=== block 1 ===
Fig. 1: block 1, sequential cells coloured by netlist name
Bar = 20 µm. Other sequential cells in the stronger grey, the rest of the logic in the fainter grey.
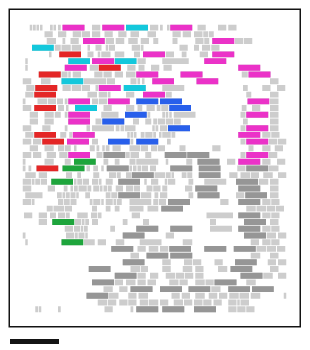

--- src/rtl/pim_job_sequencer.sv ---
// rtl/pim_job_sequencer.sv - replays one PIM MAC job (zero point, load, exec, wait, readout) on the peripheral bus
// Optional zero-point write at job start is enabled by defining PIM_SEQ_ZERO_POINT_EN.
module pim_job_sequencer #(
  parameter logic [31:0] ADDR_IDLE   = 32'h0000_0000,
  parameter logic [31:0] ADDR_ZP     = 32'h0000_0010,
  parameter logic [31:0] ADDR_INPUT  = 32'h0000_0020,
  parameter logic [31:0] ADDR_EXEC   = 32'h0000_0030,
  parameter logic [31:0] ADDR_READ   = 32'h0000_0040,
  parameter int unsigned EXEC_CYCLES = 16,
  parameter int unsigned OUT_WORDS   = 32
) (
  input  logic        clk_i,
  input  logic        rst_ni,
  input  logic        cmd_valid_i,
  output logic        cmd_ready_o,
  input  logic [6:0]  cmd_row_addr7_i,
  input  logic [8:0]  cmd_col_addr9_i,
  input  logic [4:0]  cmd_words_i,
  input  logic [31:0] cmd_zp_i,
  input  logic        wdata_valid_i,
  output logic        wdata_ready_o,
  input  logic [31:0] wdata_i,
  input  logic        abort_i,
  output logic [31:0] address_o,
  output logic [31:0] data_o,
  input  logic [31:0] peri_rdata_i,
  output logic [31:0] rdata_o,
  output logic        rdata_valid_o,
  output logic        busy_o,
  output logic        done_o
);

  localparam logic [2:0] S_IDLE  = 3'd0;
  localparam logic [2:0] S_ZP    = 3'd1;
  localparam logic [2:0] S_LOAD  = 3'd2;
  localparam logic [2:0] S_EXEC  = 3'd3;
  localparam logic [2:0] S_WAIT  = 3'd4;
  localparam logic [2:0] S_READ  = 3'd5;
  localparam logic [2:0] S_DRAIN = 3'd6;
  localparam logic [2:0] S_DONE  = 3'd7;

  localparam logic [7:0] WAIT_LAST = 8'(EXEC_CYCLES - 1);
  localparam logic [4:0] IDX_LAST  = 5'(OUT_WORDS - 1);

  logic [2:0]  state_q, state_d;
  logic [6:0]  row_q, row_d;
  logic [8:0]  col_q, col_d;
  logic [4:0]  wcnt_q, wcnt_d;
  logic [7:0]  wait_q, wait_d;
  logic [4:0]  idx_q, idx_d;
  logic [31:0] addr_q, addr_d;
  logic [31:0] data_q, data_d;
  logic        addr_rd_q, addr_rd_d;
  logic        rd_pend_q, rd_pend_d;
  logic [31:0] rdata_q, rdata_d;
  logic        rdata_valid_q, rdata_valid_d;
  logic [4:0]  words_clamped;

`ifdef PIM_SEQ_ZERO_POINT_EN
  logic [31:0] zp_q, zp_d;
`else
  logic        unused_zp;
  assign unused_zp = ^cmd_zp_i;
`endif

  assign words_clamped = (cmd_words_i > 5'd16) ? 5'd16 : cmd_words_i;

  always_comb begin
    state_d       = state_q;
    row_d         = row_q;
    col_d         = col_q;
    wcnt_d        = wcnt_q;
    wait_d        = wait_q;
    idx_d         = idx_q;
    addr_d        = ADDR_IDLE;
    data_d        = 32'd0;
    addr_rd_d     = 1'b0;
    // Read pipeline: bus address, then peripheral data, then registered output.
    rd_pend_d     = addr_rd_q;
    rdata_valid_d = rd_pend_q;
    rdata_d       = rd_pend_q ? peri_rdata_i : rdata_q;
`ifdef PIM_SEQ_ZERO_POINT_EN
    zp_d          = zp_q;
`endif
    case (state_q)
      S_IDLE: begin
        if (cmd_valid_i) begin
          row_d  = cmd_row_addr7_i;
          col_d  = cmd_col_addr9_i;
          wcnt_d = words_clamped;
`ifdef PIM_SEQ_ZERO_POINT_EN
          zp_d    = cmd_zp_i;
          state_d = S_ZP;
`else
          state_d = (words_clamped == 5'd0) ? S_EXEC : S_LOAD;
`endif
        end
      end
`ifdef PIM_SEQ_ZERO_POINT_EN
      S_ZP: begin
        addr_d  = ADDR_ZP;
        data_d  = zp_q;
        state_d = (wcnt_q == 5'd0) ? S_EXEC : S_LOAD;
      end
`endif
      S_LOAD: begin
        if (wdata_valid_i) begin
          addr_d = ADDR_INPUT;
          data_d = wdata_i;
          if (wcnt_q != 5'd0) wcnt_d = wcnt_q - 5'd1;
          if (wcnt_q <= 5'd1) state_d = S_EXEC;
        end
      end
      S_EXEC: begin
        addr_d  = ADDR_EXEC;
        data_d  = {16'b0, row_q, col_q};
        wait_d  = WAIT_LAST;
        idx_d   = 5'd0;
        state_d = S_WAIT;
      end
      S_WAIT: begin
        if (wait_q == 8'd0) state_d = S_READ;
        else                wait_d  = wait_q - 8'd1;
      end
      S_READ: begin
        addr_d    = ADDR_READ | {27'b0, idx_q};
        addr_rd_d = 1'b1;
        if (idx_q == IDX_LAST) state_d = S_DRAIN;
        else                   idx_d   = idx_q + 5'd1;
      end
      S_DRAIN: begin
        if (rdata_valid_q && !rd_pend_q && !addr_rd_q) state_d = S_DONE;
      end
      S_DONE:  state_d = S_IDLE;
      default: state_d = S_IDLE;
    endcase

    if (abort_i && state_q != S_IDLE) begin
      state_d       = S_IDLE;
      addr_d        = ADDR_IDLE;
      data_d        = 32'd0;
      addr_rd_d     = 1'b0;
      rd_pend_d     = 1'b0;
      rdata_valid_d = 1'b0;
      wcnt_d        = 5'd0;
    end
  end

  always_ff @(posedge clk_i or negedge rst_ni) begin
    if (!rst_ni) begin
      state_q       <= S_IDLE;
      row_q         <= 7'd0;
      col_q         <= 9'd0;
      wcnt_q        <= 5'd0;
      wait_q        <= 8'd0;
      idx_q         <= 5'd0;
      addr_q        <= ADDR_IDLE;
      data_q        <= 32'd0;
      addr_rd_q     <= 1'b0;
      rd_pend_q     <= 1'b0;
      rdata_q       <= 32'd0;
      rdata_valid_q <= 1'b0;
`ifdef PIM_SEQ_ZERO_POINT_EN
      zp_q          <= 32'd0;
`endif
    end else begin
      state_q       <= state_d;
      row_q         <= row_d;
      col_q         <= col_d;
      wcnt_q        <= wcnt_d;
      wait_q        <= wait_d;
      idx_q         <= idx_d;
      addr_q        <= addr_d;
      data_q        <= data_d;
      addr_rd_q     <= addr_rd_d;
      rd_pend_q     <= rd_pend_d;
      rdata_q       <= rdata_d;
      rdata_valid_q <= rdata_valid_d;
`ifdef PIM_SEQ_ZERO_POINT_EN
      zp_q          <= zp_d;
`endif
    end
  end

  assign cmd_ready_o   = (state_q == S_IDLE);
  assign busy_o        = !cmd_ready_o;
  assign wdata_ready_o = (state_q == S_LOAD);
  assign done_o        = (state_q == S_DONE) && !abort_i;
  assign address_o     = addr_q;
  assign data_o        = data_q;
  assign rdata_o       = rdata_q;
  assign rdata_valid_o = rdata_valid_q;

endmodule

--- config.mk ---
export PLATFORM = sky130hd
export DESIGN_NAME = pim_job_sequencer
export DESIGN_NICKNAME = d
export VERILOG_FILES = /design/src/rtl/pim_job_sequencer.sv
export SDC_FILE = /design/constraint.sdc
export NUM_CORES = 1
export LEC_CHECK = 0
export CAP_MARGIN = 20
export CORE_ASPECT_RATIO = 1.1
export CORE_MARGIN = 5
export CORE_UTILIZATION = 38
export CTS_CLUSTER_DIAMETER = 120
export CTS_CLUSTER_SIZE = 10
export DETAILED_ROUTE_END_ITERATION = 6
export GPL_ROUTABILITY_DRIVEN = 0
export PLACE_DENSITY = 0.75
export SYNTH_ARGS = -nofsm -noshare
export SYNTH_HDL_FRONTEND = slang
export SYNTH_SLANG_ARGS = --single-unit
--- constraint.sdc ---
create_clock -name clk_i -period 2.2 [get_ports clk_i]
set_input_delay 0.22 -clock clk_i [delete_from_list [all_inputs] [get_ports clk_i]]
set_output_delay 0.22 -clock clk_i [all_outputs]
set_load 0.03 [all_outputs]
=== block 2 ===
**config.mk**
```make
export PLATFORM = sky130hd
export DESIGN_NAME = pb_conditioner
export DESIGN_NICKNAME = d
export VERILOG_FILES = /design/src/rtl/pb_conditioner.sv
export SDC_FILE = /design/constraint.sdc
export NUM_CORES = 1
export LEC_CHECK = 0
export ABC_AREA = 1
export CAP_MARGIN = 20
export CORE_MARGIN = 5
export CORE_UTILIZATION = 60
export CTS_CLUSTER_DIAMETER = 200
export DETAILED_ROUTE_END_ITERATION = 6
export PLACE_DENSITY = 0.77
export SLEW_MARGIN = 10
export SYNTH_ARGS = -nofsm -noshare
export SYNTH_HDL_FRONTEND = slang
export SYNTH_SLANG_ARGS = --single-unit
```
**constraint.sdc**
```tcl
create_clock -name clk -period 4.38 [get_ports clk]
set_input_delay 1.314 -clock clk [delete_from_list [all_inputs] [get_ports clk]]
set_output_delay 1.314 -clock clk [all_outputs]
set_load 0.01 [all_outputs]
```
**src/rtl/pb_conditioner.sv**
```systemverilog
// Pushbutton front end: per-channel synchronizer, debounce FSM and
// press/release/hold event strobes for the LED pattern logic.
module pb_conditioner #(
   parameter int unsigned WIDTH           = 2,
   parameter int unsigned ACTIVE_LOW      = 0,
   parameter int unsigned DEBOUNCE_CYCLES = 500000,
   parameter int unsigned HOLD_CYCLES     = 50000000,
   parameter int unsigned CNT_W           = 26
) (
   input  logic             clk,
   input  logic             rst_n,
   input  logic             en,
   input  logic [WIDTH-1:0] pb_raw,
   output logic [WIDTH-1:0] pb_clean,
   output logic [WIDTH-1:0] pb_press,
   output logic [WIDTH-1:0] pb_release,
   output logic [WIDTH-1:0] pb_hold,
   output logic             any_press
);

   localparam logic [WIDTH-1:0] INV_MASK  = (ACTIVE_LOW != 0) ? '1 : '0;
   localparam logic [CNT_W-1:0] DB_LAST   = CNT_W'(DEBOUNCE_CYCLES - 1);
   localparam logic [CNT_W-1:0] HOLD_LAST = CNT_W'(HOLD_CYCLES - 1);
   localparam logic             HOLD_EN   = (HOLD_CYCLES != 0);

   typedef enum logic [1:0] {
      IDLE         = 2'd0,
      PRESS_WAIT   = 2'd1,
      PRESSED      = 2'd2,
      RELEASE_WAIT = 2'd3
   } state_t;

   logic [WIDTH-1:0] sync1;
   logic [WIDTH-1:0] sync2;
   logic [WIDTH-1:0] clean_nx;
   logic [WIDTH-1:0] press_nx;
   logic [WIDTH-1:0] release_nx;
   logic [WIDTH-1:0] hold_nx;

   // Two-flop synchronizer on the polarity-normalized pins
   always_ff @(posedge clk or negedge rst_n) begin
      if (!rst_n) begin
         sync1 <= '0;
         sync2 <= '0;
      end else begin
         sync1 <= pb_raw ^ INV_MASK;
         sync2 <= sync1;
      end
   end

   for (genvar i = 0; i < int'(WIDTH); i++) begin : g_ch
      state_t           state_q, state_d;
      logic [CNT_W-1:0] dcnt_q, dcnt_d;
      logic [CNT_W-1:0] hcnt_q, hcnt_d;
      logic             hold_done_q, hold_done_d;
      logic             press_c, release_c, hold_c;

      // Channel state and counters
      always_ff @(posedge clk or negedge rst_n) begin
         if (!rst_n) begin
            state_q     <= IDLE;
            dcnt_q      <= '0;
            hcnt_q      <= '0;
            hold_done_q <= 1'b0;
         end else begin
            state_q     <= state_d;
            dcnt_q      <= dcnt_d;
            hcnt_q      <= hcnt_d;
            hold_done_q <= hold_done_d;
         end
      end

      // Debounce transitions; hcnt freezes outside PRESSED so a
      // bounced release cannot re-arm the hold event
      always_comb begin
         state_d     = state_q;
         dcnt_d      = dcnt_q;
         hcnt_d      = hcnt_q;
         hold_done_d = hold_done_q;
         case (state_q)
            IDLE: begin
               if (sync2[i]) begin
                  state_d = PRESS_WAIT;
                  dcnt_d  = '0;
               end
            end
            PRESS_WAIT: begin
               if (!sync2[i]) begin
                  state_d = IDLE;
               end else if (dcnt_q == DB_LAST) begin
                  state_d     = PRESSED;
                  hcnt_d      = '0;
                  hold_done_d = 1'b0;
               end else begin
                  dcnt_d = dcnt_q + CNT_W'(1);
               end
            end
            PRESSED: begin
               if (!sync2[i]) begin
                  state_d = RELEASE_WAIT;
                  dcnt_d  = '0;
               end else if (HOLD_EN && !hold_done_q && hcnt_q == HOLD_LAST) begin
                  hold_done_d = 1'b1;
               end else if (!hold_done_q && hcnt_q != '1) begin
                  hcnt_d = hcnt_q + CNT_W'(1);
               end
            end
            RELEASE_WAIT: begin
               if (sync2[i]) begin
                  state_d = PRESSED;
               end else if (dcnt_q == DB_LAST) begin
                  state_d = IDLE;
               end else begin
                  dcnt_d = dcnt_q + CNT_W'(1);
               end
            end
            default: state_d = IDLE;
         endcase
      end

      // Event decode for the next registered output values
      always_comb begin
         press_c   = 1'b0;
         release_c = 1'b0;
         hold_c    = 1'b0;
         case (state_q)
            PRESS_WAIT:
               press_c = sync2[i] && (dcnt_q == DB_LAST);
            PRESSED:
               hold_c = sync2[i] && HOLD_EN && !hold_done_q && (hcnt_q == HOLD_LAST);
            RELEASE_WAIT:
               release_c = !sync2[i] && (dcnt_q == DB_LAST);
            default: ;
         endcase
      end

      assign clean_nx[i]   = (state_d == PRESSED) || (state_d == RELEASE_WAIT);
      assign press_nx[i]   = press_c;
      assign release_nx[i] = release_c;
      assign hold_nx[i]    = hold_c;
   end

   // Registered outputs; en masks the strobes only, never the level
   always_ff @(posedge clk or negedge rst_n) begin
      if (!rst_n) begin
         pb_clean   <= '0;
         pb_press   <= '0;
         pb_release <= '0;
         pb_hold    <= '0;
         any_press  <= 1'b0;
      end else begin
         pb_clean   <= clean_nx;
         pb_press   <= press_nx & {WIDTH{en}};
         pb_release <= release_nx & {WIDTH{en}};
         pb_hold    <= hold_nx & {WIDTH{en}};
         any_press  <= |(press_nx & {WIDTH{en}});
      end
   end

endmodule

```
=== block 3 ===
$ cat config.mk
export PLATFORM = sky130hd
export DESIGN_NAME = serial_comparator
export DESIGN_NICKNAME = d
export VERILOG_FILES = /design/src/rtl/serial_comparator_pkg.sv /design/src/rtl/serial_comparator_bit_cmp_cell.sv /design/src/rtl/serial_comparator.sv
export SDC_FILE = /design/constraint.sdc
export NUM_CORES = 1
export LEC_CHECK = 0
export ABC_CLOCK_PERIOD_IN_PS = 3400
export CORE_MARGIN = 2
export CORE_UTILIZATION = 40
export CTS_CLUSTER_SIZE = 10
export DETAILED_ROUTE_END_ITERATION = 6
export GPL_ROUTABILITY_DRIVEN = 0
export PLACE_DENSITY = 0.65
export SLEW_MARGIN = 40
export SYNTH_ARGS = -nofsm -noshare
export SYNTH_HDL_FRONTEND = slang
export SYNTH_SLANG_ARGS = --single-unit
$ cat constraint.sdc
create_clock -name clk -period 3.4 [get_ports clk]
set_input_delay 0.68 -clock clk [delete_from_list [all_inputs] [get_ports clk]]
set_output_delay 0.68 -clock clk [all_outputs]
set_load 0.02 [all_outputs]
$ cat src/rtl/serial_comparator_pkg.sv
// Shared constants and state encoding for the bit-serial magnitude comparator.
// Imported by serial_comparator and its bit_cmp_cell helper.
package serial_comparator_pkg;

  localparam int WIDTH_DEFAULT = 6;

  typedef enum logic [1:0] {
    IDLE  = 2'd0,
    SHIFT = 2'd1,
    DONE  = 2'd2
  } state_t;

endpackage : serial_comparator_pkg

$ cat src/rtl/serial_comparator_bit_cmp_cell.sv
// Single-bit comparison cell: flags a differing bit pair and whether a's bit wins.
// Purely combinational; the serial comparator feeds it the current operand MSBs.
module bit_cmp_cell (
  input  logic a_bit,
  input  logic b_bit,
  output logic differ,
  output logic a_greater
);

  assign differ    = a_bit ^ b_bit;
  assign a_greater = a_bit & ~b_bit;

endmodule : bit_cmp_cell

$ cat src/rtl/serial_comparator.sv
// Bit-serial unsigned comparator: scans operands MSB-first, one bit per cycle,
// latching the verdict at the first differing bit. Fixed latency of WIDTH+1 cycles.
module serial_comparator
  import serial_comparator_pkg::*;
#(
  parameter int WIDTH = WIDTH_DEFAULT
) (
  input  logic             clk,
  input  logic             reset,
  input  logic             start,
  input  logic [WIDTH-1:0] a,
  input  logic [WIDTH-1:0] b,
  output logic             busy,
  output logic             done,
  output logic             diff,
  output logic             gt,
  output logic             lt
);

  localparam int CNT_W = (WIDTH > 1) ? $clog2(WIDTH) : 1;

  state_t           state_reg, state_next;
  logic [WIDTH-1:0] a_sr_reg, a_sr_next;
  logic [WIDTH-1:0] b_sr_reg, b_sr_next;
  logic [CNT_W-1:0] cnt_reg, cnt_next;
  logic             diff_reg, diff_next;
  logic             gt_reg, gt_next;
  logic             lt_reg, lt_next;

  logic             bit_differ;
  logic             bit_a_greater;

  bit_cmp_cell u_bit_cmp_cell (
    .a_bit     (a_sr_reg[WIDTH-1]),
    .b_bit     (b_sr_reg[WIDTH-1]),
    .differ    (bit_differ),
    .a_greater (bit_a_greater)
  );

  always_ff @(posedge clk) begin
    if (reset) begin
      state_reg <= IDLE;
      a_sr_reg  <= '0;
      b_sr_reg  <= '0;
      cnt_reg   <= '0;
      diff_reg  <= 1'b0;
      gt_reg    <= 1'b0;
      lt_reg    <= 1'b0;
    end else begin
      state_reg <= state_next;
      a_sr_reg  <= a_sr_next;
      b_sr_reg  <= b_sr_next;
      cnt_reg   <= cnt_next;
      diff_reg  <= diff_next;
      gt_reg    <= gt_next;
      lt_reg    <= lt_next;
    end
  end

  always_comb begin
    state_next = state_reg;
    a_sr_next  = a_sr_reg;
    b_sr_next  = b_sr_reg;
    cnt_next   = cnt_reg;
    diff_next  = diff_reg;
    gt_next    = gt_reg;
    lt_next    = lt_reg;

    unique case (state_reg)
      IDLE: begin
        if (start) begin
          a_sr_next  = a;
          b_sr_next  = b;
          cnt_next   = CNT_W'(WIDTH - 1);
          diff_next  = 1'b0;
          gt_next    = 1'b0;
          lt_next    = 1'b0;
          state_next = SHIFT;
        end
      end
      SHIFT: begin
        a_sr_next = a_sr_reg << 1;
        b_sr_next = b_sr_reg << 1;
        // Only the first differing bit decides; later bits are don't-care.
        if (!diff_reg && bit_differ) begin
          diff_next = 1'b1;
          gt_next   = bit_a_greater;
          lt_next   = ~bit_a_greater;
        end
        if (cnt_reg == '0) begin
          state_next = DONE;
        end else begin
          cnt_next = cnt_reg - CNT_W'(1);
        end
      end
      DONE: begin
        state_next = IDLE;
      end
      default: begin
        state_next = IDLE;
      end
    endcase
  end

  assign busy = (state_reg != IDLE);
  assign done = (state_reg == DONE);
  assign diff = diff_reg;
  assign gt   = gt_reg;
  assign lt   = lt_reg;

endmodule : serial_comparator


==> gallery <==
Metal layers overlaid.
Two of the layers only.
panel A
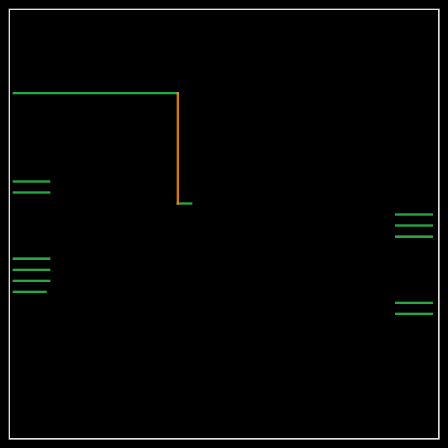
panel B
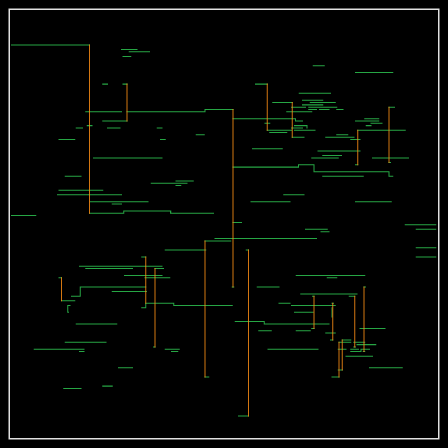
panel C
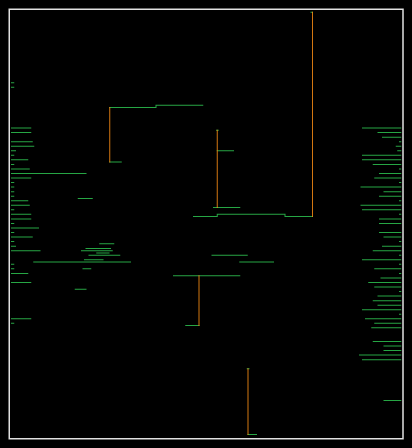
The one with the most wire is panel B.
block 2: panel B
block 1: panel C
block 3: panel A

Fig. 2: block 1, routing congestion map
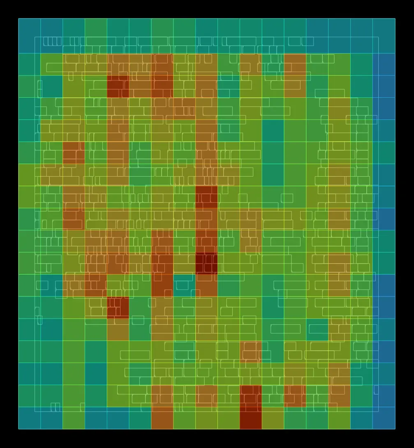
average wire per standard cell: 15.69 µm
M2 GR Usage: 25.60%

Notes on Fig. 1 above:
| name in the netlist | colour | placed flops |
|---|---|---|
| `wait_q` | blue | 8 |
| `col_q` | red | 9 |
| `data_o` | magenta | 32 |
| `wcnt_q` | green | 5 |
| `row_q` | cyan | 7 |
not coloured: 50
Sequential Power: 2.80 mW
proportion of cell area occupied by registers: 40.08%
FF+latch area: 2778 µm²
post-layout utilization of the core: 55.29%

==> PnR_summary.wiki, block 1 <==
== Metrics ==
{| class="wikitable"
! Metric !! Value
|-
| Portion of synthesized cell area occupied by the leading cell type || 57.57%
|-
| Cell with the most instances after synthesis || sky130_fd_sc_hd__dfrtp_1
|-
| Total power || 7.621 mW
|-
| Worst min path class || input pin to asynchronous set/reset pin
|-
| Post-placement setup slack || 0.2116 ns
|-
| Non-Clock Buffer Area Fraction || 25.69%
|-
| Sort of element at the end of the critical path || output port
|-
| Status || completed
|-
| Number of tap cells added at floorplan || 157
|-
| Ratio of cells with drive above 1 in the final layout || 15.29%
|-
| Commonest cells post-synth || sky130_fd_sc_hd__dfrtp_1, sky130_fd_sc_hd__mux2_2, sky130_fd_sc_hd__nor2_1
|-
| Share of power burned in registers || 36.7%
|-
| Compound-cell area share of the yosys netlist || 8.921%
|-
| Chip Width || 117.4 µm
|-
| Flip-flops || 111
|-
| Clock buffers || 9
|-
| Tool warnings || 61
|-
| Number of cells in the yosys synthesis report || 397
|-
| WL met2 || 5825 µm
|-
| H-tree depth reported by CTS || 3
|-
| Most common reg cell || sky130_fd_sc_hd__dfrtp_1
|-
| Std-Cell Rows || 43
|-
| Post-synthesis instance area || 4825 µm²
|-
| Vias in the first global route || 3698
|-
| Overall fraction of global-route tracks in use || 15.19%
|}
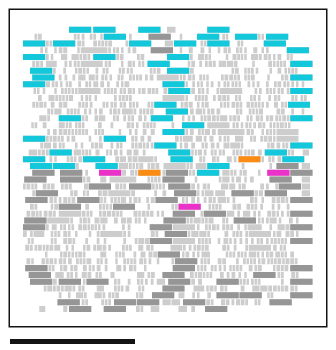
Fig. 3. Sequential cells coloured by netlist name (block 2).
Bar = 50 µm. Other sequential cells in the stronger grey, the rest of the logic in the fainter grey.
| name in the netlist | colour | placed flops |
|---|---|---|
| `g_ch.hcnt_q` | cyan | 52 |
| `g_ch.state_q` | magenta | 3 |
| `g_ch.hold_done_q` | orange | 2 |
not coloured: 64
Sequential Power: 1.14 mW
FF+latch area: 3028 µm²
proportion of cell area occupied by registers: 33.98%

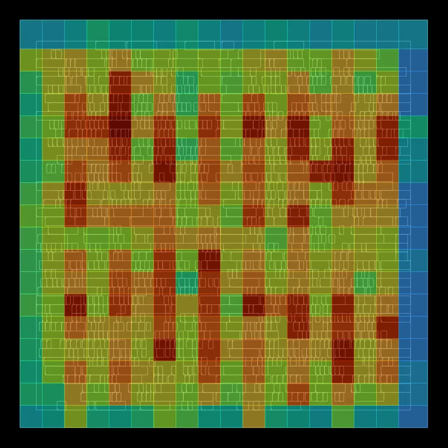
Fig. 4. Routing congestion map (block 2).
average wire per standard cell: 13.50 µm
M2 GR Usage: 42.35%
post-layout utilization of the core: 67.29%
overall fraction of global-route tracks in use: 26.07%

==> PnR_summary.wiki, block 2 <==
== Metrics ==
{| class="wikitable"
! Metric !! Value
|-
| Post-CTS setup-driven buffer insertion count || 0
|-
| Average size of a mapped cell || 6.344 µm²
|-
| Number of design-rule violations left by the first detailed-router iteration || 855
|-
| Number of different library cells in the post-synthesis netlist || 36
|-
| Portion of synthesized cell area occupied by the leading cell type || 37.35%
|-
| YS chip area || 8108 µm²
|-
| Max-cap violation count || 0
|-
| Wire length on met1 || 9246 µm
|-
| Largest combinational cell category by area || simple AND/OR/NAND/NOR gates
|-
| Ratio of cells with drive above 1 in the final layout || 4.934%
|-
| Worst vdd rail ir drop || 0.3066 mV
|-
| Post-synthesis instance area || 8108 µm²
|-
| Std-Cell Rows || 42
|-
| Global routing usage on met3 || 5.207%
|-
| Status || completed
|-
| Launch point of the worst hold path || sync1[1]
|}
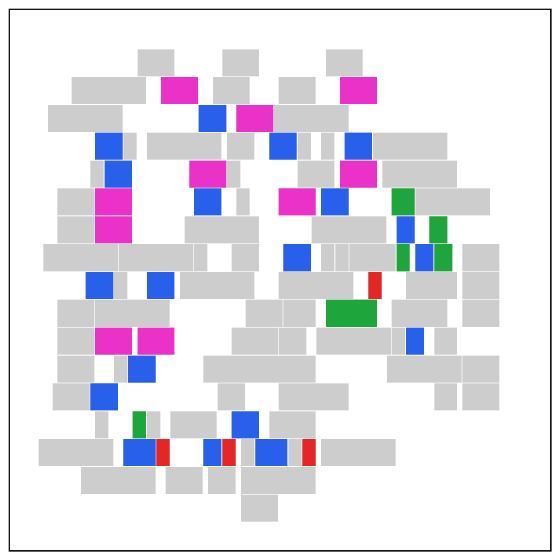
Fig. 5. Selected gate families (block 3).
| family | colour | cells |
|---|---|---|
| inverters | red | 4 |
| inverting AOI/OAI gates | blue | 19 |
| NAND gates | green | 6 |
| multiplexers | magenta | 10 |
post-layout instance count excluding filler cells: 139
combinational share of cell area: 40.75%
most frequent standard cell in the layout excluding fill and tap cells: sky130_fd_sc_hd__dfxtp_1

==> PnR_summary.wiki, block 3 <==
== Metrics ==
{| class="wikitable"
! Metric !! Value
|-
| Largest combinational cell category by area || simple AND/OR/NAND/NOR gates
|-
| Layout overhead on the synthesized area || 23.03%
|-
| Arr. time, crit path || 1.64 ns
|-
| Number of clock buffers inserted by TritonCTS || 3
|-
| Overall fraction of global-route tracks in use || 12.87%
|-
| Floorplan die area || 2783 µm²
|-
| Share of power burned in registers || 46.4%
|-
| Adder-Cell Fraction of Synth Area || 3.947%
|-
| Sequential Power || 275 µW
|-
| WL met2 || 741 µm
|-
| Worst min-delay path endpoint || gt
|-
| Post-DP Area || 1117 µm²
|-
| Worst vdd rail ir drop || 0.3337 mV
|-
| Most common reg cell || sky130_fd_sc_hd__dfxtp_1
|-
| Post-synthesis simple-gate area fraction || 19.61%
|-
| Largest cell class by area || logic gates
|-
| H-tree depth reported by CTS || 1
|-
| Flip-flops || 20
|-
| Max stage delay cell, worst path || sky130_fd_sc_hd__clkdlybuf4s50_1
|-
| Instance tally after logic synthesis || 95
|-
| Final antenna diode count || 0
|-
| Proportion of total power due to net switching || 25.23%
|-
| Slowest cell delay on critical path || 0.60 ns
|-
| Most frequent cells in the layout || sky130_fd_sc_hd__dfxtp_1, sky130_fd_sc_hd__clkdlybuf4s50_1, sky130_fd_sc_hd__nor2_1, sky130_fd_sc_hd__mux2i_1, sky130_fd_sc_hd__a211oi_1
|-
| Final Hold Violation Tally || 0
|-
| Number of cells in the yosys synthesis report || 95
|-
| Status || completed
|-
| Startpoint of the most critical register-to-register path || state_reg[0]
|}

=== block 4 ===
Fig. 6: block 4, selected gate families
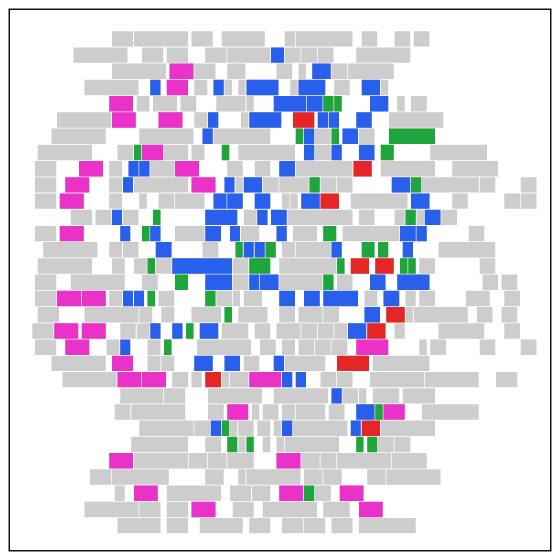

===== config.mk =====
export PLATFORM = sky130hd
export DESIGN_NAME = clock_enable_sequencer
export DESIGN_NICKNAME = d
export VERILOG_FILES = /design/src/rtl/clock_enable_sequencer.sv
export SDC_FILE = /design/constraint.sdc
export NUM_CORES = 1
export LEC_CHECK = 0
export CORE_MARGIN = 2
export CORE_UTILIZATION = 41
export CTS_CLUSTER_DIAMETER = 100
export DETAILED_ROUTE_END_ITERATION = 12
export PLACE_DENSITY = 0.76
export SYNTH_ARGS = -nofsm -noshare
export SYNTH_HDL_FRONTEND = slang
export SYNTH_SLANG_ARGS = --single-unit

===== constraint.sdc =====
create_clock -name clk -period 1.9 [get_ports clk]
set_input_delay 0.38 -clock clk [delete_from_list [all_inputs] [get_ports clk]]
set_output_delay 0.38 -clock clk [all_outputs]
set_load 0.05 [all_outputs]

===== src/rtl/clock_enable_sequencer.sv =====
// ============================================================================
//  Module      : clock_enable_sequencer
//  Description : Runtime-configurable clock-enable controller. Holds a
//                divider ratio R and a pulse count, and on a start command
//                emits either a finite burst of single-cycle enable strobes
//                (one every R+1 cycles) or a continuous strobe train.
//  Revision    : 1.0 - initial release
// ----------------------------------------------------------------------------
//  Ports
//    clk          in   system clock, rising edge
//    rst_n        in   asynchronous active-low reset
//    cfg_valid    in   configuration offer
//    cfg_ready    out  high in IDLE; cfg accepted when high with cfg_valid
//    cfg_ratio    in   [CNT_W]   divider ratio R (period R+1 cycles)
//    cfg_count    in   [BURST_W] strobes per burst, 0 = continuous
//    start        in   begin sequence (sampled in IDLE only)
//    stop         in   abort sequence (honoured in RUN only)
//    o_en         out  registered one-cycle enable strobe
//    busy         out  high while in RUN
//    done         out  one-cycle flag coincident with final burst strobe
//    pulses_left  out  [BURST_W] strobes remaining (0 in continuous mode)
// ============================================================================
`default_nettype none

module clock_enable_sequencer #(
  parameter int CNT_W         = 8,
  parameter int BURST_W       = 16,
  parameter int DEFAULT_RATIO = 50
) (
  input  logic               clk,
  input  logic               rst_n,
  input  logic               cfg_valid,
  output logic               cfg_ready,
  input  logic [CNT_W-1:0]   cfg_ratio,
  input  logic [BURST_W-1:0] cfg_count,
  input  logic               start,
  input  logic               stop,
  output logic               o_en,
  output logic               busy,
  output logic               done,
  output logic [BURST_W-1:0] pulses_left
);

  localparam logic [CNT_W-1:0] C_DEFAULT_RATIO = CNT_W'(DEFAULT_RATIO);

  typedef enum logic [1:0] {
    ST_IDLE = 2'd0,
    ST_RUN  = 2'd1,
    ST_DONE = 2'd2
  } state_t;

  state_t             state_q,     state_d;
  logic [CNT_W-1:0]   cnt_q,       cnt_d;
  logic [CNT_W-1:0]   ratio_q,     ratio_d;
  logic [BURST_W-1:0] count_q,     count_d;
  logic [BURST_W-1:0] remaining_q, remaining_d;
  logic               en_q,        en_d;

  logic               cfg_accept;
  logic [BURST_W-1:0] eff_count;

  // --------------------------------------------------------------------------
  // State register
  // --------------------------------------------------------------------------
  always_ff @(posedge clk or negedge rst_n) begin
    if (!rst_n) begin
      state_q     <= ST_IDLE;
      cnt_q       <= '0;
      ratio_q     <= C_DEFAULT_RATIO;
      count_q     <= '0;
      remaining_q <= '0;
      en_q        <= 1'b0;
    end else begin
      state_q     <= state_d;
      cnt_q       <= cnt_d;
      ratio_q     <= ratio_d;
      count_q     <= count_d;
      remaining_q <= remaining_d;
      en_q        <= en_d;
    end
  end

  // --------------------------------------------------------------------------
  // Next-state logic
  // --------------------------------------------------------------------------
  always_comb begin
    state_d     = state_q;
    cnt_d       = cnt_q;
    ratio_d     = ratio_q;
    count_d     = count_q;
    remaining_d = remaining_q;
    en_d        = 1'b0;

    cfg_accept  = cfg_valid && (state_q == ST_IDLE);
    // A config accepted on the same edge as start takes effect immediately.
    eff_count   = cfg_accept ? cfg_count : count_q;

    if (cfg_accept) begin
      ratio_d = cfg_ratio;
      count_d = cfg_count;
    end

    case (state_q)
      ST_IDLE: begin
        if (start) begin
          state_d     = ST_RUN;
          cnt_d       = '0;
          remaining_d = eff_count;
        end
      end

      ST_RUN: begin
        // stop pre-empts any strobe due on this edge
        if (stop) begin
          state_d     = ST_IDLE;
          cnt_d       = '0;
          remaining_d = '0;
        end else if (cnt_q == ratio_q) begin
          en_d  = 1'b1;
          cnt_d = '0;
          if (count_q != '0) begin
            if (remaining_q == BURST_W'(1)) begin
              state_d     = ST_DONE;
              remaining_d = '0;
            end else begin
              remaining_d = remaining_q - BURST_W'(1);
            end
          end
        end else begin
          cnt_d = cnt_q + CNT_W'(1);
        end
      end

      ST_DONE: begin
        state_d = ST_IDLE;
      end

      default: begin
        state_d = ST_IDLE;
      end
    endcase
  end

  // --------------------------------------------------------------------------
  // Outputs
  // --------------------------------------------------------------------------
  assign cfg_ready   = (state_q == ST_IDLE);
  assign busy        = (state_q == ST_RUN);
  assign done        = (state_q == ST_DONE);
  assign o_en        = en_q;
  assign pulses_left = remaining_q;

endmodule

`default_nettype wire


=== block 5 ===
<file path="src/rtl/ps2_keycode_rx.sv">
// PS/2 set-2 keyboard receiver: deserialises frames, tracks E0/F0 prefixes, and holds the HID usage of a pressed movement key.
// Outputs are registered one cycle after the detected stop-bit fall; the PS/2 device cannot be back-pressured.
module ps2_keycode_rx #(
  parameter int TIMEOUT_CYCLES = 100000,
  parameter int SYNC_STAGES    = 2
) (
  input  logic       clk_i,
  input  logic       rst_i,
  input  logic       ps2_clk_i,
  input  logic       ps2_data_i,
  output logic [7:0] keycode_o,
  output logic       key_valid_o,
  output logic [7:0] rx_byte_o,
  output logic       rx_strobe_o,
  output logic       frame_err_o
);

  localparam int TW = $clog2(TIMEOUT_CYCLES);

  typedef enum logic [1:0] {IDLE, DATA, PARITY, STOP} state_e;

  state_e                 state_q, state_d;
  logic [SYNC_STAGES-1:0] clk_sync_q, dat_sync_q;
  logic                   clk_prev_q;
  logic [2:0]             bitcnt_q, bitcnt_d;
  logic [7:0]             shift_q, shift_d;
  logic                   par_q, par_d;
  logic [TW-1:0]          to_q, to_d;
  logic                   brk_q, brk_d, ext_q, ext_d;
  logic [7:0]             keycode_q, keycode_d, rx_byte_q, rx_byte_d;
  logic                   key_valid_q, key_valid_d, rx_strobe_q, rx_strobe_d, err_q, err_d;
  logic                   fall, bit_in, timeout;
  logic [7:0]             mapped;

  function automatic logic [7:0] map_key(input logic ext, input logic [7:0] code);
    logic [7:0] usage;
    usage = 8'h00;
    if (!ext) begin
      case (code)
        8'h1D:   usage = 8'h1A;
        8'h1C:   usage = 8'h04;
        8'h1B:   usage = 8'h16;
        8'h23:   usage = 8'h07;
        8'h29:   usage = 8'h2C;
        default: usage = 8'h00;
      endcase
    end else begin
      case (code)
        8'h75:   usage = 8'h52;
        8'h72:   usage = 8'h51;
        8'h6B:   usage = 8'h50;
        8'h74:   usage = 8'h4F;
        default: usage = 8'h00;
      endcase
    end
    return usage;
  endfunction

  assign fall    = clk_prev_q & ~clk_sync_q[SYNC_STAGES-1];
  assign bit_in  = dat_sync_q[SYNC_STAGES-1];
  assign timeout = (state_q != IDLE) && (to_q == TW'(TIMEOUT_CYCLES - 1));
  assign mapped  = map_key(ext_q, shift_q);

  always_comb begin
    state_d     = state_q;
    bitcnt_d    = bitcnt_q;
    shift_d     = shift_q;
    par_d       = par_q;
    to_d        = to_q + 1'b1;
    brk_d       = brk_q;
    ext_d       = ext_q;
    keycode_d   = keycode_q;
    rx_byte_d   = rx_byte_q;
    rx_strobe_d = 1'b0;
    err_d       = 1'b0;
    if (state_q == IDLE || fall) to_d = '0;
    // A timeout takes priority over a coincident fall, which is dropped.
    if (timeout) begin
      err_d   = 1'b1;
      state_d = IDLE;
      brk_d   = 1'b0;
      ext_d   = 1'b0;
      to_d    = '0;
    end else if (fall) begin
      case (state_q)
        IDLE: begin
          if (!bit_in) begin
            state_d  = DATA;
            bitcnt_d = 3'd0;
          end else begin
            err_d = 1'b1;
            brk_d = 1'b0;
            ext_d = 1'b0;
          end
        end
        DATA: begin
          shift_d  = {bit_in, shift_q[7:1]};
          bitcnt_d = bitcnt_q + 3'd1;
          if (bitcnt_q == 3'd7) state_d = PARITY;
        end
        PARITY: begin
          par_d   = bit_in;
          state_d = STOP;
        end
        STOP: begin
          state_d = IDLE;
          if (bit_in && (^{shift_q, par_q})) begin
            rx_strobe_d = 1'b1;
            rx_byte_d   = shift_q;
            if (shift_q == 8'hE0) begin
              ext_d = 1'b1;
            end else if (shift_q == 8'hF0) begin
              brk_d = 1'b1;
            end else begin
              brk_d = 1'b0;
              ext_d = 1'b0;
              if (mapped != 8'h00) begin
                if (!brk_q) keycode_d = mapped;
                else if (mapped == keycode_q) keycode_d = 8'h00;
              end
            end
          end else begin
            err_d = 1'b1;
            brk_d = 1'b0;
            ext_d = 1'b0;
          end
        end
        default: state_d = IDLE;
      endcase
    end
    key_valid_d = (keycode_d != keycode_q);
  end

  always_ff @(posedge clk_i or posedge rst_i) begin
    if (rst_i) begin
      state_q     <= IDLE;
      clk_sync_q  <= '1;
      dat_sync_q  <= '1;
      clk_prev_q  <= 1'b1;
      bitcnt_q    <= 3'd0;
      shift_q     <= 8'h00;
      par_q       <= 1'b0;
      to_q        <= '0;
      brk_q       <= 1'b0;
      ext_q       <= 1'b0;
      keycode_q   <= 8'h00;
      rx_byte_q   <= 8'h00;
      key_valid_q <= 1'b0;
      rx_strobe_q <= 1'b0;
      err_q       <= 1'b0;
    end else begin
      state_q     <= state_d;
      clk_sync_q  <= {clk_sync_q[SYNC_STAGES-2:0], ps2_clk_i};
      dat_sync_q  <= {dat_sync_q[SYNC_STAGES-2:0], ps2_data_i};
      clk_prev_q  <= clk_sync_q[SYNC_STAGES-1];
      bitcnt_q    <= bitcnt_d;
      shift_q     <= shift_d;
      par_q       <= par_d;
      to_q        <= to_d;
      brk_q       <= brk_d;
      ext_q       <= ext_d;
      keycode_q   <= keycode_d;
      rx_byte_q   <= rx_byte_d;
      key_valid_q <= key_valid_d;
      rx_strobe_q <= rx_strobe_d;
      err_q       <= err_d;
    end
  end

  assign keycode_o   = keycode_q;
  assign key_valid_o = key_valid_q;
  assign rx_byte_o   = rx_byte_q;
  assign rx_strobe_o = rx_strobe_q;
  assign frame_err_o = err_q;

endmodule
</file>
<file path="config.mk">
export PLATFORM = sky130hd
export DESIGN_NAME = ps2_keycode_rx
export DESIGN_NICKNAME = d
export VERILOG_FILES = /design/src/rtl/ps2_keycode_rx.sv
export SDC_FILE = /design/constraint.sdc
export NUM_CORES = 1
export LEC_CHECK = 0
export CORE_ASPECT_RATIO = 0.5
export CORE_MARGIN = 2
export CORE_UTILIZATION = 30
export CTS_CLUSTER_DIAMETER = 40
export DETAILED_ROUTE_END_ITERATION = 6
export RECOVER_POWER = 100
export SYNTH_ARGS = -nofsm -noshare
export SYNTH_HDL_FRONTEND = slang
export SYNTH_SLANG_ARGS = --single-unit
</file>
<file path="constraint.sdc">
create_clock -name clk_i -period 2.9 [get_ports clk_i]
set_input_delay 0.435 -clock clk_i [delete_from_list [all_inputs] [get_ports clk_i]]
set_output_delay 0.435 -clock clk_i [all_outputs]
set_load 0.1 [all_outputs]
</file>
=== block 6 ===
==> config.mk <==
export PLATFORM = sky130hd
export DESIGN_NAME = f_substitute
export DESIGN_NICKNAME = d
export VERILOG_FILES = /design/src/rtl/des_pkg.sv /design/src/rtl/sbox_lookup.sv /design/src/rtl/f_substitute.sv
export SDC_FILE = /design/constraint.sdc
export NUM_CORES = 1
export LEC_CHECK = 0
export ABC_AREA = 1
export CAP_MARGIN = 20
export CORE_MARGIN = 2
export CORE_UTILIZATION = 55
export CTS_CLUSTER_SIZE = 14
export DETAILED_ROUTE_END_ITERATION = 7
export GPL_ROUTABILITY_DRIVEN = 0
export PLACE_DENSITY = 0.84
export SYNTH_ARGS = -nofsm -noshare
export SYNTH_HDL_FRONTEND = slang
export SYNTH_SLANG_ARGS = --single-unit
==> constraint.sdc <==
create_clock -name clk -period 3.4 [get_ports clk]
set_clock_uncertainty 0.05 [all_clocks]
set_input_delay 0.68 -clock clk [delete_from_list [all_inputs] [get_ports clk]]
set_output_delay 0.68 -clock clk [all_outputs]
set_load 0.02 [all_outputs]
==> src/rtl/des_pkg.sv <==
// Shared DES round-function tables and FSM state type.
package des_pkg;

    typedef enum logic [1:0] {IDLE, BUSY, DONE} state_t;

    // S-boxes S1..S8; each 256-bit literal lists entries row-major, index {row,col}, leftmost first.
    localparam logic [0:7][0:63][3:0] sbox_tbl = {
        256'hE4D12FB83A6C5907_0F74E2D1A6CB9538_41E8D62BFC973A50_FC8249175B3EA06D,
        256'hF18E6B34972DC05A_3D47F28EC01A69B5_0E7BA4D158C6932F_D8A13F42B67C05E9,
        256'hA09E63F51DC7B428_D709346A285ECBF1_D6498F30B12C5AE7_1AD069874FE3B52C,
        256'h7DE3069A1285BC4F_D8B56F03472C1AE9_A690CB7DF13E5284_3F06A1D8945BC72E,
        256'h2C417AB6853FD0E9_EB2C47D150FA3986_421BAD78F9C5630E_B8C71E2D6F09A453,
        256'hC1AF92680D34E75B_AF427C9561DE0B38_9EF528C3704A1DB6_432C95FABE17608D,
        256'h4B2EF08D3C975A61_D0B7491AE35C2F86_14BDC37EAF680592_6BD814A7950FE23C,
        256'hD2846FB1A93E50C7_1FD8A374C56B0E92_7B419CE206ADF358_21E74A8DFC90356B
    };

    // FIPS 46-3 P permutation, 1-based source positions
    localparam logic [0:31][5:0] p_tbl = {
        6'd16, 6'd7,  6'd20, 6'd21, 6'd29, 6'd12, 6'd28, 6'd17,
        6'd1,  6'd15, 6'd23, 6'd26, 6'd5,  6'd18, 6'd31, 6'd10,
        6'd2,  6'd8,  6'd24, 6'd14, 6'd32, 6'd27, 6'd3,  6'd9,
        6'd19, 6'd13, 6'd30, 6'd6,  6'd22, 6'd11, 6'd4,  6'd25
    };

    function automatic logic [3:0] rev4(input logic [3:0] v);
        return {v[0], v[1], v[2], v[3]};
    endfunction

endpackage

==> src/rtl/sbox_lookup.sv <==
// One DES S-box lookup; grp[0] is DES bit 1 of the 6-bit group, box is 1..8.
module sbox_lookup
    import des_pkg::*;
(
    input  logic [5:0] grp,
    input  logic [3:0] box,
    output logic [3:0] sout
);

    logic [2:0] box_sel;
    logic [5:0] idx;

    // row = DES bits 1,6; column = DES bits 2..5
    assign box_sel = 3'(box - 4'd1);
    assign idx     = {grp[0], grp[5], grp[1], grp[2], grp[3], grp[4]};
    assign sout    = sbox_tbl[box_sel][idx];

endmodule

==> src/rtl/f_substitute.sv <==
// DES round-function substitution + permutation, SBOX_PER_CYCLE S-boxes per clock.
module f_substitute
    import des_pkg::*;
#(
    parameter int unsigned SBOX_PER_CYCLE = 2
) (
    input  logic        clk,
    input  logic        rst,
    input  logic        in_valid,
    output logic        in_ready,
    input  logic [47:0] expanded,
    input  logic [47:0] subkey,
    output logic        out_valid,
    input  logic        out_ready,
    output logic [31:0] f_out
);

    localparam int unsigned n_groups = 8 / SBOX_PER_CYCLE;
    localparam int unsigned cnt_w    = (n_groups > 1) ? $clog2(n_groups) : 1;

    state_t                               state;
    state_t                               state_nxt;
    logic [47:0]                          x;
    logic [cnt_w-1:0]                     cnt;
    logic [31:0]                          res;
    logic                                 cnt_last;
    logic [SBOX_PER_CYCLE-1:0][3:0]       sout;

    assign cnt_last = (cnt == cnt_w'(n_groups - 1));

    // Group c covers S-boxes c*N+1 .. c*N+N
    for (genvar k = 0; k < SBOX_PER_CYCLE; k++) begin : g_sbox
        logic [5:0] grp;
        logic [3:0] box;

        assign grp = 6'(x >> (6 * (int'(cnt) * SBOX_PER_CYCLE + k)));
        assign box = 4'(int'(cnt) * SBOX_PER_CYCLE + k + 1);

        sbox_lookup u_sbox (
            .grp  (grp),
            .box  (box),
            .sout (sout[k])
        );
    end

    always_ff @(posedge clk or posedge rst) begin
        if (rst) begin
            state <= IDLE;
        end else begin
            state <= state_nxt;
        end
    end

    always_comb begin
        state_nxt = state;
        unique case (state)
            IDLE:    if (in_valid)  state_nxt = BUSY;
            BUSY:    if (cnt_last)  state_nxt = DONE;
            DONE:    if (out_ready) state_nxt = IDLE;
            default:                state_nxt = IDLE;
        endcase
    end

    // Datapath and registered handshake outputs
    always_ff @(posedge clk or posedge rst) begin
        if (rst) begin
            x         <= '0;
            cnt       <= '0;
            res       <= '0;
            in_ready  <= 1'b1;
            out_valid <= 1'b0;
        end else begin
            in_ready  <= (state_nxt == IDLE);
            out_valid <= (state_nxt == DONE);
            unique case (state)
                IDLE: begin
                    if (in_valid) begin
                        x   <= expanded ^ subkey;
                        cnt <= '0;
                        res <= '0;
                    end
                end
                BUSY: begin
                    for (int unsigned k = 0; k < SBOX_PER_CYCLE; k++) begin
                        res[5'(4 * (int'(cnt) * SBOX_PER_CYCLE + k)) +: 4] <= rev4(sout[k]);
                    end
                    cnt <= cnt_last ? '0 : cnt + cnt_w'(1);
                end
                default: ;
            endcase
        end
    end

    // P permutation is pure wiring off the result register
    always_comb begin
        f_out = '0;
        for (int unsigned i = 0; i < 32; i++) begin
            f_out[i] = res[5'(p_tbl[i] - 6'd1)];
        end
    end

endmodule

Fig. 7: block 6, signal wires on met4
Bar = 20 µm.
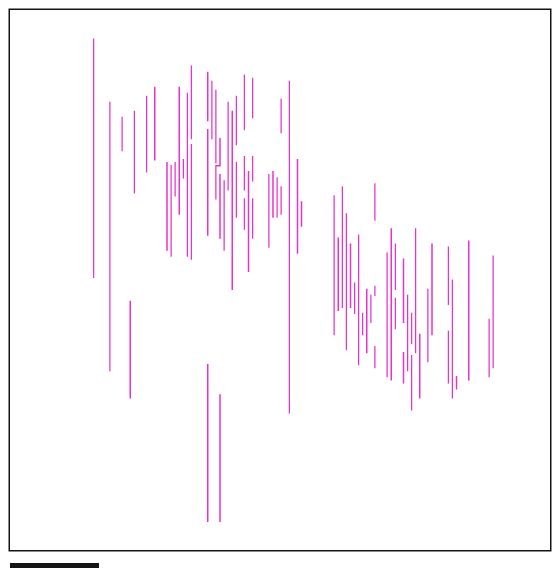
wire length on this layer: 1370 µm
share of all routed wire: 5.5%
main direction: vertical
longest straight run: 74.8 µm
vias after detailed routing: 8996
drt total wl: 24940 µm

==> PnR_summary.wiki, block 6 <==
== Metrics ==
{| class="wikitable"
! Metric !! Value
|-
| Status || finished with violations
|-
| Violations in the final reports || DRC
|-
| Largest reg by FF count || x
|-
| Largest combinational cell category by area || simple AND/OR/NAND/NOR gates
|-
| Clock buffers || 11
|-
| DRC || 40
|-
| Non-Clock Buffer Area Fraction || 15.94%
|-
| Worst min path class || flip-flop to flip-flop
|-
| Post-DP Area || 8925 µm²
|-
| Count of hold-fix buffers inserted at cts || 0
|-
| Top routing layer used || met4
|-
| Peak fanout along the critical path || 46
|-
| Commonest cells post-synth || sky130_fd_sc_hd__nand2_1, sky130_fd_sc_hd__nand3_1, sky130_fd_sc_hd__dfrtp_1
|-
| Type of element launching the critical path || flip-flop
|-
| Layout overhead on the synthesized area || 20.69%
|-
| Flop2flop setup slack || 0.25 ns
|-
| Flip-flops || 86
|-
| Gr ovfl total || 0
|-
| Overall fraction of global-route tracks in use || 34.52%
|-
| Cell types occupying the most area after synthesis || sky130_fd_sc_hd__dfrtp_1, sky130_fd_sc_hd__nand2_1, sky130_fd_sc_hd__nand3_1, sky130_fd_sc_hd__xnor2_1, sky130_fd_sc_hd__o21ai_0
|-
| Launch point of the worst hold path || res[19]
|-
| Number of search-and-repair iterations in the first detailed-routing pass || 8
|-
| H-tree depth reported by CTS || 3
|}
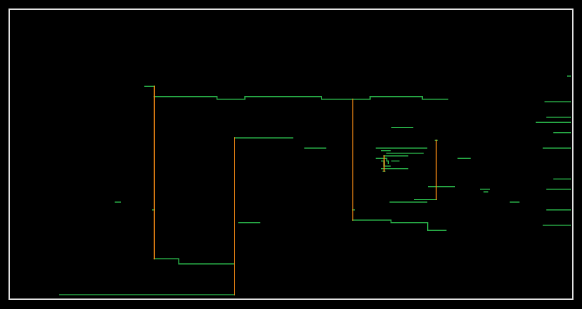
Fig. 8. Metal layers overlaid (block 5).
Two of the layers only.
| layer | colour | wire length |
|---|---|---|
| met3 | green | 352 µm |
| met4 | orange | 139 µm |
overall fraction of global-route tracks in use: 13.02%
average wire per standard cell: 13.71 µm
vias after detailed routing: 2440
drt total wl: 6717 µm

==> PnR_summary.wiki, block 5 <==
== Metrics ==
{| class="wikitable"
! Metric !! Value
|-
| Slowest cell delay on critical path || 0.57 ns
|-
| WL met2 || 2975 µm
|-
| GPL Wtd Cong || 0.8006
|-
| Register share after synthesis || 45.69%
|-
| Setup ws final || 0.2483 ns
|-
| CP required || 3.11 ns
|-
| Number of synthesized flops with an enable pin || 0
|-
| Commonest cells post-synth || sky130_fd_sc_hd__dfrtp_1, sky130_fd_sc_hd__nor2_1, sky130_fd_sc_hd__nand3_1, sky130_fd_sc_hd__o21ai_0, sky130_fd_sc_hd__mux2_2
|-
| FF+latch area || 1433 µm²
|-
| Remaining antenna violation count || 0
|-
| Layout overhead on the synthesized area || 19.87%
|-
| Final Instance Area || 3759 µm²
|-
| Largest net degree at the start of global routing || 37
|-
| Yosys Warn Count || 0
|-
| Final layout net count || 357
|-
| Area fraction in mux cells || 7.981%
|-
| Post-placement setup slack || 0.1696 ns
|-
| Post-route fraction of the period consumed by the critical path || 91.44%
|-
| Flop2flop setup slack || 0.25 ns
|-
| Status || completed
|-
| Flip-flops || 57
|-
| Via-per-instance ratio || 4.980
|-
| Floorplan die area || 11340 µm²
|-
| Worst-path cell chain || buf_4 -> or2_2 -> nor4_1 -> mux2i_1 -> o21ai_0 -> and4b_1 -> nand4_2 -> a31o_1
|-
| M2 GR Usage || 19.31%
|-
| Filler instances || 1049
|-
| Post-cts gate resize count || 0
|}
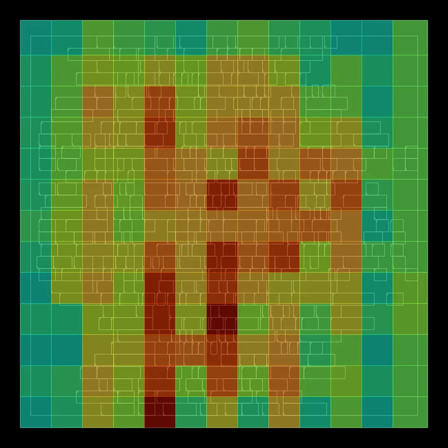
Fig. 9. Routing congestion map (block 4).
average wire per standard cell: 17.43 µm
busiest layer in global routing: met2
post-layout utilization of the core: 60.50%
overall fraction of global-route tracks in use: 21.78%

## Picture notes: Fig. 6
| family | colour | cells | most used |
|---|---|---|---|
| multiplexers | magenta | 31 | mux2_2 |
| NAND gates | green | 37 | nand2_1 |
| AND-OR and OR-AND gates | red | 10 | a22o_1 |
| inverting AOI/OAI gates | blue | 78 | a21oi_1 |
post-layout instance count excluding filler cells: 512
combinational share of cell area: 41.55%
most frequent standard cell in the layout excluding fill and tap cells: sky130_fd_sc_hd__buf_4

==> PnR_summary.wiki, block 4 <==
== Metrics ==
{| class="wikitable"
! Metric !! Value
|-
| Status || completed
|-
| Wire length on met1 || 4113 µm
|-
| Instance tally after logic synthesis || 310
|-
| M2 GR Usage || 34.02%
|-
| Count of hold-fix buffers inserted at cts || 0
|-
| Multi-input gate area || 1823 µm²
|-
| WS Path Type || flip-flop to flip-flop
|-
| Post-CTS setup-driven buffer insertion count || 3
|-
| Final Hold Violation Tally || 0
|-
| Tool warnings || 29
|-
| Register share after synthesis || 41.70%
|-
| Cell family contributing the most delay on the critical path || simple AND/OR/NAND/NOR gates
|-
| Non-clock buffer instance count of the final layout || 114
|-
| Final hold slack || 0.05167 ns
|-
| Flop2flop setup slack || 0.003 ns
|}

==> layout pictures side by side <==
Sequential cells coloured by netlist name.
picture 1
Bar = 20 µm. Other sequential cells in the stronger grey, the rest of the logic in the fainter grey.
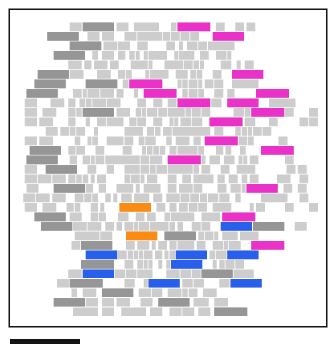
picture 2
Bar = 20 µm. Other sequential cells in the stronger grey, the rest of the logic in the fainter grey.
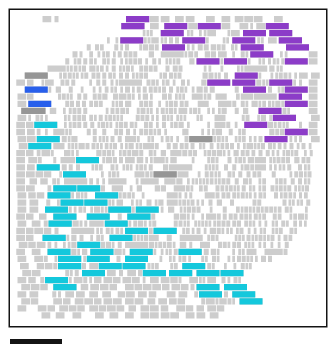
picture 3
Bar = 50 µm. Other sequential cells in the stronger grey, the rest of the logic in the fainter grey.
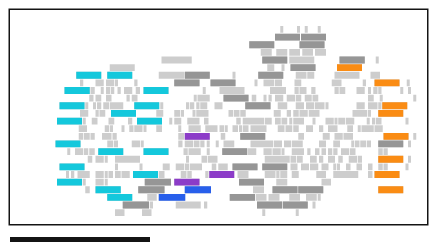
| from | picture |
|---|---|
| block 4 | picture 1 |
| block 5 | picture 3 |
| block 6 | picture 2 |
The one with the most cells is picture 2.

Key to picture 1:
| name in the netlist | colour | placed flops |
|---|---|---|
| `state_q` | orange | 2 |
| `cnt_q` | blue | 8 |
| `pulses_left` | magenta | 16 |
not coloured: 25


=== block 7 ===
Fig. 10: block 7, selected gate families
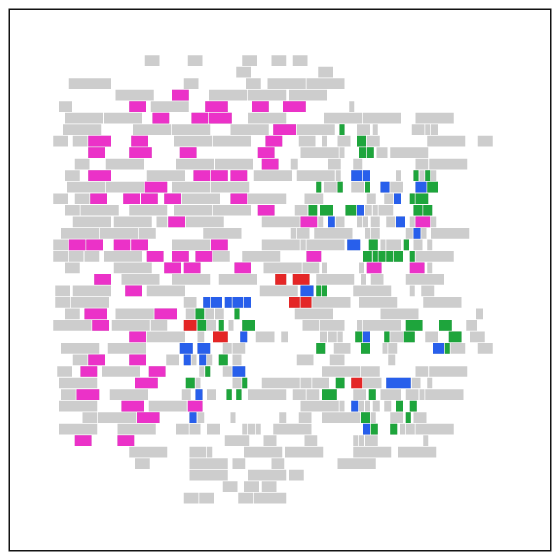

<file path="config.mk">
export PLATFORM = sky130hd
export DESIGN_NAME = seg7_capture
export DESIGN_NICKNAME = d
export VERILOG_FILES = /design/src/rtl/seg7_capture.sv
export SDC_FILE = /design/constraint.sdc
export NUM_CORES = 1
export LEC_CHECK = 0
export CORE_MARGIN = 10
export CORE_UTILIZATION = 40
export DETAILED_ROUTE_END_ITERATION = 10
export GPL_TIMING_DRIVEN = 0
export HOLD_SLACK_MARGIN = 0.06
export PLACE_DENSITY_LB_ADDON = 0.3
export SLEW_MARGIN = 30
export SYNTH_ARGS = -nofsm -noshare
export SYNTH_HDL_FRONTEND = slang
export SYNTH_SLANG_ARGS = --single-unit
</file>
<file path="constraint.sdc">
create_clock -name clk -period 8.9 [get_ports clk]
set_input_delay 1.78 -clock clk [delete_from_list [all_inputs] [get_ports clk]]
set_output_delay 1.78 -clock clk [all_outputs]
set_load 0.005 [all_outputs]
</file>
<file path="src/rtl/seg7_capture.sv">
// Captures a multiplexed 7-segment display into a hex frame: each digit is
// decoded once its pattern has been stable long enough, and a full frame is committed at once.
module seg7_capture #(
    parameter int N_DIG   = 4,
    parameter int STABLE  = 4,
    parameter int TIMEOUT = 65535
) (
    input  logic                 clk,
    input  logic                 rst,
    input  logic [6:0]           seg,
    input  logic [N_DIG-1:0]     dig_n,
    output logic [4*N_DIG-1:0]   value,
    output logic [N_DIG-1:0]     idle,
    output logic [N_DIG-1:0]     err,
    output logic [N_DIG-1:0]     ambig,
    output logic                 frame_valid,
    output logic                 stale
);

    localparam int IW = (N_DIG > 1) ? $clog2(N_DIG) : 1;
    localparam int TW = $clog2(TIMEOUT + 1);
    localparam logic [7:0]    STAB_MAX = 8'(STABLE);
    localparam logic [7:0]    STAB_PRE = 8'(STABLE - 1);
    localparam logic [TW-1:0] TMO_MAX  = TW'(TIMEOUT);

    typedef enum logic [0:0] {SCAN = 1'b0, COMMIT = 1'b1} state_t;

    // Returns {nibble, idle, err, ambig}; 1100000 is read as 6 since B cannot be told apart.
    function automatic logic [6:0] decode(input logic [6:0] s);
        logic [6:0] d;
        case (s)
            7'b0000001: d = {4'h0, 3'b000};
            7'b1001111: d = {4'h1, 3'b000};
            7'b0010010: d = {4'h2, 3'b000};
            7'b0000110: d = {4'h3, 3'b000};
            7'b1001100: d = {4'h4, 3'b000};
            7'b0100100: d = {4'h5, 3'b000};
            7'b1100000: d = {4'h6, 3'b001};
            7'b0001111: d = {4'h7, 3'b000};
            7'b0000000: d = {4'h8, 3'b000};
            7'b0001100: d = {4'h9, 3'b000};
            7'b0001000: d = {4'hA, 3'b000};
            7'b0110001: d = {4'hC, 3'b000};
            7'b1000010: d = {4'hD, 3'b000};
            7'b0110000: d = {4'hE, 3'b000};
            7'b0111000: d = {4'hF, 3'b000};
            7'b1111110: d = {4'h0, 3'b100};
            default:    d = {4'h0, 3'b010};
        endcase
        return d;
    endfunction

    state_t               state_r, state_next_s;
    logic [N_DIG-1:0]     lows_s;
    logic                 sel_s, same_s, capture_s;
    logic [IW-1:0]        idx_s, prev_idx_r;
    logic [6:0]           prev_seg_r, dec_s;
    logic                 prev_sel_r;
    logic [7:0]           stab_r, stab_next_s;
    logic [N_DIG-1:0]     cap_mask_s, captured_r, captured_next_s;
    logic [4*N_DIG-1:0]   shv_r, shv_next_s, value_r;
    logic [N_DIG-1:0]     shi_r, she_r, sha_r, shi_next_s, she_next_s, sha_next_s;
    logic [N_DIG-1:0]     idle_r, err_r, ambig_r;
    logic                 frame_valid_r, stale_r;
    logic [TW-1:0]        tmo_r, tmo_next_s;

    // Digit selection, stability tracking and capture decision.
    always_comb begin
        lows_s = ~dig_n;
        sel_s  = (lows_s != '0) && ((lows_s & (lows_s - N_DIG'(1))) == '0);
        idx_s  = '0;
        for (int i = 0; i < N_DIG; i++) begin
            if (lows_s[i]) begin
                idx_s = IW'(i);
            end else begin
                idx_s = idx_s;
            end
        end
        same_s    = prev_sel_r && (idx_s == prev_idx_r) && (seg == prev_seg_r);
        capture_s = sel_s && same_s && (stab_r == STAB_PRE);
        dec_s     = decode(seg);
        if (!sel_s) begin
            stab_next_s = 8'd0;
        end else if (same_s) begin
            stab_next_s = (stab_r == STAB_MAX) ? stab_r : stab_r + 8'd1;
        end else begin
            stab_next_s = 8'd1;
        end
        cap_mask_s = capture_s ? (N_DIG'(1) << idx_s) : '0;
    end

    // Shadow frame, captured bookkeeping, frame FSM and timeout.
    always_comb begin
        shv_next_s = shv_r;
        shi_next_s = shi_r;
        she_next_s = she_r;
        sha_next_s = sha_r;
        if (capture_s) begin
            shv_next_s[int'(idx_s)*4 +: 4] = dec_s[6:3];
            shi_next_s[idx_s] = dec_s[2];
            she_next_s[idx_s] = dec_s[1];
            sha_next_s[idx_s] = dec_s[0];
        end else begin
            shv_next_s = shv_r;
        end
        state_next_s    = SCAN;
        captured_next_s = captured_r | cap_mask_s;
        case (state_r)
            SCAN: begin
                if (captured_next_s == '1) begin
                    state_next_s = COMMIT;
                end else begin
                    state_next_s = SCAN;
                end
            end
            COMMIT: begin
                state_next_s    = SCAN;
                captured_next_s = cap_mask_s;
            end
            default: state_next_s = SCAN;
        endcase
        if (state_next_s == COMMIT) begin
            tmo_next_s = '0;
        end else if ((state_r == SCAN) && (tmo_r != TMO_MAX)) begin
            tmo_next_s = tmo_r + TW'(1);
        end else begin
            tmo_next_s = tmo_r;
        end
    end

    // State and output registers; outputs load on entry to COMMIT so they line up with frame_valid.
    always_ff @(posedge clk or posedge rst) begin
        if (rst) begin
            state_r       <= SCAN;
            prev_sel_r    <= 1'b0;
            prev_idx_r    <= '0;
            prev_seg_r    <= '0;
            stab_r        <= 8'd0;
            captured_r    <= '0;
            shv_r         <= '0;
            shi_r         <= '0;
            she_r         <= '0;
            sha_r         <= '0;
            value_r       <= '0;
            idle_r        <= '0;
            err_r         <= '0;
            ambig_r       <= '0;
            frame_valid_r <= 1'b0;
            stale_r       <= 1'b0;
            tmo_r         <= '0;
        end else begin
            state_r       <= state_next_s;
            prev_sel_r    <= sel_s;
            prev_idx_r    <= idx_s;
            prev_seg_r    <= seg;
            stab_r        <= stab_next_s;
            captured_r    <= captured_next_s;
            shv_r         <= shv_next_s;
            shi_r         <= shi_next_s;
            she_r         <= she_next_s;
            sha_r         <= sha_next_s;
            frame_valid_r <= (state_next_s == COMMIT);
            tmo_r         <= tmo_next_s;
            stale_r       <= (tmo_next_s == TMO_MAX);
            if (state_next_s == COMMIT) begin
                value_r <= shv_next_s;
                idle_r  <= shi_next_s;
                err_r   <= she_next_s;
                ambig_r <= sha_next_s;
            end
        end
    end

    assign value       = value_r;
    assign idle        = idle_r;
    assign err         = err_r;
    assign ambig       = ambig_r;
    assign frame_valid = frame_valid_r;
    assign stale       = stale_r;

endmodule
</file>
=== block 8 ===
[src/rtl/k051316_vt_pkg.sv]
// Shared timing defaults and counter widths for the 051316 raster generator.
package k051316_vt_pkg;

    localparam int unsigned CNT_W   = 9;
    localparam int unsigned FRAME_W = 8;
    localparam int unsigned CNT_MAX = 1 << CNT_W;

    localparam int unsigned H_TOTAL_DEF      = 384;
    localparam int unsigned H_ACTIVE_DEF     = 256;
    localparam int unsigned H_SYNC_START_DEF = 288;
    localparam int unsigned H_SYNC_LEN_DEF   = 32;

    localparam int unsigned V_TOTAL_DEF      = 264;
    localparam int unsigned V_ACTIVE_DEF     = 224;
    localparam int unsigned V_SYNC_START_DEF = 240;
    localparam int unsigned V_SYNC_LEN_DEF   = 8;

endpackage

[src/rtl/k051316_vt_cnt.sv]
// Wrapping beam counter with carry-out and registered active/sync window
// decodes taken from the value being loaded, so decodes always match cnt.
module k051316_vt_cnt
    import k051316_vt_pkg::*;
#(
    parameter int unsigned TOTAL      = H_TOTAL_DEF,
    parameter int unsigned ACTIVE     = H_ACTIVE_DEF,
    parameter int unsigned SYNC_START = H_SYNC_START_DEF,
    parameter int unsigned SYNC_LEN   = H_SYNC_LEN_DEF
) (
    input  logic             clk,
    input  logic             rst_n,
    input  logic             en,
    output logic [CNT_W-1:0] cnt,
    output logic             carry_c,
    output logic             active,
    output logic             sync
);

    logic [CNT_W-1:0] nxt;
    logic [31:0]      nxt_w;

    assign carry_c = (cnt == CNT_W'(TOTAL - 1));
    assign nxt     = carry_c ? '0 : cnt + CNT_W'(1);
    assign nxt_w   = 32'(nxt);

    always_ff @(posedge clk or negedge rst_n) begin
        if (!rst_n) begin
            cnt    <= CNT_W'(TOTAL - 1);
            active <= 1'b0;
            sync   <= 1'b0;
        end else if (en) begin
            cnt    <= nxt;
            active <= (nxt_w < ACTIVE);
            sync   <= (nxt_w >= SYNC_START) && (nxt_w < SYNC_START + SYNC_LEN);
        end
    end

endmodule

[src/rtl/k051316_vtgen.sv]
// Raster timing generator for the 051316: M6 divider, H/V beam counters,
// frame counter and a vblank interrupt with CPU acknowledge.
module k051316_vtgen
    import k051316_vt_pkg::*;
#(
    parameter int unsigned H_TOTAL      = H_TOTAL_DEF,
    parameter int unsigned H_ACTIVE     = H_ACTIVE_DEF,
    parameter int unsigned H_SYNC_START = H_SYNC_START_DEF,
    parameter int unsigned H_SYNC_LEN   = H_SYNC_LEN_DEF,
    parameter int unsigned V_TOTAL      = V_TOTAL_DEF,
    parameter int unsigned V_ACTIVE     = V_ACTIVE_DEF,
    parameter int unsigned V_SYNC_START = V_SYNC_START_DEF,
    parameter int unsigned V_SYNC_LEN   = V_SYNC_LEN_DEF
) (
    input  logic               M12,
    input  logic               nRES,
    output logic               M6,
    output logic               HSCN,
    output logic               VSCN,
    output logic               HRC,
    output logic               VRC,
    output logic [CNT_W-1:0]   H,
    output logic [CNT_W-1:0]   V,
    output logic [FRAME_W-1:0] FRAME,
    output logic               IRQ_n,
    input  logic               ACK_n
);

    if (H_TOTAL > CNT_MAX || H_ACTIVE > H_TOTAL ||
        H_SYNC_START + H_SYNC_LEN > H_TOTAL) begin : g_bad_h
        $error("k051316_vtgen: illegal horizontal timing parameters");
    end
    if (V_TOTAL > CNT_MAX || V_ACTIVE > V_TOTAL ||
        V_SYNC_START + V_SYNC_LEN > V_TOTAL) begin : g_bad_v
        $error("k051316_vtgen: illegal vertical timing parameters");
    end

    logic        advance;
    logic        h_carry;
    logic        v_carry;
    logic        v_en;
    logic        irq_set;
    logic [31:0] v_nxt;

    // Advance happens on the M12 edge where M6 falls.
    assign advance = M6;
    assign v_en    = advance & h_carry;
    assign v_nxt   = v_carry ? 32'd0 : 32'(V) + 32'd1;
    assign irq_set = v_en && (v_nxt == V_ACTIVE);

    always_ff @(posedge M12 or negedge nRES) begin
        if (!nRES) begin
            M6 <= 1'b0;
        end else begin
            M6 <= ~M6;
        end
    end

    k051316_vt_cnt #(
        .TOTAL      (H_TOTAL),
        .ACTIVE     (H_ACTIVE),
        .SYNC_START (H_SYNC_START),
        .SYNC_LEN   (H_SYNC_LEN)
    ) u_h_cnt (
        .clk     (M12),
        .rst_n   (nRES),
        .en      (advance),
        .cnt     (H),
        .carry_c (h_carry),
        .active  (HSCN),
        .sync    (HRC)
    );

    k051316_vt_cnt #(
        .TOTAL      (V_TOTAL),
        .ACTIVE     (V_ACTIVE),
        .SYNC_START (V_SYNC_START),
        .SYNC_LEN   (V_SYNC_LEN)
    ) u_v_cnt (
        .clk     (M12),
        .rst_n   (nRES),
        .en      (v_en),
        .cnt     (V),
        .carry_c (v_carry),
        .active  (VSCN),
        .sync    (VRC)
    );

    // Frame count steps on the advance into (0,0).
    always_ff @(posedge M12 or negedge nRES) begin
        if (!nRES) begin
            FRAME <= '0;
        end else if (v_en && v_carry) begin
            FRAME <= FRAME + FRAME_W'(1);
        end
    end

    // Set has priority over a simultaneous acknowledge.
    always_ff @(posedge M12 or negedge nRES) begin
        if (!nRES) begin
            IRQ_n <= 1'b1;
        end else if (irq_set) begin
            IRQ_n <= 1'b0;
        end else if (!ACK_n) begin
            IRQ_n <= 1'b1;
        end
    end

endmodule

[config.mk]
export PLATFORM = sky130hd
export DESIGN_NAME = k051316_vtgen
export DESIGN_NICKNAME = d
export VERILOG_FILES = /design/src/rtl/k051316_vt_pkg.sv /design/src/rtl/k051316_vt_cnt.sv /design/src/rtl/k051316_vtgen.sv
export SDC_FILE = /design/constraint.sdc
export NUM_CORES = 1
export LEC_CHECK = 0
export CAP_MARGIN = 20
export CELL_PAD_IN_SITES_DETAIL_PLACEMENT = 0
export CELL_PAD_IN_SITES_GLOBAL_PLACEMENT = 2
export CORE_ASPECT_RATIO = 0.9
export CORE_MARGIN = 2
export CORE_UTILIZATION = 36
export CTS_BUF_LIST = sky130_fd_sc_hd__clkbuf_2
export DETAILED_ROUTE_END_ITERATION = 10
export GPL_TIMING_DRIVEN = 0
export PLACE_DENSITY_LB_ADDON = 0.1
export SYNTH_ARGS = -nofsm -noshare
export SYNTH_HDL_FRONTEND = slang
export SYNTH_SLANG_ARGS = --single-unit
[constraint.sdc]
create_clock -name M12 -period 6.5 [get_ports M12]
set_input_delay 1.3 -clock M12 [delete_from_list [all_inputs] [get_ports M12]]
set_output_delay 1.3 -clock M12 [all_outputs]
set_load 0.01 [all_outputs]
=== block 9 ===
==> src/rtl/apb_pkg.sv <==
// Shared APB slave definitions: FSM state encoding, default widths and wait-state limit.
// Out-of-range error reporting is controlled by the APB_SLV_SLVERR_EN macro in apb_slave_regs.
package apb_pkg;

  localparam int APB_ADDR_W   = 4;
  localparam int APB_DATA_W   = 8;
  localparam int APB_MAX_WAIT = 15;

  typedef enum logic [1:0] {
    IDLE = 2'd0,
    WAIT = 2'd1,
    DONE = 2'd2
  } state_t;

endpackage

==> src/rtl/apb_regfile.sv <==
// DEPTH x DATA_W register storage with async reset, one qualified write port
// and a combinational read port that returns 0 for unimplemented addresses.
module apb_regfile
  import apb_pkg::*;
#(
  parameter int ADDR_W = APB_ADDR_W,
  parameter int DATA_W = APB_DATA_W,
  parameter int DEPTH  = 12
) (
  input  logic              clk,
  input  logic              rst,
  input  logic              we,
  input  logic [ADDR_W-1:0] waddr,
  input  logic [DATA_W-1:0] wdata,
  input  logic [ADDR_W-1:0] raddr,
  output logic [DATA_W-1:0] rdata
);

  // DEPTH may equal 2**ADDR_W, so the bound needs one extra bit.
  localparam logic [ADDR_W:0] DEPTH_C = (ADDR_W + 1)'(DEPTH);

  logic [DATA_W-1:0] mem [DEPTH];
  logic              w_ok;
  logic              r_ok;

  assign w_ok = ({1'b0, waddr} < DEPTH_C);
  assign r_ok = ({1'b0, raddr} < DEPTH_C);

  always_ff @(posedge clk or posedge rst) begin
    if (rst) begin
      for (int i = 0; i < DEPTH; i++) begin
        mem[i] <= '0;
      end
    end else if (we && w_ok) begin
      mem[waddr] <= wdata;
    end
  end

  assign rdata = r_ok ? mem[raddr] : '0;

endmodule

==> src/rtl/apb_slave_regs.sv <==
// APB slave with programmable wait states in front of an internal register file.
// Define APB_SLV_SLVERR_EN to report out-of-range accesses on pslverr (tied to 0 otherwise).
module apb_slave_regs
  import apb_pkg::*;
#(
  parameter int ADDR_W      = APB_ADDR_W,
  parameter int DATA_W      = APB_DATA_W,
  parameter int DEPTH       = 12,
  parameter int WAIT_CYCLES = 1
) (
  input  logic              pclk,
  input  logic              preset,
  input  logic              psel,
  input  logic              penable,
  input  logic              pwrite,
  input  logic [ADDR_W-1:0] paddr,
  input  logic [DATA_W-1:0] pwdata,
  output logic [DATA_W-1:0] prdata,
  output logic              pready,
  output logic              pslverr
);

  // Handshake: a transfer is a setup cycle (psel=1, penable=0) followed by access
  // cycles (psel=1, penable=1); it completes on the edge where psel, penable and
  // pready are all 1. Dropping psel before that edge aborts the transfer.

`ifdef APB_SLV_SLVERR_EN
  localparam logic SLVERR_EN = 1'b1;
`else
  localparam logic SLVERR_EN = 1'b0;
`endif

  localparam logic [ADDR_W:0] DEPTH_C   = (ADDR_W + 1)'(DEPTH);
  localparam logic [3:0]      WAIT_LOAD = 4'(WAIT_CYCLES);

  state_t            state, state_d;
  logic [3:0]        cnt, cnt_d;
  logic [ADDR_W-1:0] addr_q, addr_d;
  logic              write_q, write_d;
  logic [DATA_W-1:0] wdata_q, wdata_d;
  logic              err_q, err_d;
  logic [DATA_W-1:0] prdata_d;
  logic              pready_d;
  logic              pslverr_d;
  logic              we;
  logic              setup;
  logic              setup_err;
  logic [ADDR_W-1:0] rd_addr;
  logic [DATA_W-1:0] rd_data;

  assign setup     = psel && !penable;
  assign setup_err = ({1'b0, paddr} >= DEPTH_C);
  // Zero-wait transfers read at the setup edge, before the address is captured.
  assign rd_addr   = setup ? paddr : addr_q;

  apb_regfile #(
    .ADDR_W (ADDR_W),
    .DATA_W (DATA_W),
    .DEPTH  (DEPTH)
  ) u_regfile (
    .clk   (pclk),
    .rst   (preset),
    .we    (we),
    .waddr (addr_q),
    .wdata (wdata_q),
    .raddr (rd_addr),
    .rdata (rd_data)
  );

  always_comb begin
    state_d   = state;
    cnt_d     = cnt;
    addr_d    = addr_q;
    write_d   = write_q;
    wdata_d   = wdata_q;
    err_d     = err_q;
    prdata_d  = prdata;
    pready_d  = pready;
    pslverr_d = pslverr;
    we        = 1'b0;

    if (setup) begin
      addr_d    = paddr;
      write_d   = pwrite;
      wdata_d   = pwdata;
      err_d     = setup_err;
      prdata_d  = '0;
      pready_d  = 1'b0;
      pslverr_d = 1'b0;
      if (WAIT_CYCLES == 0) begin
        state_d   = DONE;
        cnt_d     = '0;
        pready_d  = 1'b1;
        pslverr_d = SLVERR_EN && setup_err;
        prdata_d  = (!pwrite && !setup_err) ? rd_data : '0;
      end else begin
        state_d = WAIT;
        cnt_d   = WAIT_LOAD;
      end
    end else begin
      case (state)
        IDLE: begin
        end
        WAIT: begin
          if (!psel) begin
            state_d   = IDLE;
            cnt_d     = '0;
            prdata_d  = '0;
            pready_d  = 1'b0;
            pslverr_d = 1'b0;
          end else if (penable && cnt != 4'd0) begin
            cnt_d = cnt - 4'd1;
            if (cnt == 4'd1) begin
              state_d   = DONE;
              pready_d  = 1'b1;
              pslverr_d = SLVERR_EN && err_q;
              prdata_d  = (!write_q && !err_q) ? rd_data : '0;
            end
          end
        end
        DONE: begin
          if (psel && penable) begin
            we = write_q && !err_q;
          end
          if (!psel || penable) begin
            state_d   = IDLE;
            cnt_d     = '0;
            prdata_d  = '0;
            pready_d  = 1'b0;
            pslverr_d = 1'b0;
          end
        end
        default: begin
          state_d = IDLE;
        end
      endcase
    end
  end

  always_ff @(posedge pclk or posedge preset) begin
    if (preset) begin
      state   <= IDLE;
      cnt     <= '0;
      addr_q  <= '0;
      write_q <= 1'b0;
      wdata_q <= '0;
      err_q   <= 1'b0;
      prdata  <= '0;
      pready  <= 1'b0;
      pslverr <= 1'b0;
    end else begin
      state   <= state_d;
      cnt     <= cnt_d;
      addr_q  <= addr_d;
      write_q <= write_d;
      wdata_q <= wdata_d;
      err_q   <= err_d;
      prdata  <= prdata_d;
      pready  <= pready_d;
      pslverr <= pslverr_d;
    end
  end

endmodule

==> config.mk <==
export PLATFORM = sky130hd
export DESIGN_NAME = apb_slave_regs
export DESIGN_NICKNAME = d
export VERILOG_FILES = /design/src/rtl/apb_pkg.sv /design/src/rtl/apb_regfile.sv /design/src/rtl/apb_slave_regs.sv
export SDC_FILE = /design/constraint.sdc
export NUM_CORES = 1
export LEC_CHECK = 0
export CORE_MARGIN = 2
export CORE_UTILIZATION = 32
export CTS_BUF_LIST = sky130_fd_sc_hd__clkbuf_16
export DETAILED_ROUTE_END_ITERATION = 7
export HOLD_SLACK_MARGIN = 0.05
export RECOVER_POWER = 25
export SLEW_MARGIN = 15
export SYNTH_ARGS = -nofsm -noshare
export SYNTH_HDL_FRONTEND = slang
export SYNTH_HIERARCHICAL = 1
export SYNTH_SLANG_ARGS = --single-unit
==> constraint.sdc <==
create_clock -name pclk -period 3.3 [get_ports pclk]
set_input_delay 0.66 -clock pclk [delete_from_list [all_inputs] [get_ports pclk]]
set_output_delay 0.66 -clock pclk [all_outputs]
set_load 0.005 [all_outputs]
=== block 10 ===
### src/rtl/range_tree_loader.sv
// ============================================================================
//  Module      : range_tree_loader
//  Description : Loads a 15-node balanced range-lookup tree from a word
//                stream. The first 15 words are boundaries, which arrive in
//                ascending in-order sequence and are scattered to BFS node
//                addresses. The next 16 words are rule-ID sets, which are
//                written to leaf addresses 0..15. Each write to a memory is
//                registered and lasts one cycle.
//
//  Ports       : clk, reset        - clock, synchronous active-high reset
//                start             - one-cycle pulse that begins a load
//                in_valid/in_data  - upstream word stream
//                in_ready          - a word is accepted when in_valid && in_ready
//                bound_we/addr/din - boundary memory write port (BFS node 0..14)
//                rids_we/addr/din  - RIDS memory write port (leaf 0..15)
//                busy              - a load is in progress; the lookup tree is stalled
//                done              - one-cycle pulse after a successful load
//                err               - sticky flag for a boundary ordering error
//
//  Revision    : 1.0 - initial release
// ============================================================================
`default_nettype none

module range_tree_loader #(
    parameter int DATA_WIDTH = 32,
    parameter int RIDS_WIDTH = 32
) (
    input  logic                  clk,
    input  logic                  reset,
    input  logic                  start,
    input  logic                  in_valid,
    input  logic [DATA_WIDTH-1:0] in_data,
    output logic                  in_ready,
    output logic                  bound_we,
    output logic [3:0]            bound_addr,
    output logic [DATA_WIDTH-1:0] bound_din,
    output logic                  rids_we,
    output logic [3:0]            rids_addr,
    output logic [RIDS_WIDTH-1:0] rids_din,
    output logic                  busy,
    output logic                  done,
    output logic                  err
);

    localparam logic [3:0] c_LAST_BOUND_IDX = 4'd14;
    localparam logic [3:0] c_LAST_RIDS_IDX  = 4'd15;

    typedef enum logic [2:0] {
        S_IDLE       = 3'd0,
        S_LOAD_BOUND = 3'd1,
        S_LOAD_RIDS  = 3'd2,
        S_FINISH     = 3'd3,
        S_ERROR      = 3'd4
    } state_t;

    state_t                  r_state;
    state_t                  w_state_next;

    // One index is shared by both phases: in-order boundary index, then leaf index.
    logic [3:0]              r_idx;
    logic [DATA_WIDTH-1:0]   r_prev;
    logic                    r_err;
    logic                    r_done;
    logic                    r_bound_we;
    logic [3:0]              r_bound_addr;
    logic [DATA_WIDTH-1:0]   r_bound_din;
    logic                    r_rids_we;
    logic [3:0]              r_rids_addr;
    logic [RIDS_WIDTH-1:0]   r_rids_din;

    logic                    w_accept;
    logic                    w_order_err;
    logic                    w_bound_wr;
    logic                    w_rids_wr;
    logic                    w_clear;
    logic [RIDS_WIDTH-1:0]   w_rids_word;

    // Adapt the stream word to the RIDS width: truncate or zero-extend it.
    generate
        if (RIDS_WIDTH <= DATA_WIDTH) begin : g_rids_trunc
            assign w_rids_word = in_data[RIDS_WIDTH-1:0];
        end else begin : g_rids_ext
            assign w_rids_word = {{(RIDS_WIDTH-DATA_WIDTH){1'b0}}, in_data};
        end
    endgenerate

    // Maps an in-order index i to a BFS node. With k = i+1, the number of
    // trailing zeros of k selects the tree level. The root is at level 0 and
    // has tz = 3. The position inside the level is k >> (tz+1).
    function automatic logic [3:0] f_bfs_node(input logic [3:0] i);
        logic [3:0] k;
        logic [3:0] node;
        k = i + 4'd1;
        if (k[0])
            node = 4'd7 + {1'b0, k[3:1]};
        else if (k[1])
            node = 4'd3 + {2'b00, k[3:2]};
        else if (k[2])
            node = 4'd1 + {3'b000, k[3]};
        else
            node = 4'd0;
        return node;
    endfunction

    assign in_ready = (r_state == S_LOAD_BOUND) || (r_state == S_LOAD_RIDS);
    assign busy     = (r_state == S_LOAD_BOUND) || (r_state == S_LOAD_RIDS) ||
                      (r_state == S_FINISH);
    assign w_accept = in_valid && in_ready;

    assign bound_we   = r_bound_we;
    assign bound_addr = r_bound_addr;
    assign bound_din  = r_bound_din;
    assign rids_we    = r_rids_we;
    assign rids_addr  = r_rids_addr;
    assign rids_din   = r_rids_din;
    assign done       = r_done;
    assign err        = r_err;

    always_ff @(posedge clk) begin
        if (reset)
            r_state <= S_IDLE;
        else
            r_state <= w_state_next;
    end

    always_comb begin
        w_state_next = r_state;
        w_order_err  = 1'b0;
        w_bound_wr   = 1'b0;
        w_rids_wr    = 1'b0;
        w_clear      = 1'b0;
        case (r_state)
            S_IDLE, S_ERROR: begin
                if (start) begin
                    w_clear      = 1'b1;
                    w_state_next = S_LOAD_BOUND;
                end
            end
            S_LOAD_BOUND: begin
                if (w_accept) begin
                    // The first boundary has no predecessor to compare with.
                    if ((r_idx != 4'd0) && (in_data <= r_prev)) begin
                        w_order_err  = 1'b1;
                        w_state_next = S_ERROR;
                    end else begin
                        w_bound_wr = 1'b1;
                        if (r_idx == c_LAST_BOUND_IDX)
                            w_state_next = S_LOAD_RIDS;
                    end
                end
            end
            S_LOAD_RIDS: begin
                if (w_accept) begin
                    w_rids_wr = 1'b1;
                    if (r_idx == c_LAST_RIDS_IDX)
                        w_state_next = S_FINISH;
                end
            end
            S_FINISH: begin
                w_state_next = S_IDLE;
            end
            default: begin
                w_state_next = S_IDLE;
            end
        endcase
    end

    always_ff @(posedge clk) begin
        if (reset) begin
            r_idx        <= 4'd0;
            r_prev       <= '0;
            r_err        <= 1'b0;
            r_done       <= 1'b0;
            r_bound_we   <= 1'b0;
            r_bound_addr <= 4'd0;
            r_bound_din  <= '0;
            r_rids_we    <= 1'b0;
            r_rids_addr  <= 4'd0;
            r_rids_din   <= '0;
        end else begin
            r_bound_we <= w_bound_wr;
            r_rids_we  <= w_rids_wr;
            // FINISH lasts one cycle, so done rises one cycle after the last write.
            r_done     <= (r_state == S_FINISH);

            if (w_clear) begin
                r_idx  <= 4'd0;
                r_prev <= '0;
                r_err  <= 1'b0;
            end

            if (w_order_err)
                r_err <= 1'b1;

            if (w_bound_wr) begin
                r_bound_addr <= f_bfs_node(r_idx);
                r_bound_din  <= in_data;
                r_prev       <= in_data;
                r_idx        <= (r_idx == c_LAST_BOUND_IDX) ? 4'd0 : r_idx + 4'd1;
            end

            if (w_rids_wr) begin
                r_rids_addr <= r_idx;
                r_rids_din  <= w_rids_word;
                r_idx       <= r_idx + 4'd1;
            end
        end
    end

endmodule

`default_nettype wire
### config.mk
export PLATFORM = sky130hd
export DESIGN_NAME = range_tree_loader
export DESIGN_NICKNAME = d
export VERILOG_FILES = /design/src/rtl/range_tree_loader.sv
export SDC_FILE = /design/constraint.sdc
export NUM_CORES = 1
export LEC_CHECK = 0
export CORE_AREA = 8 8 139 141
export DETAILED_ROUTE_END_ITERATION = 10
export DIE_AREA = 0 0 147 149
export PLACE_DENSITY = 0.48
export RECOVER_POWER = 25
export SYNTH_ARGS = -nofsm -noshare
export SYNTH_HDL_FRONTEND = slang
export SYNTH_SLANG_ARGS = --single-unit
### constraint.sdc
create_clock -name clk -period 2.7 [get_ports clk]
set_input_delay 0.405 -clock clk [delete_from_list [all_inputs] [get_ports clk]]
set_output_delay 0.405 -clock clk [all_outputs]
set_load 0.02 [all_outputs]
Fig. 11: block 9, cells by drive strength
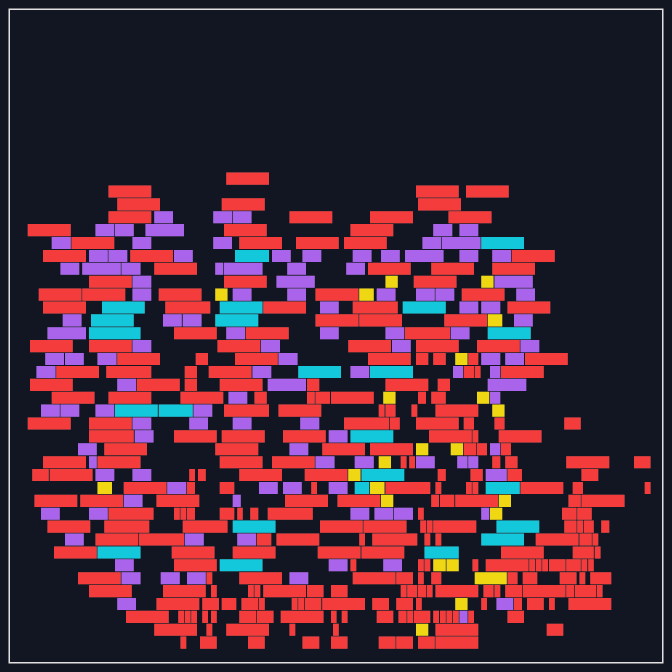
| size | colour | cells | share |
|---|---|---|---|
| drive 2 | purple | 119 | 26% |
| drive 6 and up | cyan | 23 | 5.0% |
| drive 3 to 4 | yellow | 23 | 5.0% |
| drive 1 or less | red | 291 | 64% |
layout overhead on the synthesized area: 19.90%
non-clock buffer instance count of the final layout: 43
setup ws final: 0.5815 ns
Final Instance Area: 6845 µm²

==> PnR_summary.wiki, block 9 <==
== Metrics ==
{| class="wikitable"
! Metric !! Value
|-
| FF+latch area || 3128 µm²
|-
| Status || finished with violations
|-
| Clock buffers || 17
|-
| Final Hold Violation Tally || 0
|-
| GPL Wtd Cong || 0.7867
|-
| Max-cap violation count || 1
|-
| Proportion of total power due to net switching || 25.31%
|-
| Top pwr grp || the clock network
|-
| Clock network fraction of total power || 47.3%
|-
| Violations in the final reports || capacitance limit, slew limit
|-
| Pins over their slew limit || 37
|-
| Largest combinational cell category by area || multiplexers
|-
| Post-layout instance count excluding filler cells || 681
|-
| Worst vdd rail ir drop || 0.3711 mV
|-
| Worst flop-to-flop path endpoint || u_regfile/mem[33]
|-
| Largest cell class by area || registers
|-
| Max Root-Sink Buffers || 2
|-
| Largest reg by FF count || u_regfile/mem
|-
| Average wire per standard cell || 18.24 µm
|}
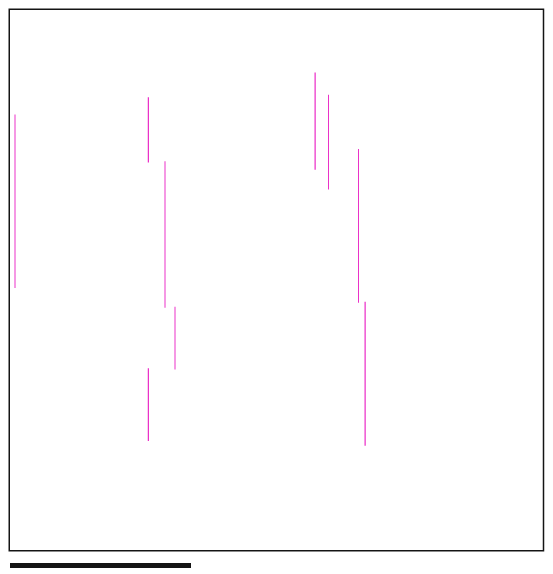
Fig. 12. Signal wires on met4 (block 10).
Bar = 50 µm.
wire length on this layer: 276 µm
nets with wire on the layer: 4
share of all routed wire: 1.8%
longest straight run: 47.6 µm
vias after detailed routing: 4517
drt total wl: 15090 µm

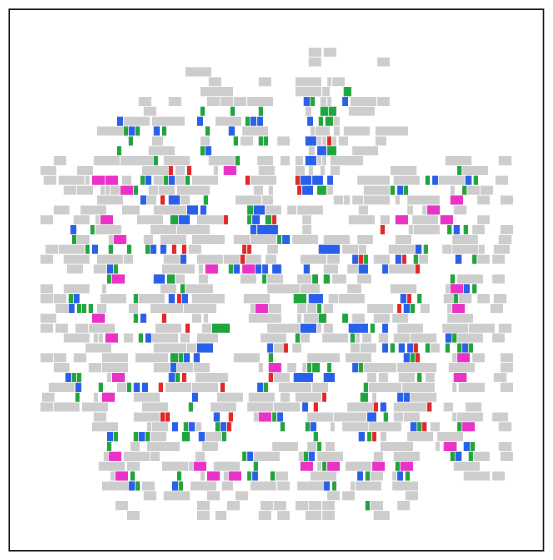
Fig. 13. Selected gate families (block 10).
| family | colour | cells | most used |
|---|---|---|---|
| multiplexers | magenta | 35 | mux2i_1 |
| NAND gates | green | 140 | nand2_1 |
| inverting AOI/OAI gates | blue | 113 | a21oi_1 |
| inverters | red | 40 | inv_1 |
most frequent standard cell in the layout excluding fill and tap cells: sky130_fd_sc_hd__nand2_1
combinational share of cell area: 34.31%

==> PnR_summary.wiki, block 10 <==
== Metrics ==
{| class="wikitable"
! Metric !! Value
|-
| Status || completed
|-
| First-pass GRT wire length || 23330 µm
|-
| Clock latency on the worst-skew pair || 0.42 ns
|-
| Total core area || 17060 µm²
|-
| Most prevalent standard cell on the critical path || sky130_fd_sc_hd__buf_4
|-
| Number of tap cells added at floorplan || 225
|-
| Proportion of total power due to net switching || 26.48%
|-
| Worst vdd rail ir drop || 0.4833 mV
|-
| Area fraction in mux cells || 7.011%
|-
| Tool warnings || 31
|-
| Most common reg cell || sky130_fd_sc_hd__dfxtp_1
|-
| Count of cells along the worst register-to-register path || 16
|-
| Proportion of cell area occupied by registers || 29.82%
|-
| Crit path buffers/inverters || 5
|-
| CTS tree || yes
|-
| Sort of element at the end of the critical path || flip-flop
|-
| Register share after synthesis || 46.07%
|-
| Final antenna diode count || 0
|-
| Post-layout instance count excluding filler cells || 994
|-
| XOR/XNOR Fraction of Synth Area || 0.5258%
|-
| Worst min-delay path endpoint || r_prev[20]
|-
| Clock tree skew after final layout || 0.01251 ns
|-
| Initial core utilization || 29.30%
|-
| Largest cell class by area || logic gates
|-
| Worst-path cell chain || clkdlybuf4s50_1 -> ha_4 -> nand4_1 -> nor4_2 -> a21bo_2 -> o2111ai_2 -> o211ai_2 -> buf_4 -> buf_4 -> a21oi_4 -> buf_12 -> clkbuf_16 -> nand2_1 -> o21ai_1
|-
| Non-clk invs || 40
|-
| Shortest period the worst path allows || 2.621 ns
|-
| Non-Clock Buffer Area Fraction || 23.10%
|-
| GR Util met1 || 15.99%
|}
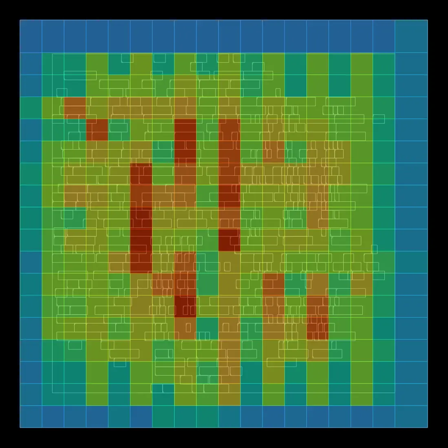
Fig. 14. Routing congestion map (block 7).
global routing usage on met3: 3.102%
busiest layer in global routing: met2
M2 GR Usage: 18.10%
average wire per standard cell: 15.60 µm
GR Util met1: 15.17%

## Picture notes: Fig. 10
| family | colour | cells | most used |
|---|---|---|---|
| inverting AOI/OAI gates | blue | 29 | o21ai_0 |
| multiplexers | magenta | 62 | mux2_2 |
| NAND gates | green | 56 | nand2_1 |
| AND-OR and OR-AND gates | red | 7 | a21o_1 |
post-layout instance count excluding filler cells: 587
most frequent standard cell in the layout excluding fill and tap cells: sky130_fd_sc_hd__dfrtp_1
combinational share of cell area: 37.22%

==> PnR_summary.wiki, block 7 <==
== Metrics ==
{| class="wikitable"
! Metric !! Value
|-
| Status || completed
|-
| Clk tree area frac || 5.165%
|-
| Average size of a mapped cell || 11.95 µm²
|-
| Count of cells along the worst register-to-register path || 9
|-
| P_comb || 42.9 µW
|-
| Compound-cell area share of the yosys netlist || 5.410%
|-
| Overall fraction of global-route tracks in use || 11.68%
|-
| Transition time of the tightest slew-check pin || 0.8922 ns
|-
| Most prevalent standard cell on the critical path || sky130_fd_sc_hd__buf_6
|-
| Clock latency on the worst-skew pair || 0.34 ns
|-
| FF+latch area || 2402 µm²
|-
| Largest cell class by area || registers
|-
| Number of synthesized flops with an enable pin || 0
|-
| Initial core utilization || 40.68%
|-
| Worst min-delay path endpoint || captured_r[2]
|-
| Pins over their slew limit || 0
|-
| Post-detailed-placement half-perimeter wirelength || 6576 µm
|-
| Remaining antenna violation count || 0
|-
| Reported leakage power || 2.490 nW
|-
| Proportion of cell area occupied by registers || 43.50%
|-
| Max stage delay cell, worst path || sky130_fd_sc_hd__nor3_4
|-
| Final Instance Area || 5523 µm²
|-
| Instance tally after logic synthesis || 387
|-
| Non-clock buffer instance count of the final layout || 59
|-
| Crit path buffers/inverters || 4
|}
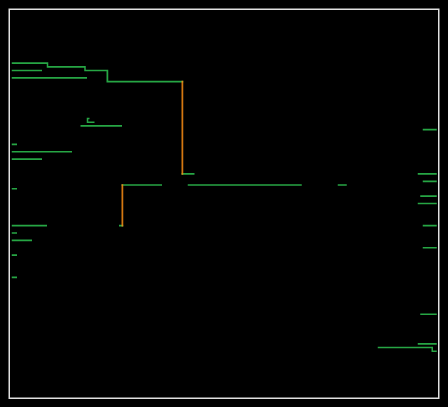
Fig. 15. Metal layers overlaid (block 8).
Two of the layers only.
| layer | colour | wire length |
|---|---|---|
| met4 | orange | 24.5 µm |
| met3 | green | 159 µm |
average wire per standard cell: 14.37 µm
overall fraction of global-route tracks in use: 15.83%

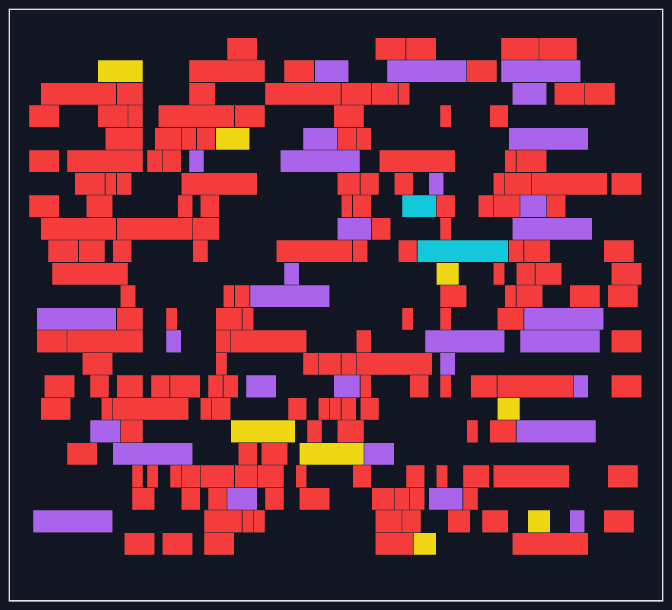
Fig. 16. Cells by drive strength (block 8).
| size | colour | cells | share |
|---|---|---|---|
| drive 6 and up | cyan | 2 | 0.93% |
| drive 3 to 4 | yellow | 8 | 3.7% |
| drive 2 | purple | 31 | 14% |
| drive 1 or less | red | 173 | 81% |
setup ws final: 3.587 ns
non-clock buffer instance count of the final layout: 43
Final Instance Area: 2292 µm²
layout overhead on the synthesized area: 26.43%

==> PnR_summary.wiki, block 8 <==
== Metrics ==
{| class="wikitable"
! Metric !! Value
|-
| CP required || 5.20 ns
|-
| Number of placed instances with taps included || 271
|-
| Remaining antenna violation count || 0
|-
| Total number of multi-input combinational cells || 128
|-
| Std-Cell Rows || 24
|-
| Vias after detailed routing || 1412
|-
| Largest combinational cell category by area || simple AND/OR/NAND/NOR gates
|-
| Transition time of the tightest slew-check pin || 0.6947 ns
|-
| Async SR Flop Fraction || 100.0%
|-
| Number of clock sinks || 32
|-
| Largest registers || u_h_cnt.cnt: 9 flops, u_v_cnt.cnt: 9 flops, FRAME: 8 flops
|-
| Synthesized netlist net count || 180
|-
| P_int || 263.3 µW
|-
| Height of the die || 71.33 µm
|-
| Proportion of total power due to net switching || 21.53%
|-
| Most common reg cell || sky130_fd_sc_hd__dfrtp_1
|-
| Status || completed
|-
| Clock latency on the worst-skew pair || 0.36 ns
|-
| Number of tap cells added at floorplan || 65
|-
| Post-placement setup slack || 3.996 ns
|-
| H-tree depth reported by CTS || 2
|-
| Most frequent cells in the layout || sky130_fd_sc_hd__clkdlybuf4s50_1, sky130_fd_sc_hd__dfrtp_1, sky130_fd_sc_hd__nand2_1, sky130_fd_sc_hd__dfstp_2
|-
| Clock slew seen by the registers of the worst setup and hold paths || 0.16 ns
|-
| Yosys Warn Count || 0
|-
| Worst flop-to-flop path endpoint || FRAME[1]
|-
| Share of power burned in registers || 59.5%
|}


==> layout pictures side by side <==
Metal layers overlaid.
Two of the layers only.
shot_01.png
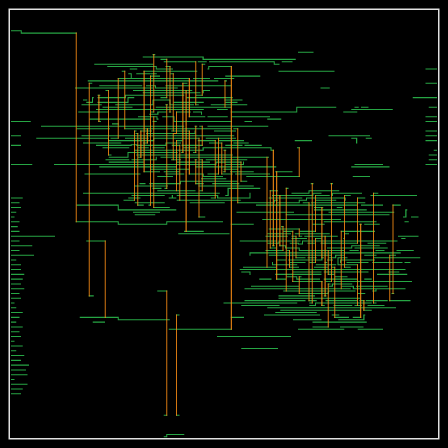
shot_02.png
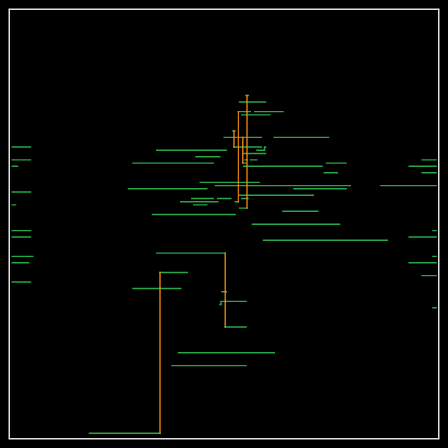
shot_03.png
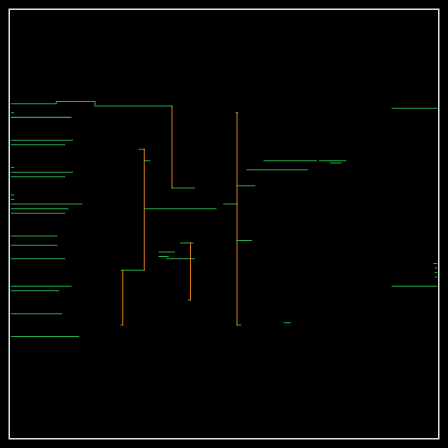
shot_04.png
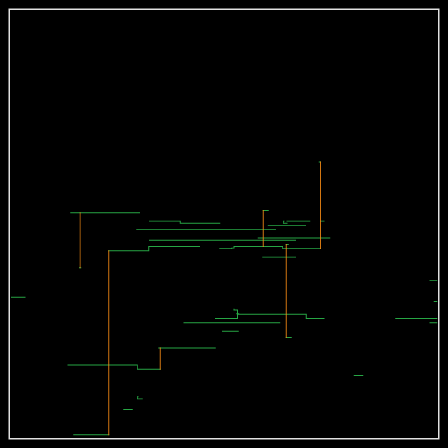
shot_05.png
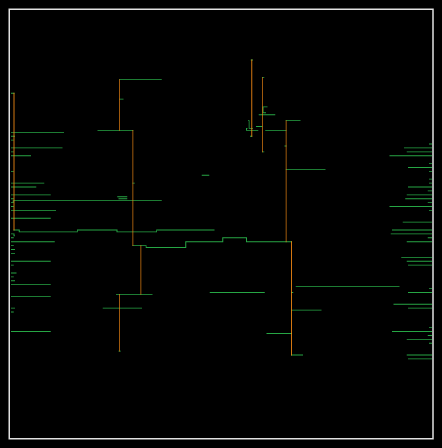
- most wire: shot_01.png
shot_05.png -> block 10
shot_04.png -> block 9
shot_01.png -> block 6
shot_03.png -> block 7
shot_02.png -> block 4


==> notes/layouts.md <==
Pictures saved along the way, in no particular order.

Selected gate families.
image #1
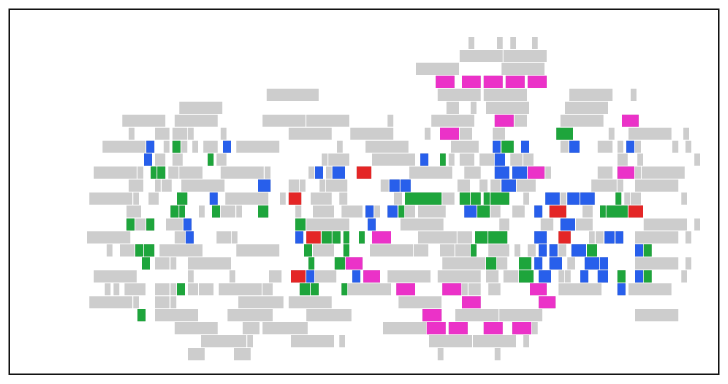
image #2
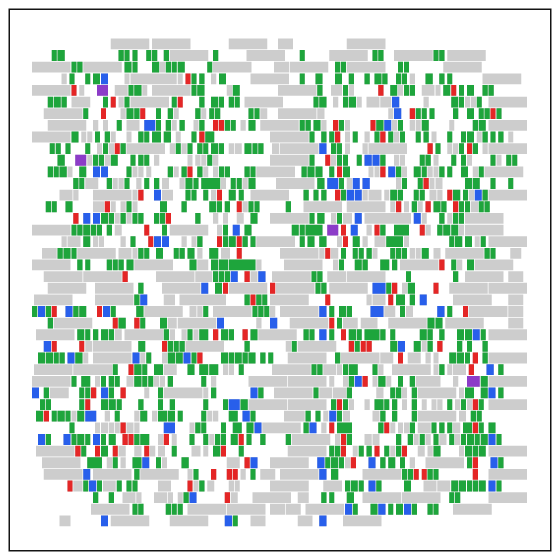
image #3
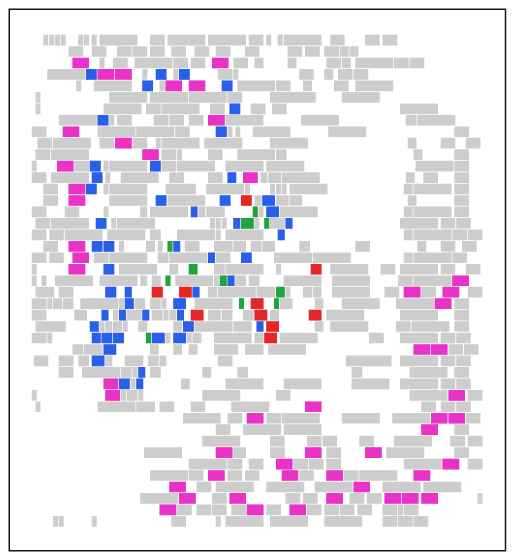
image #4
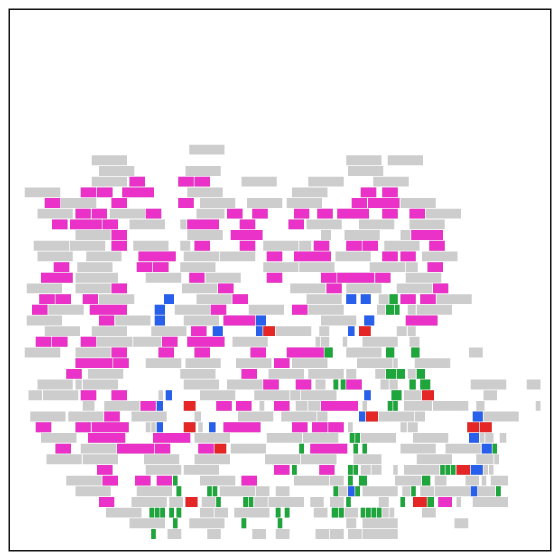
image #5
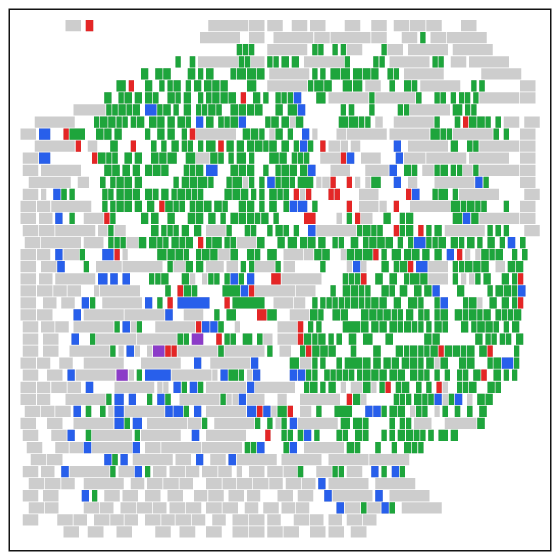
image #6
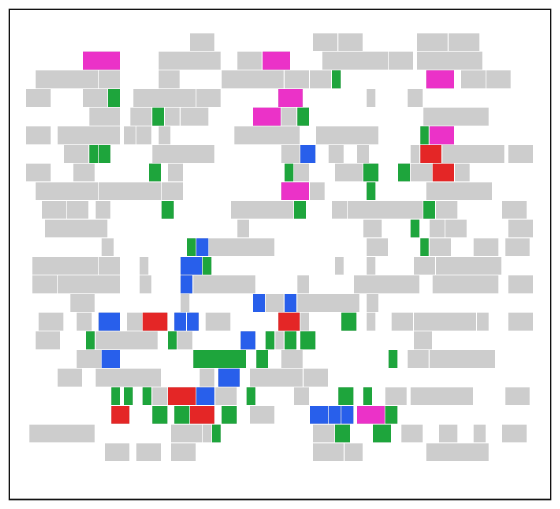
- fewest cells: image #6
For block 2, see image #2.
For block 1, see image #3.
For block 6, see image #5.
For block 5, see image #1.
For block 8, see image #6.
For block 9, see image #4.

Key to image #6:
| family | colour | cells | most used |
|---|---|---|---|
| AND-OR and OR-AND gates | red | 7 | a31o_2 |
| multiplexers | magenta | 8 | mux2_2 |
| NAND gates | green | 41 | nand2_1 |
| inverting AOI/OAI gates | blue | 16 | o21ai_0 |

Power is estimated from default activity; no workload was simulated.
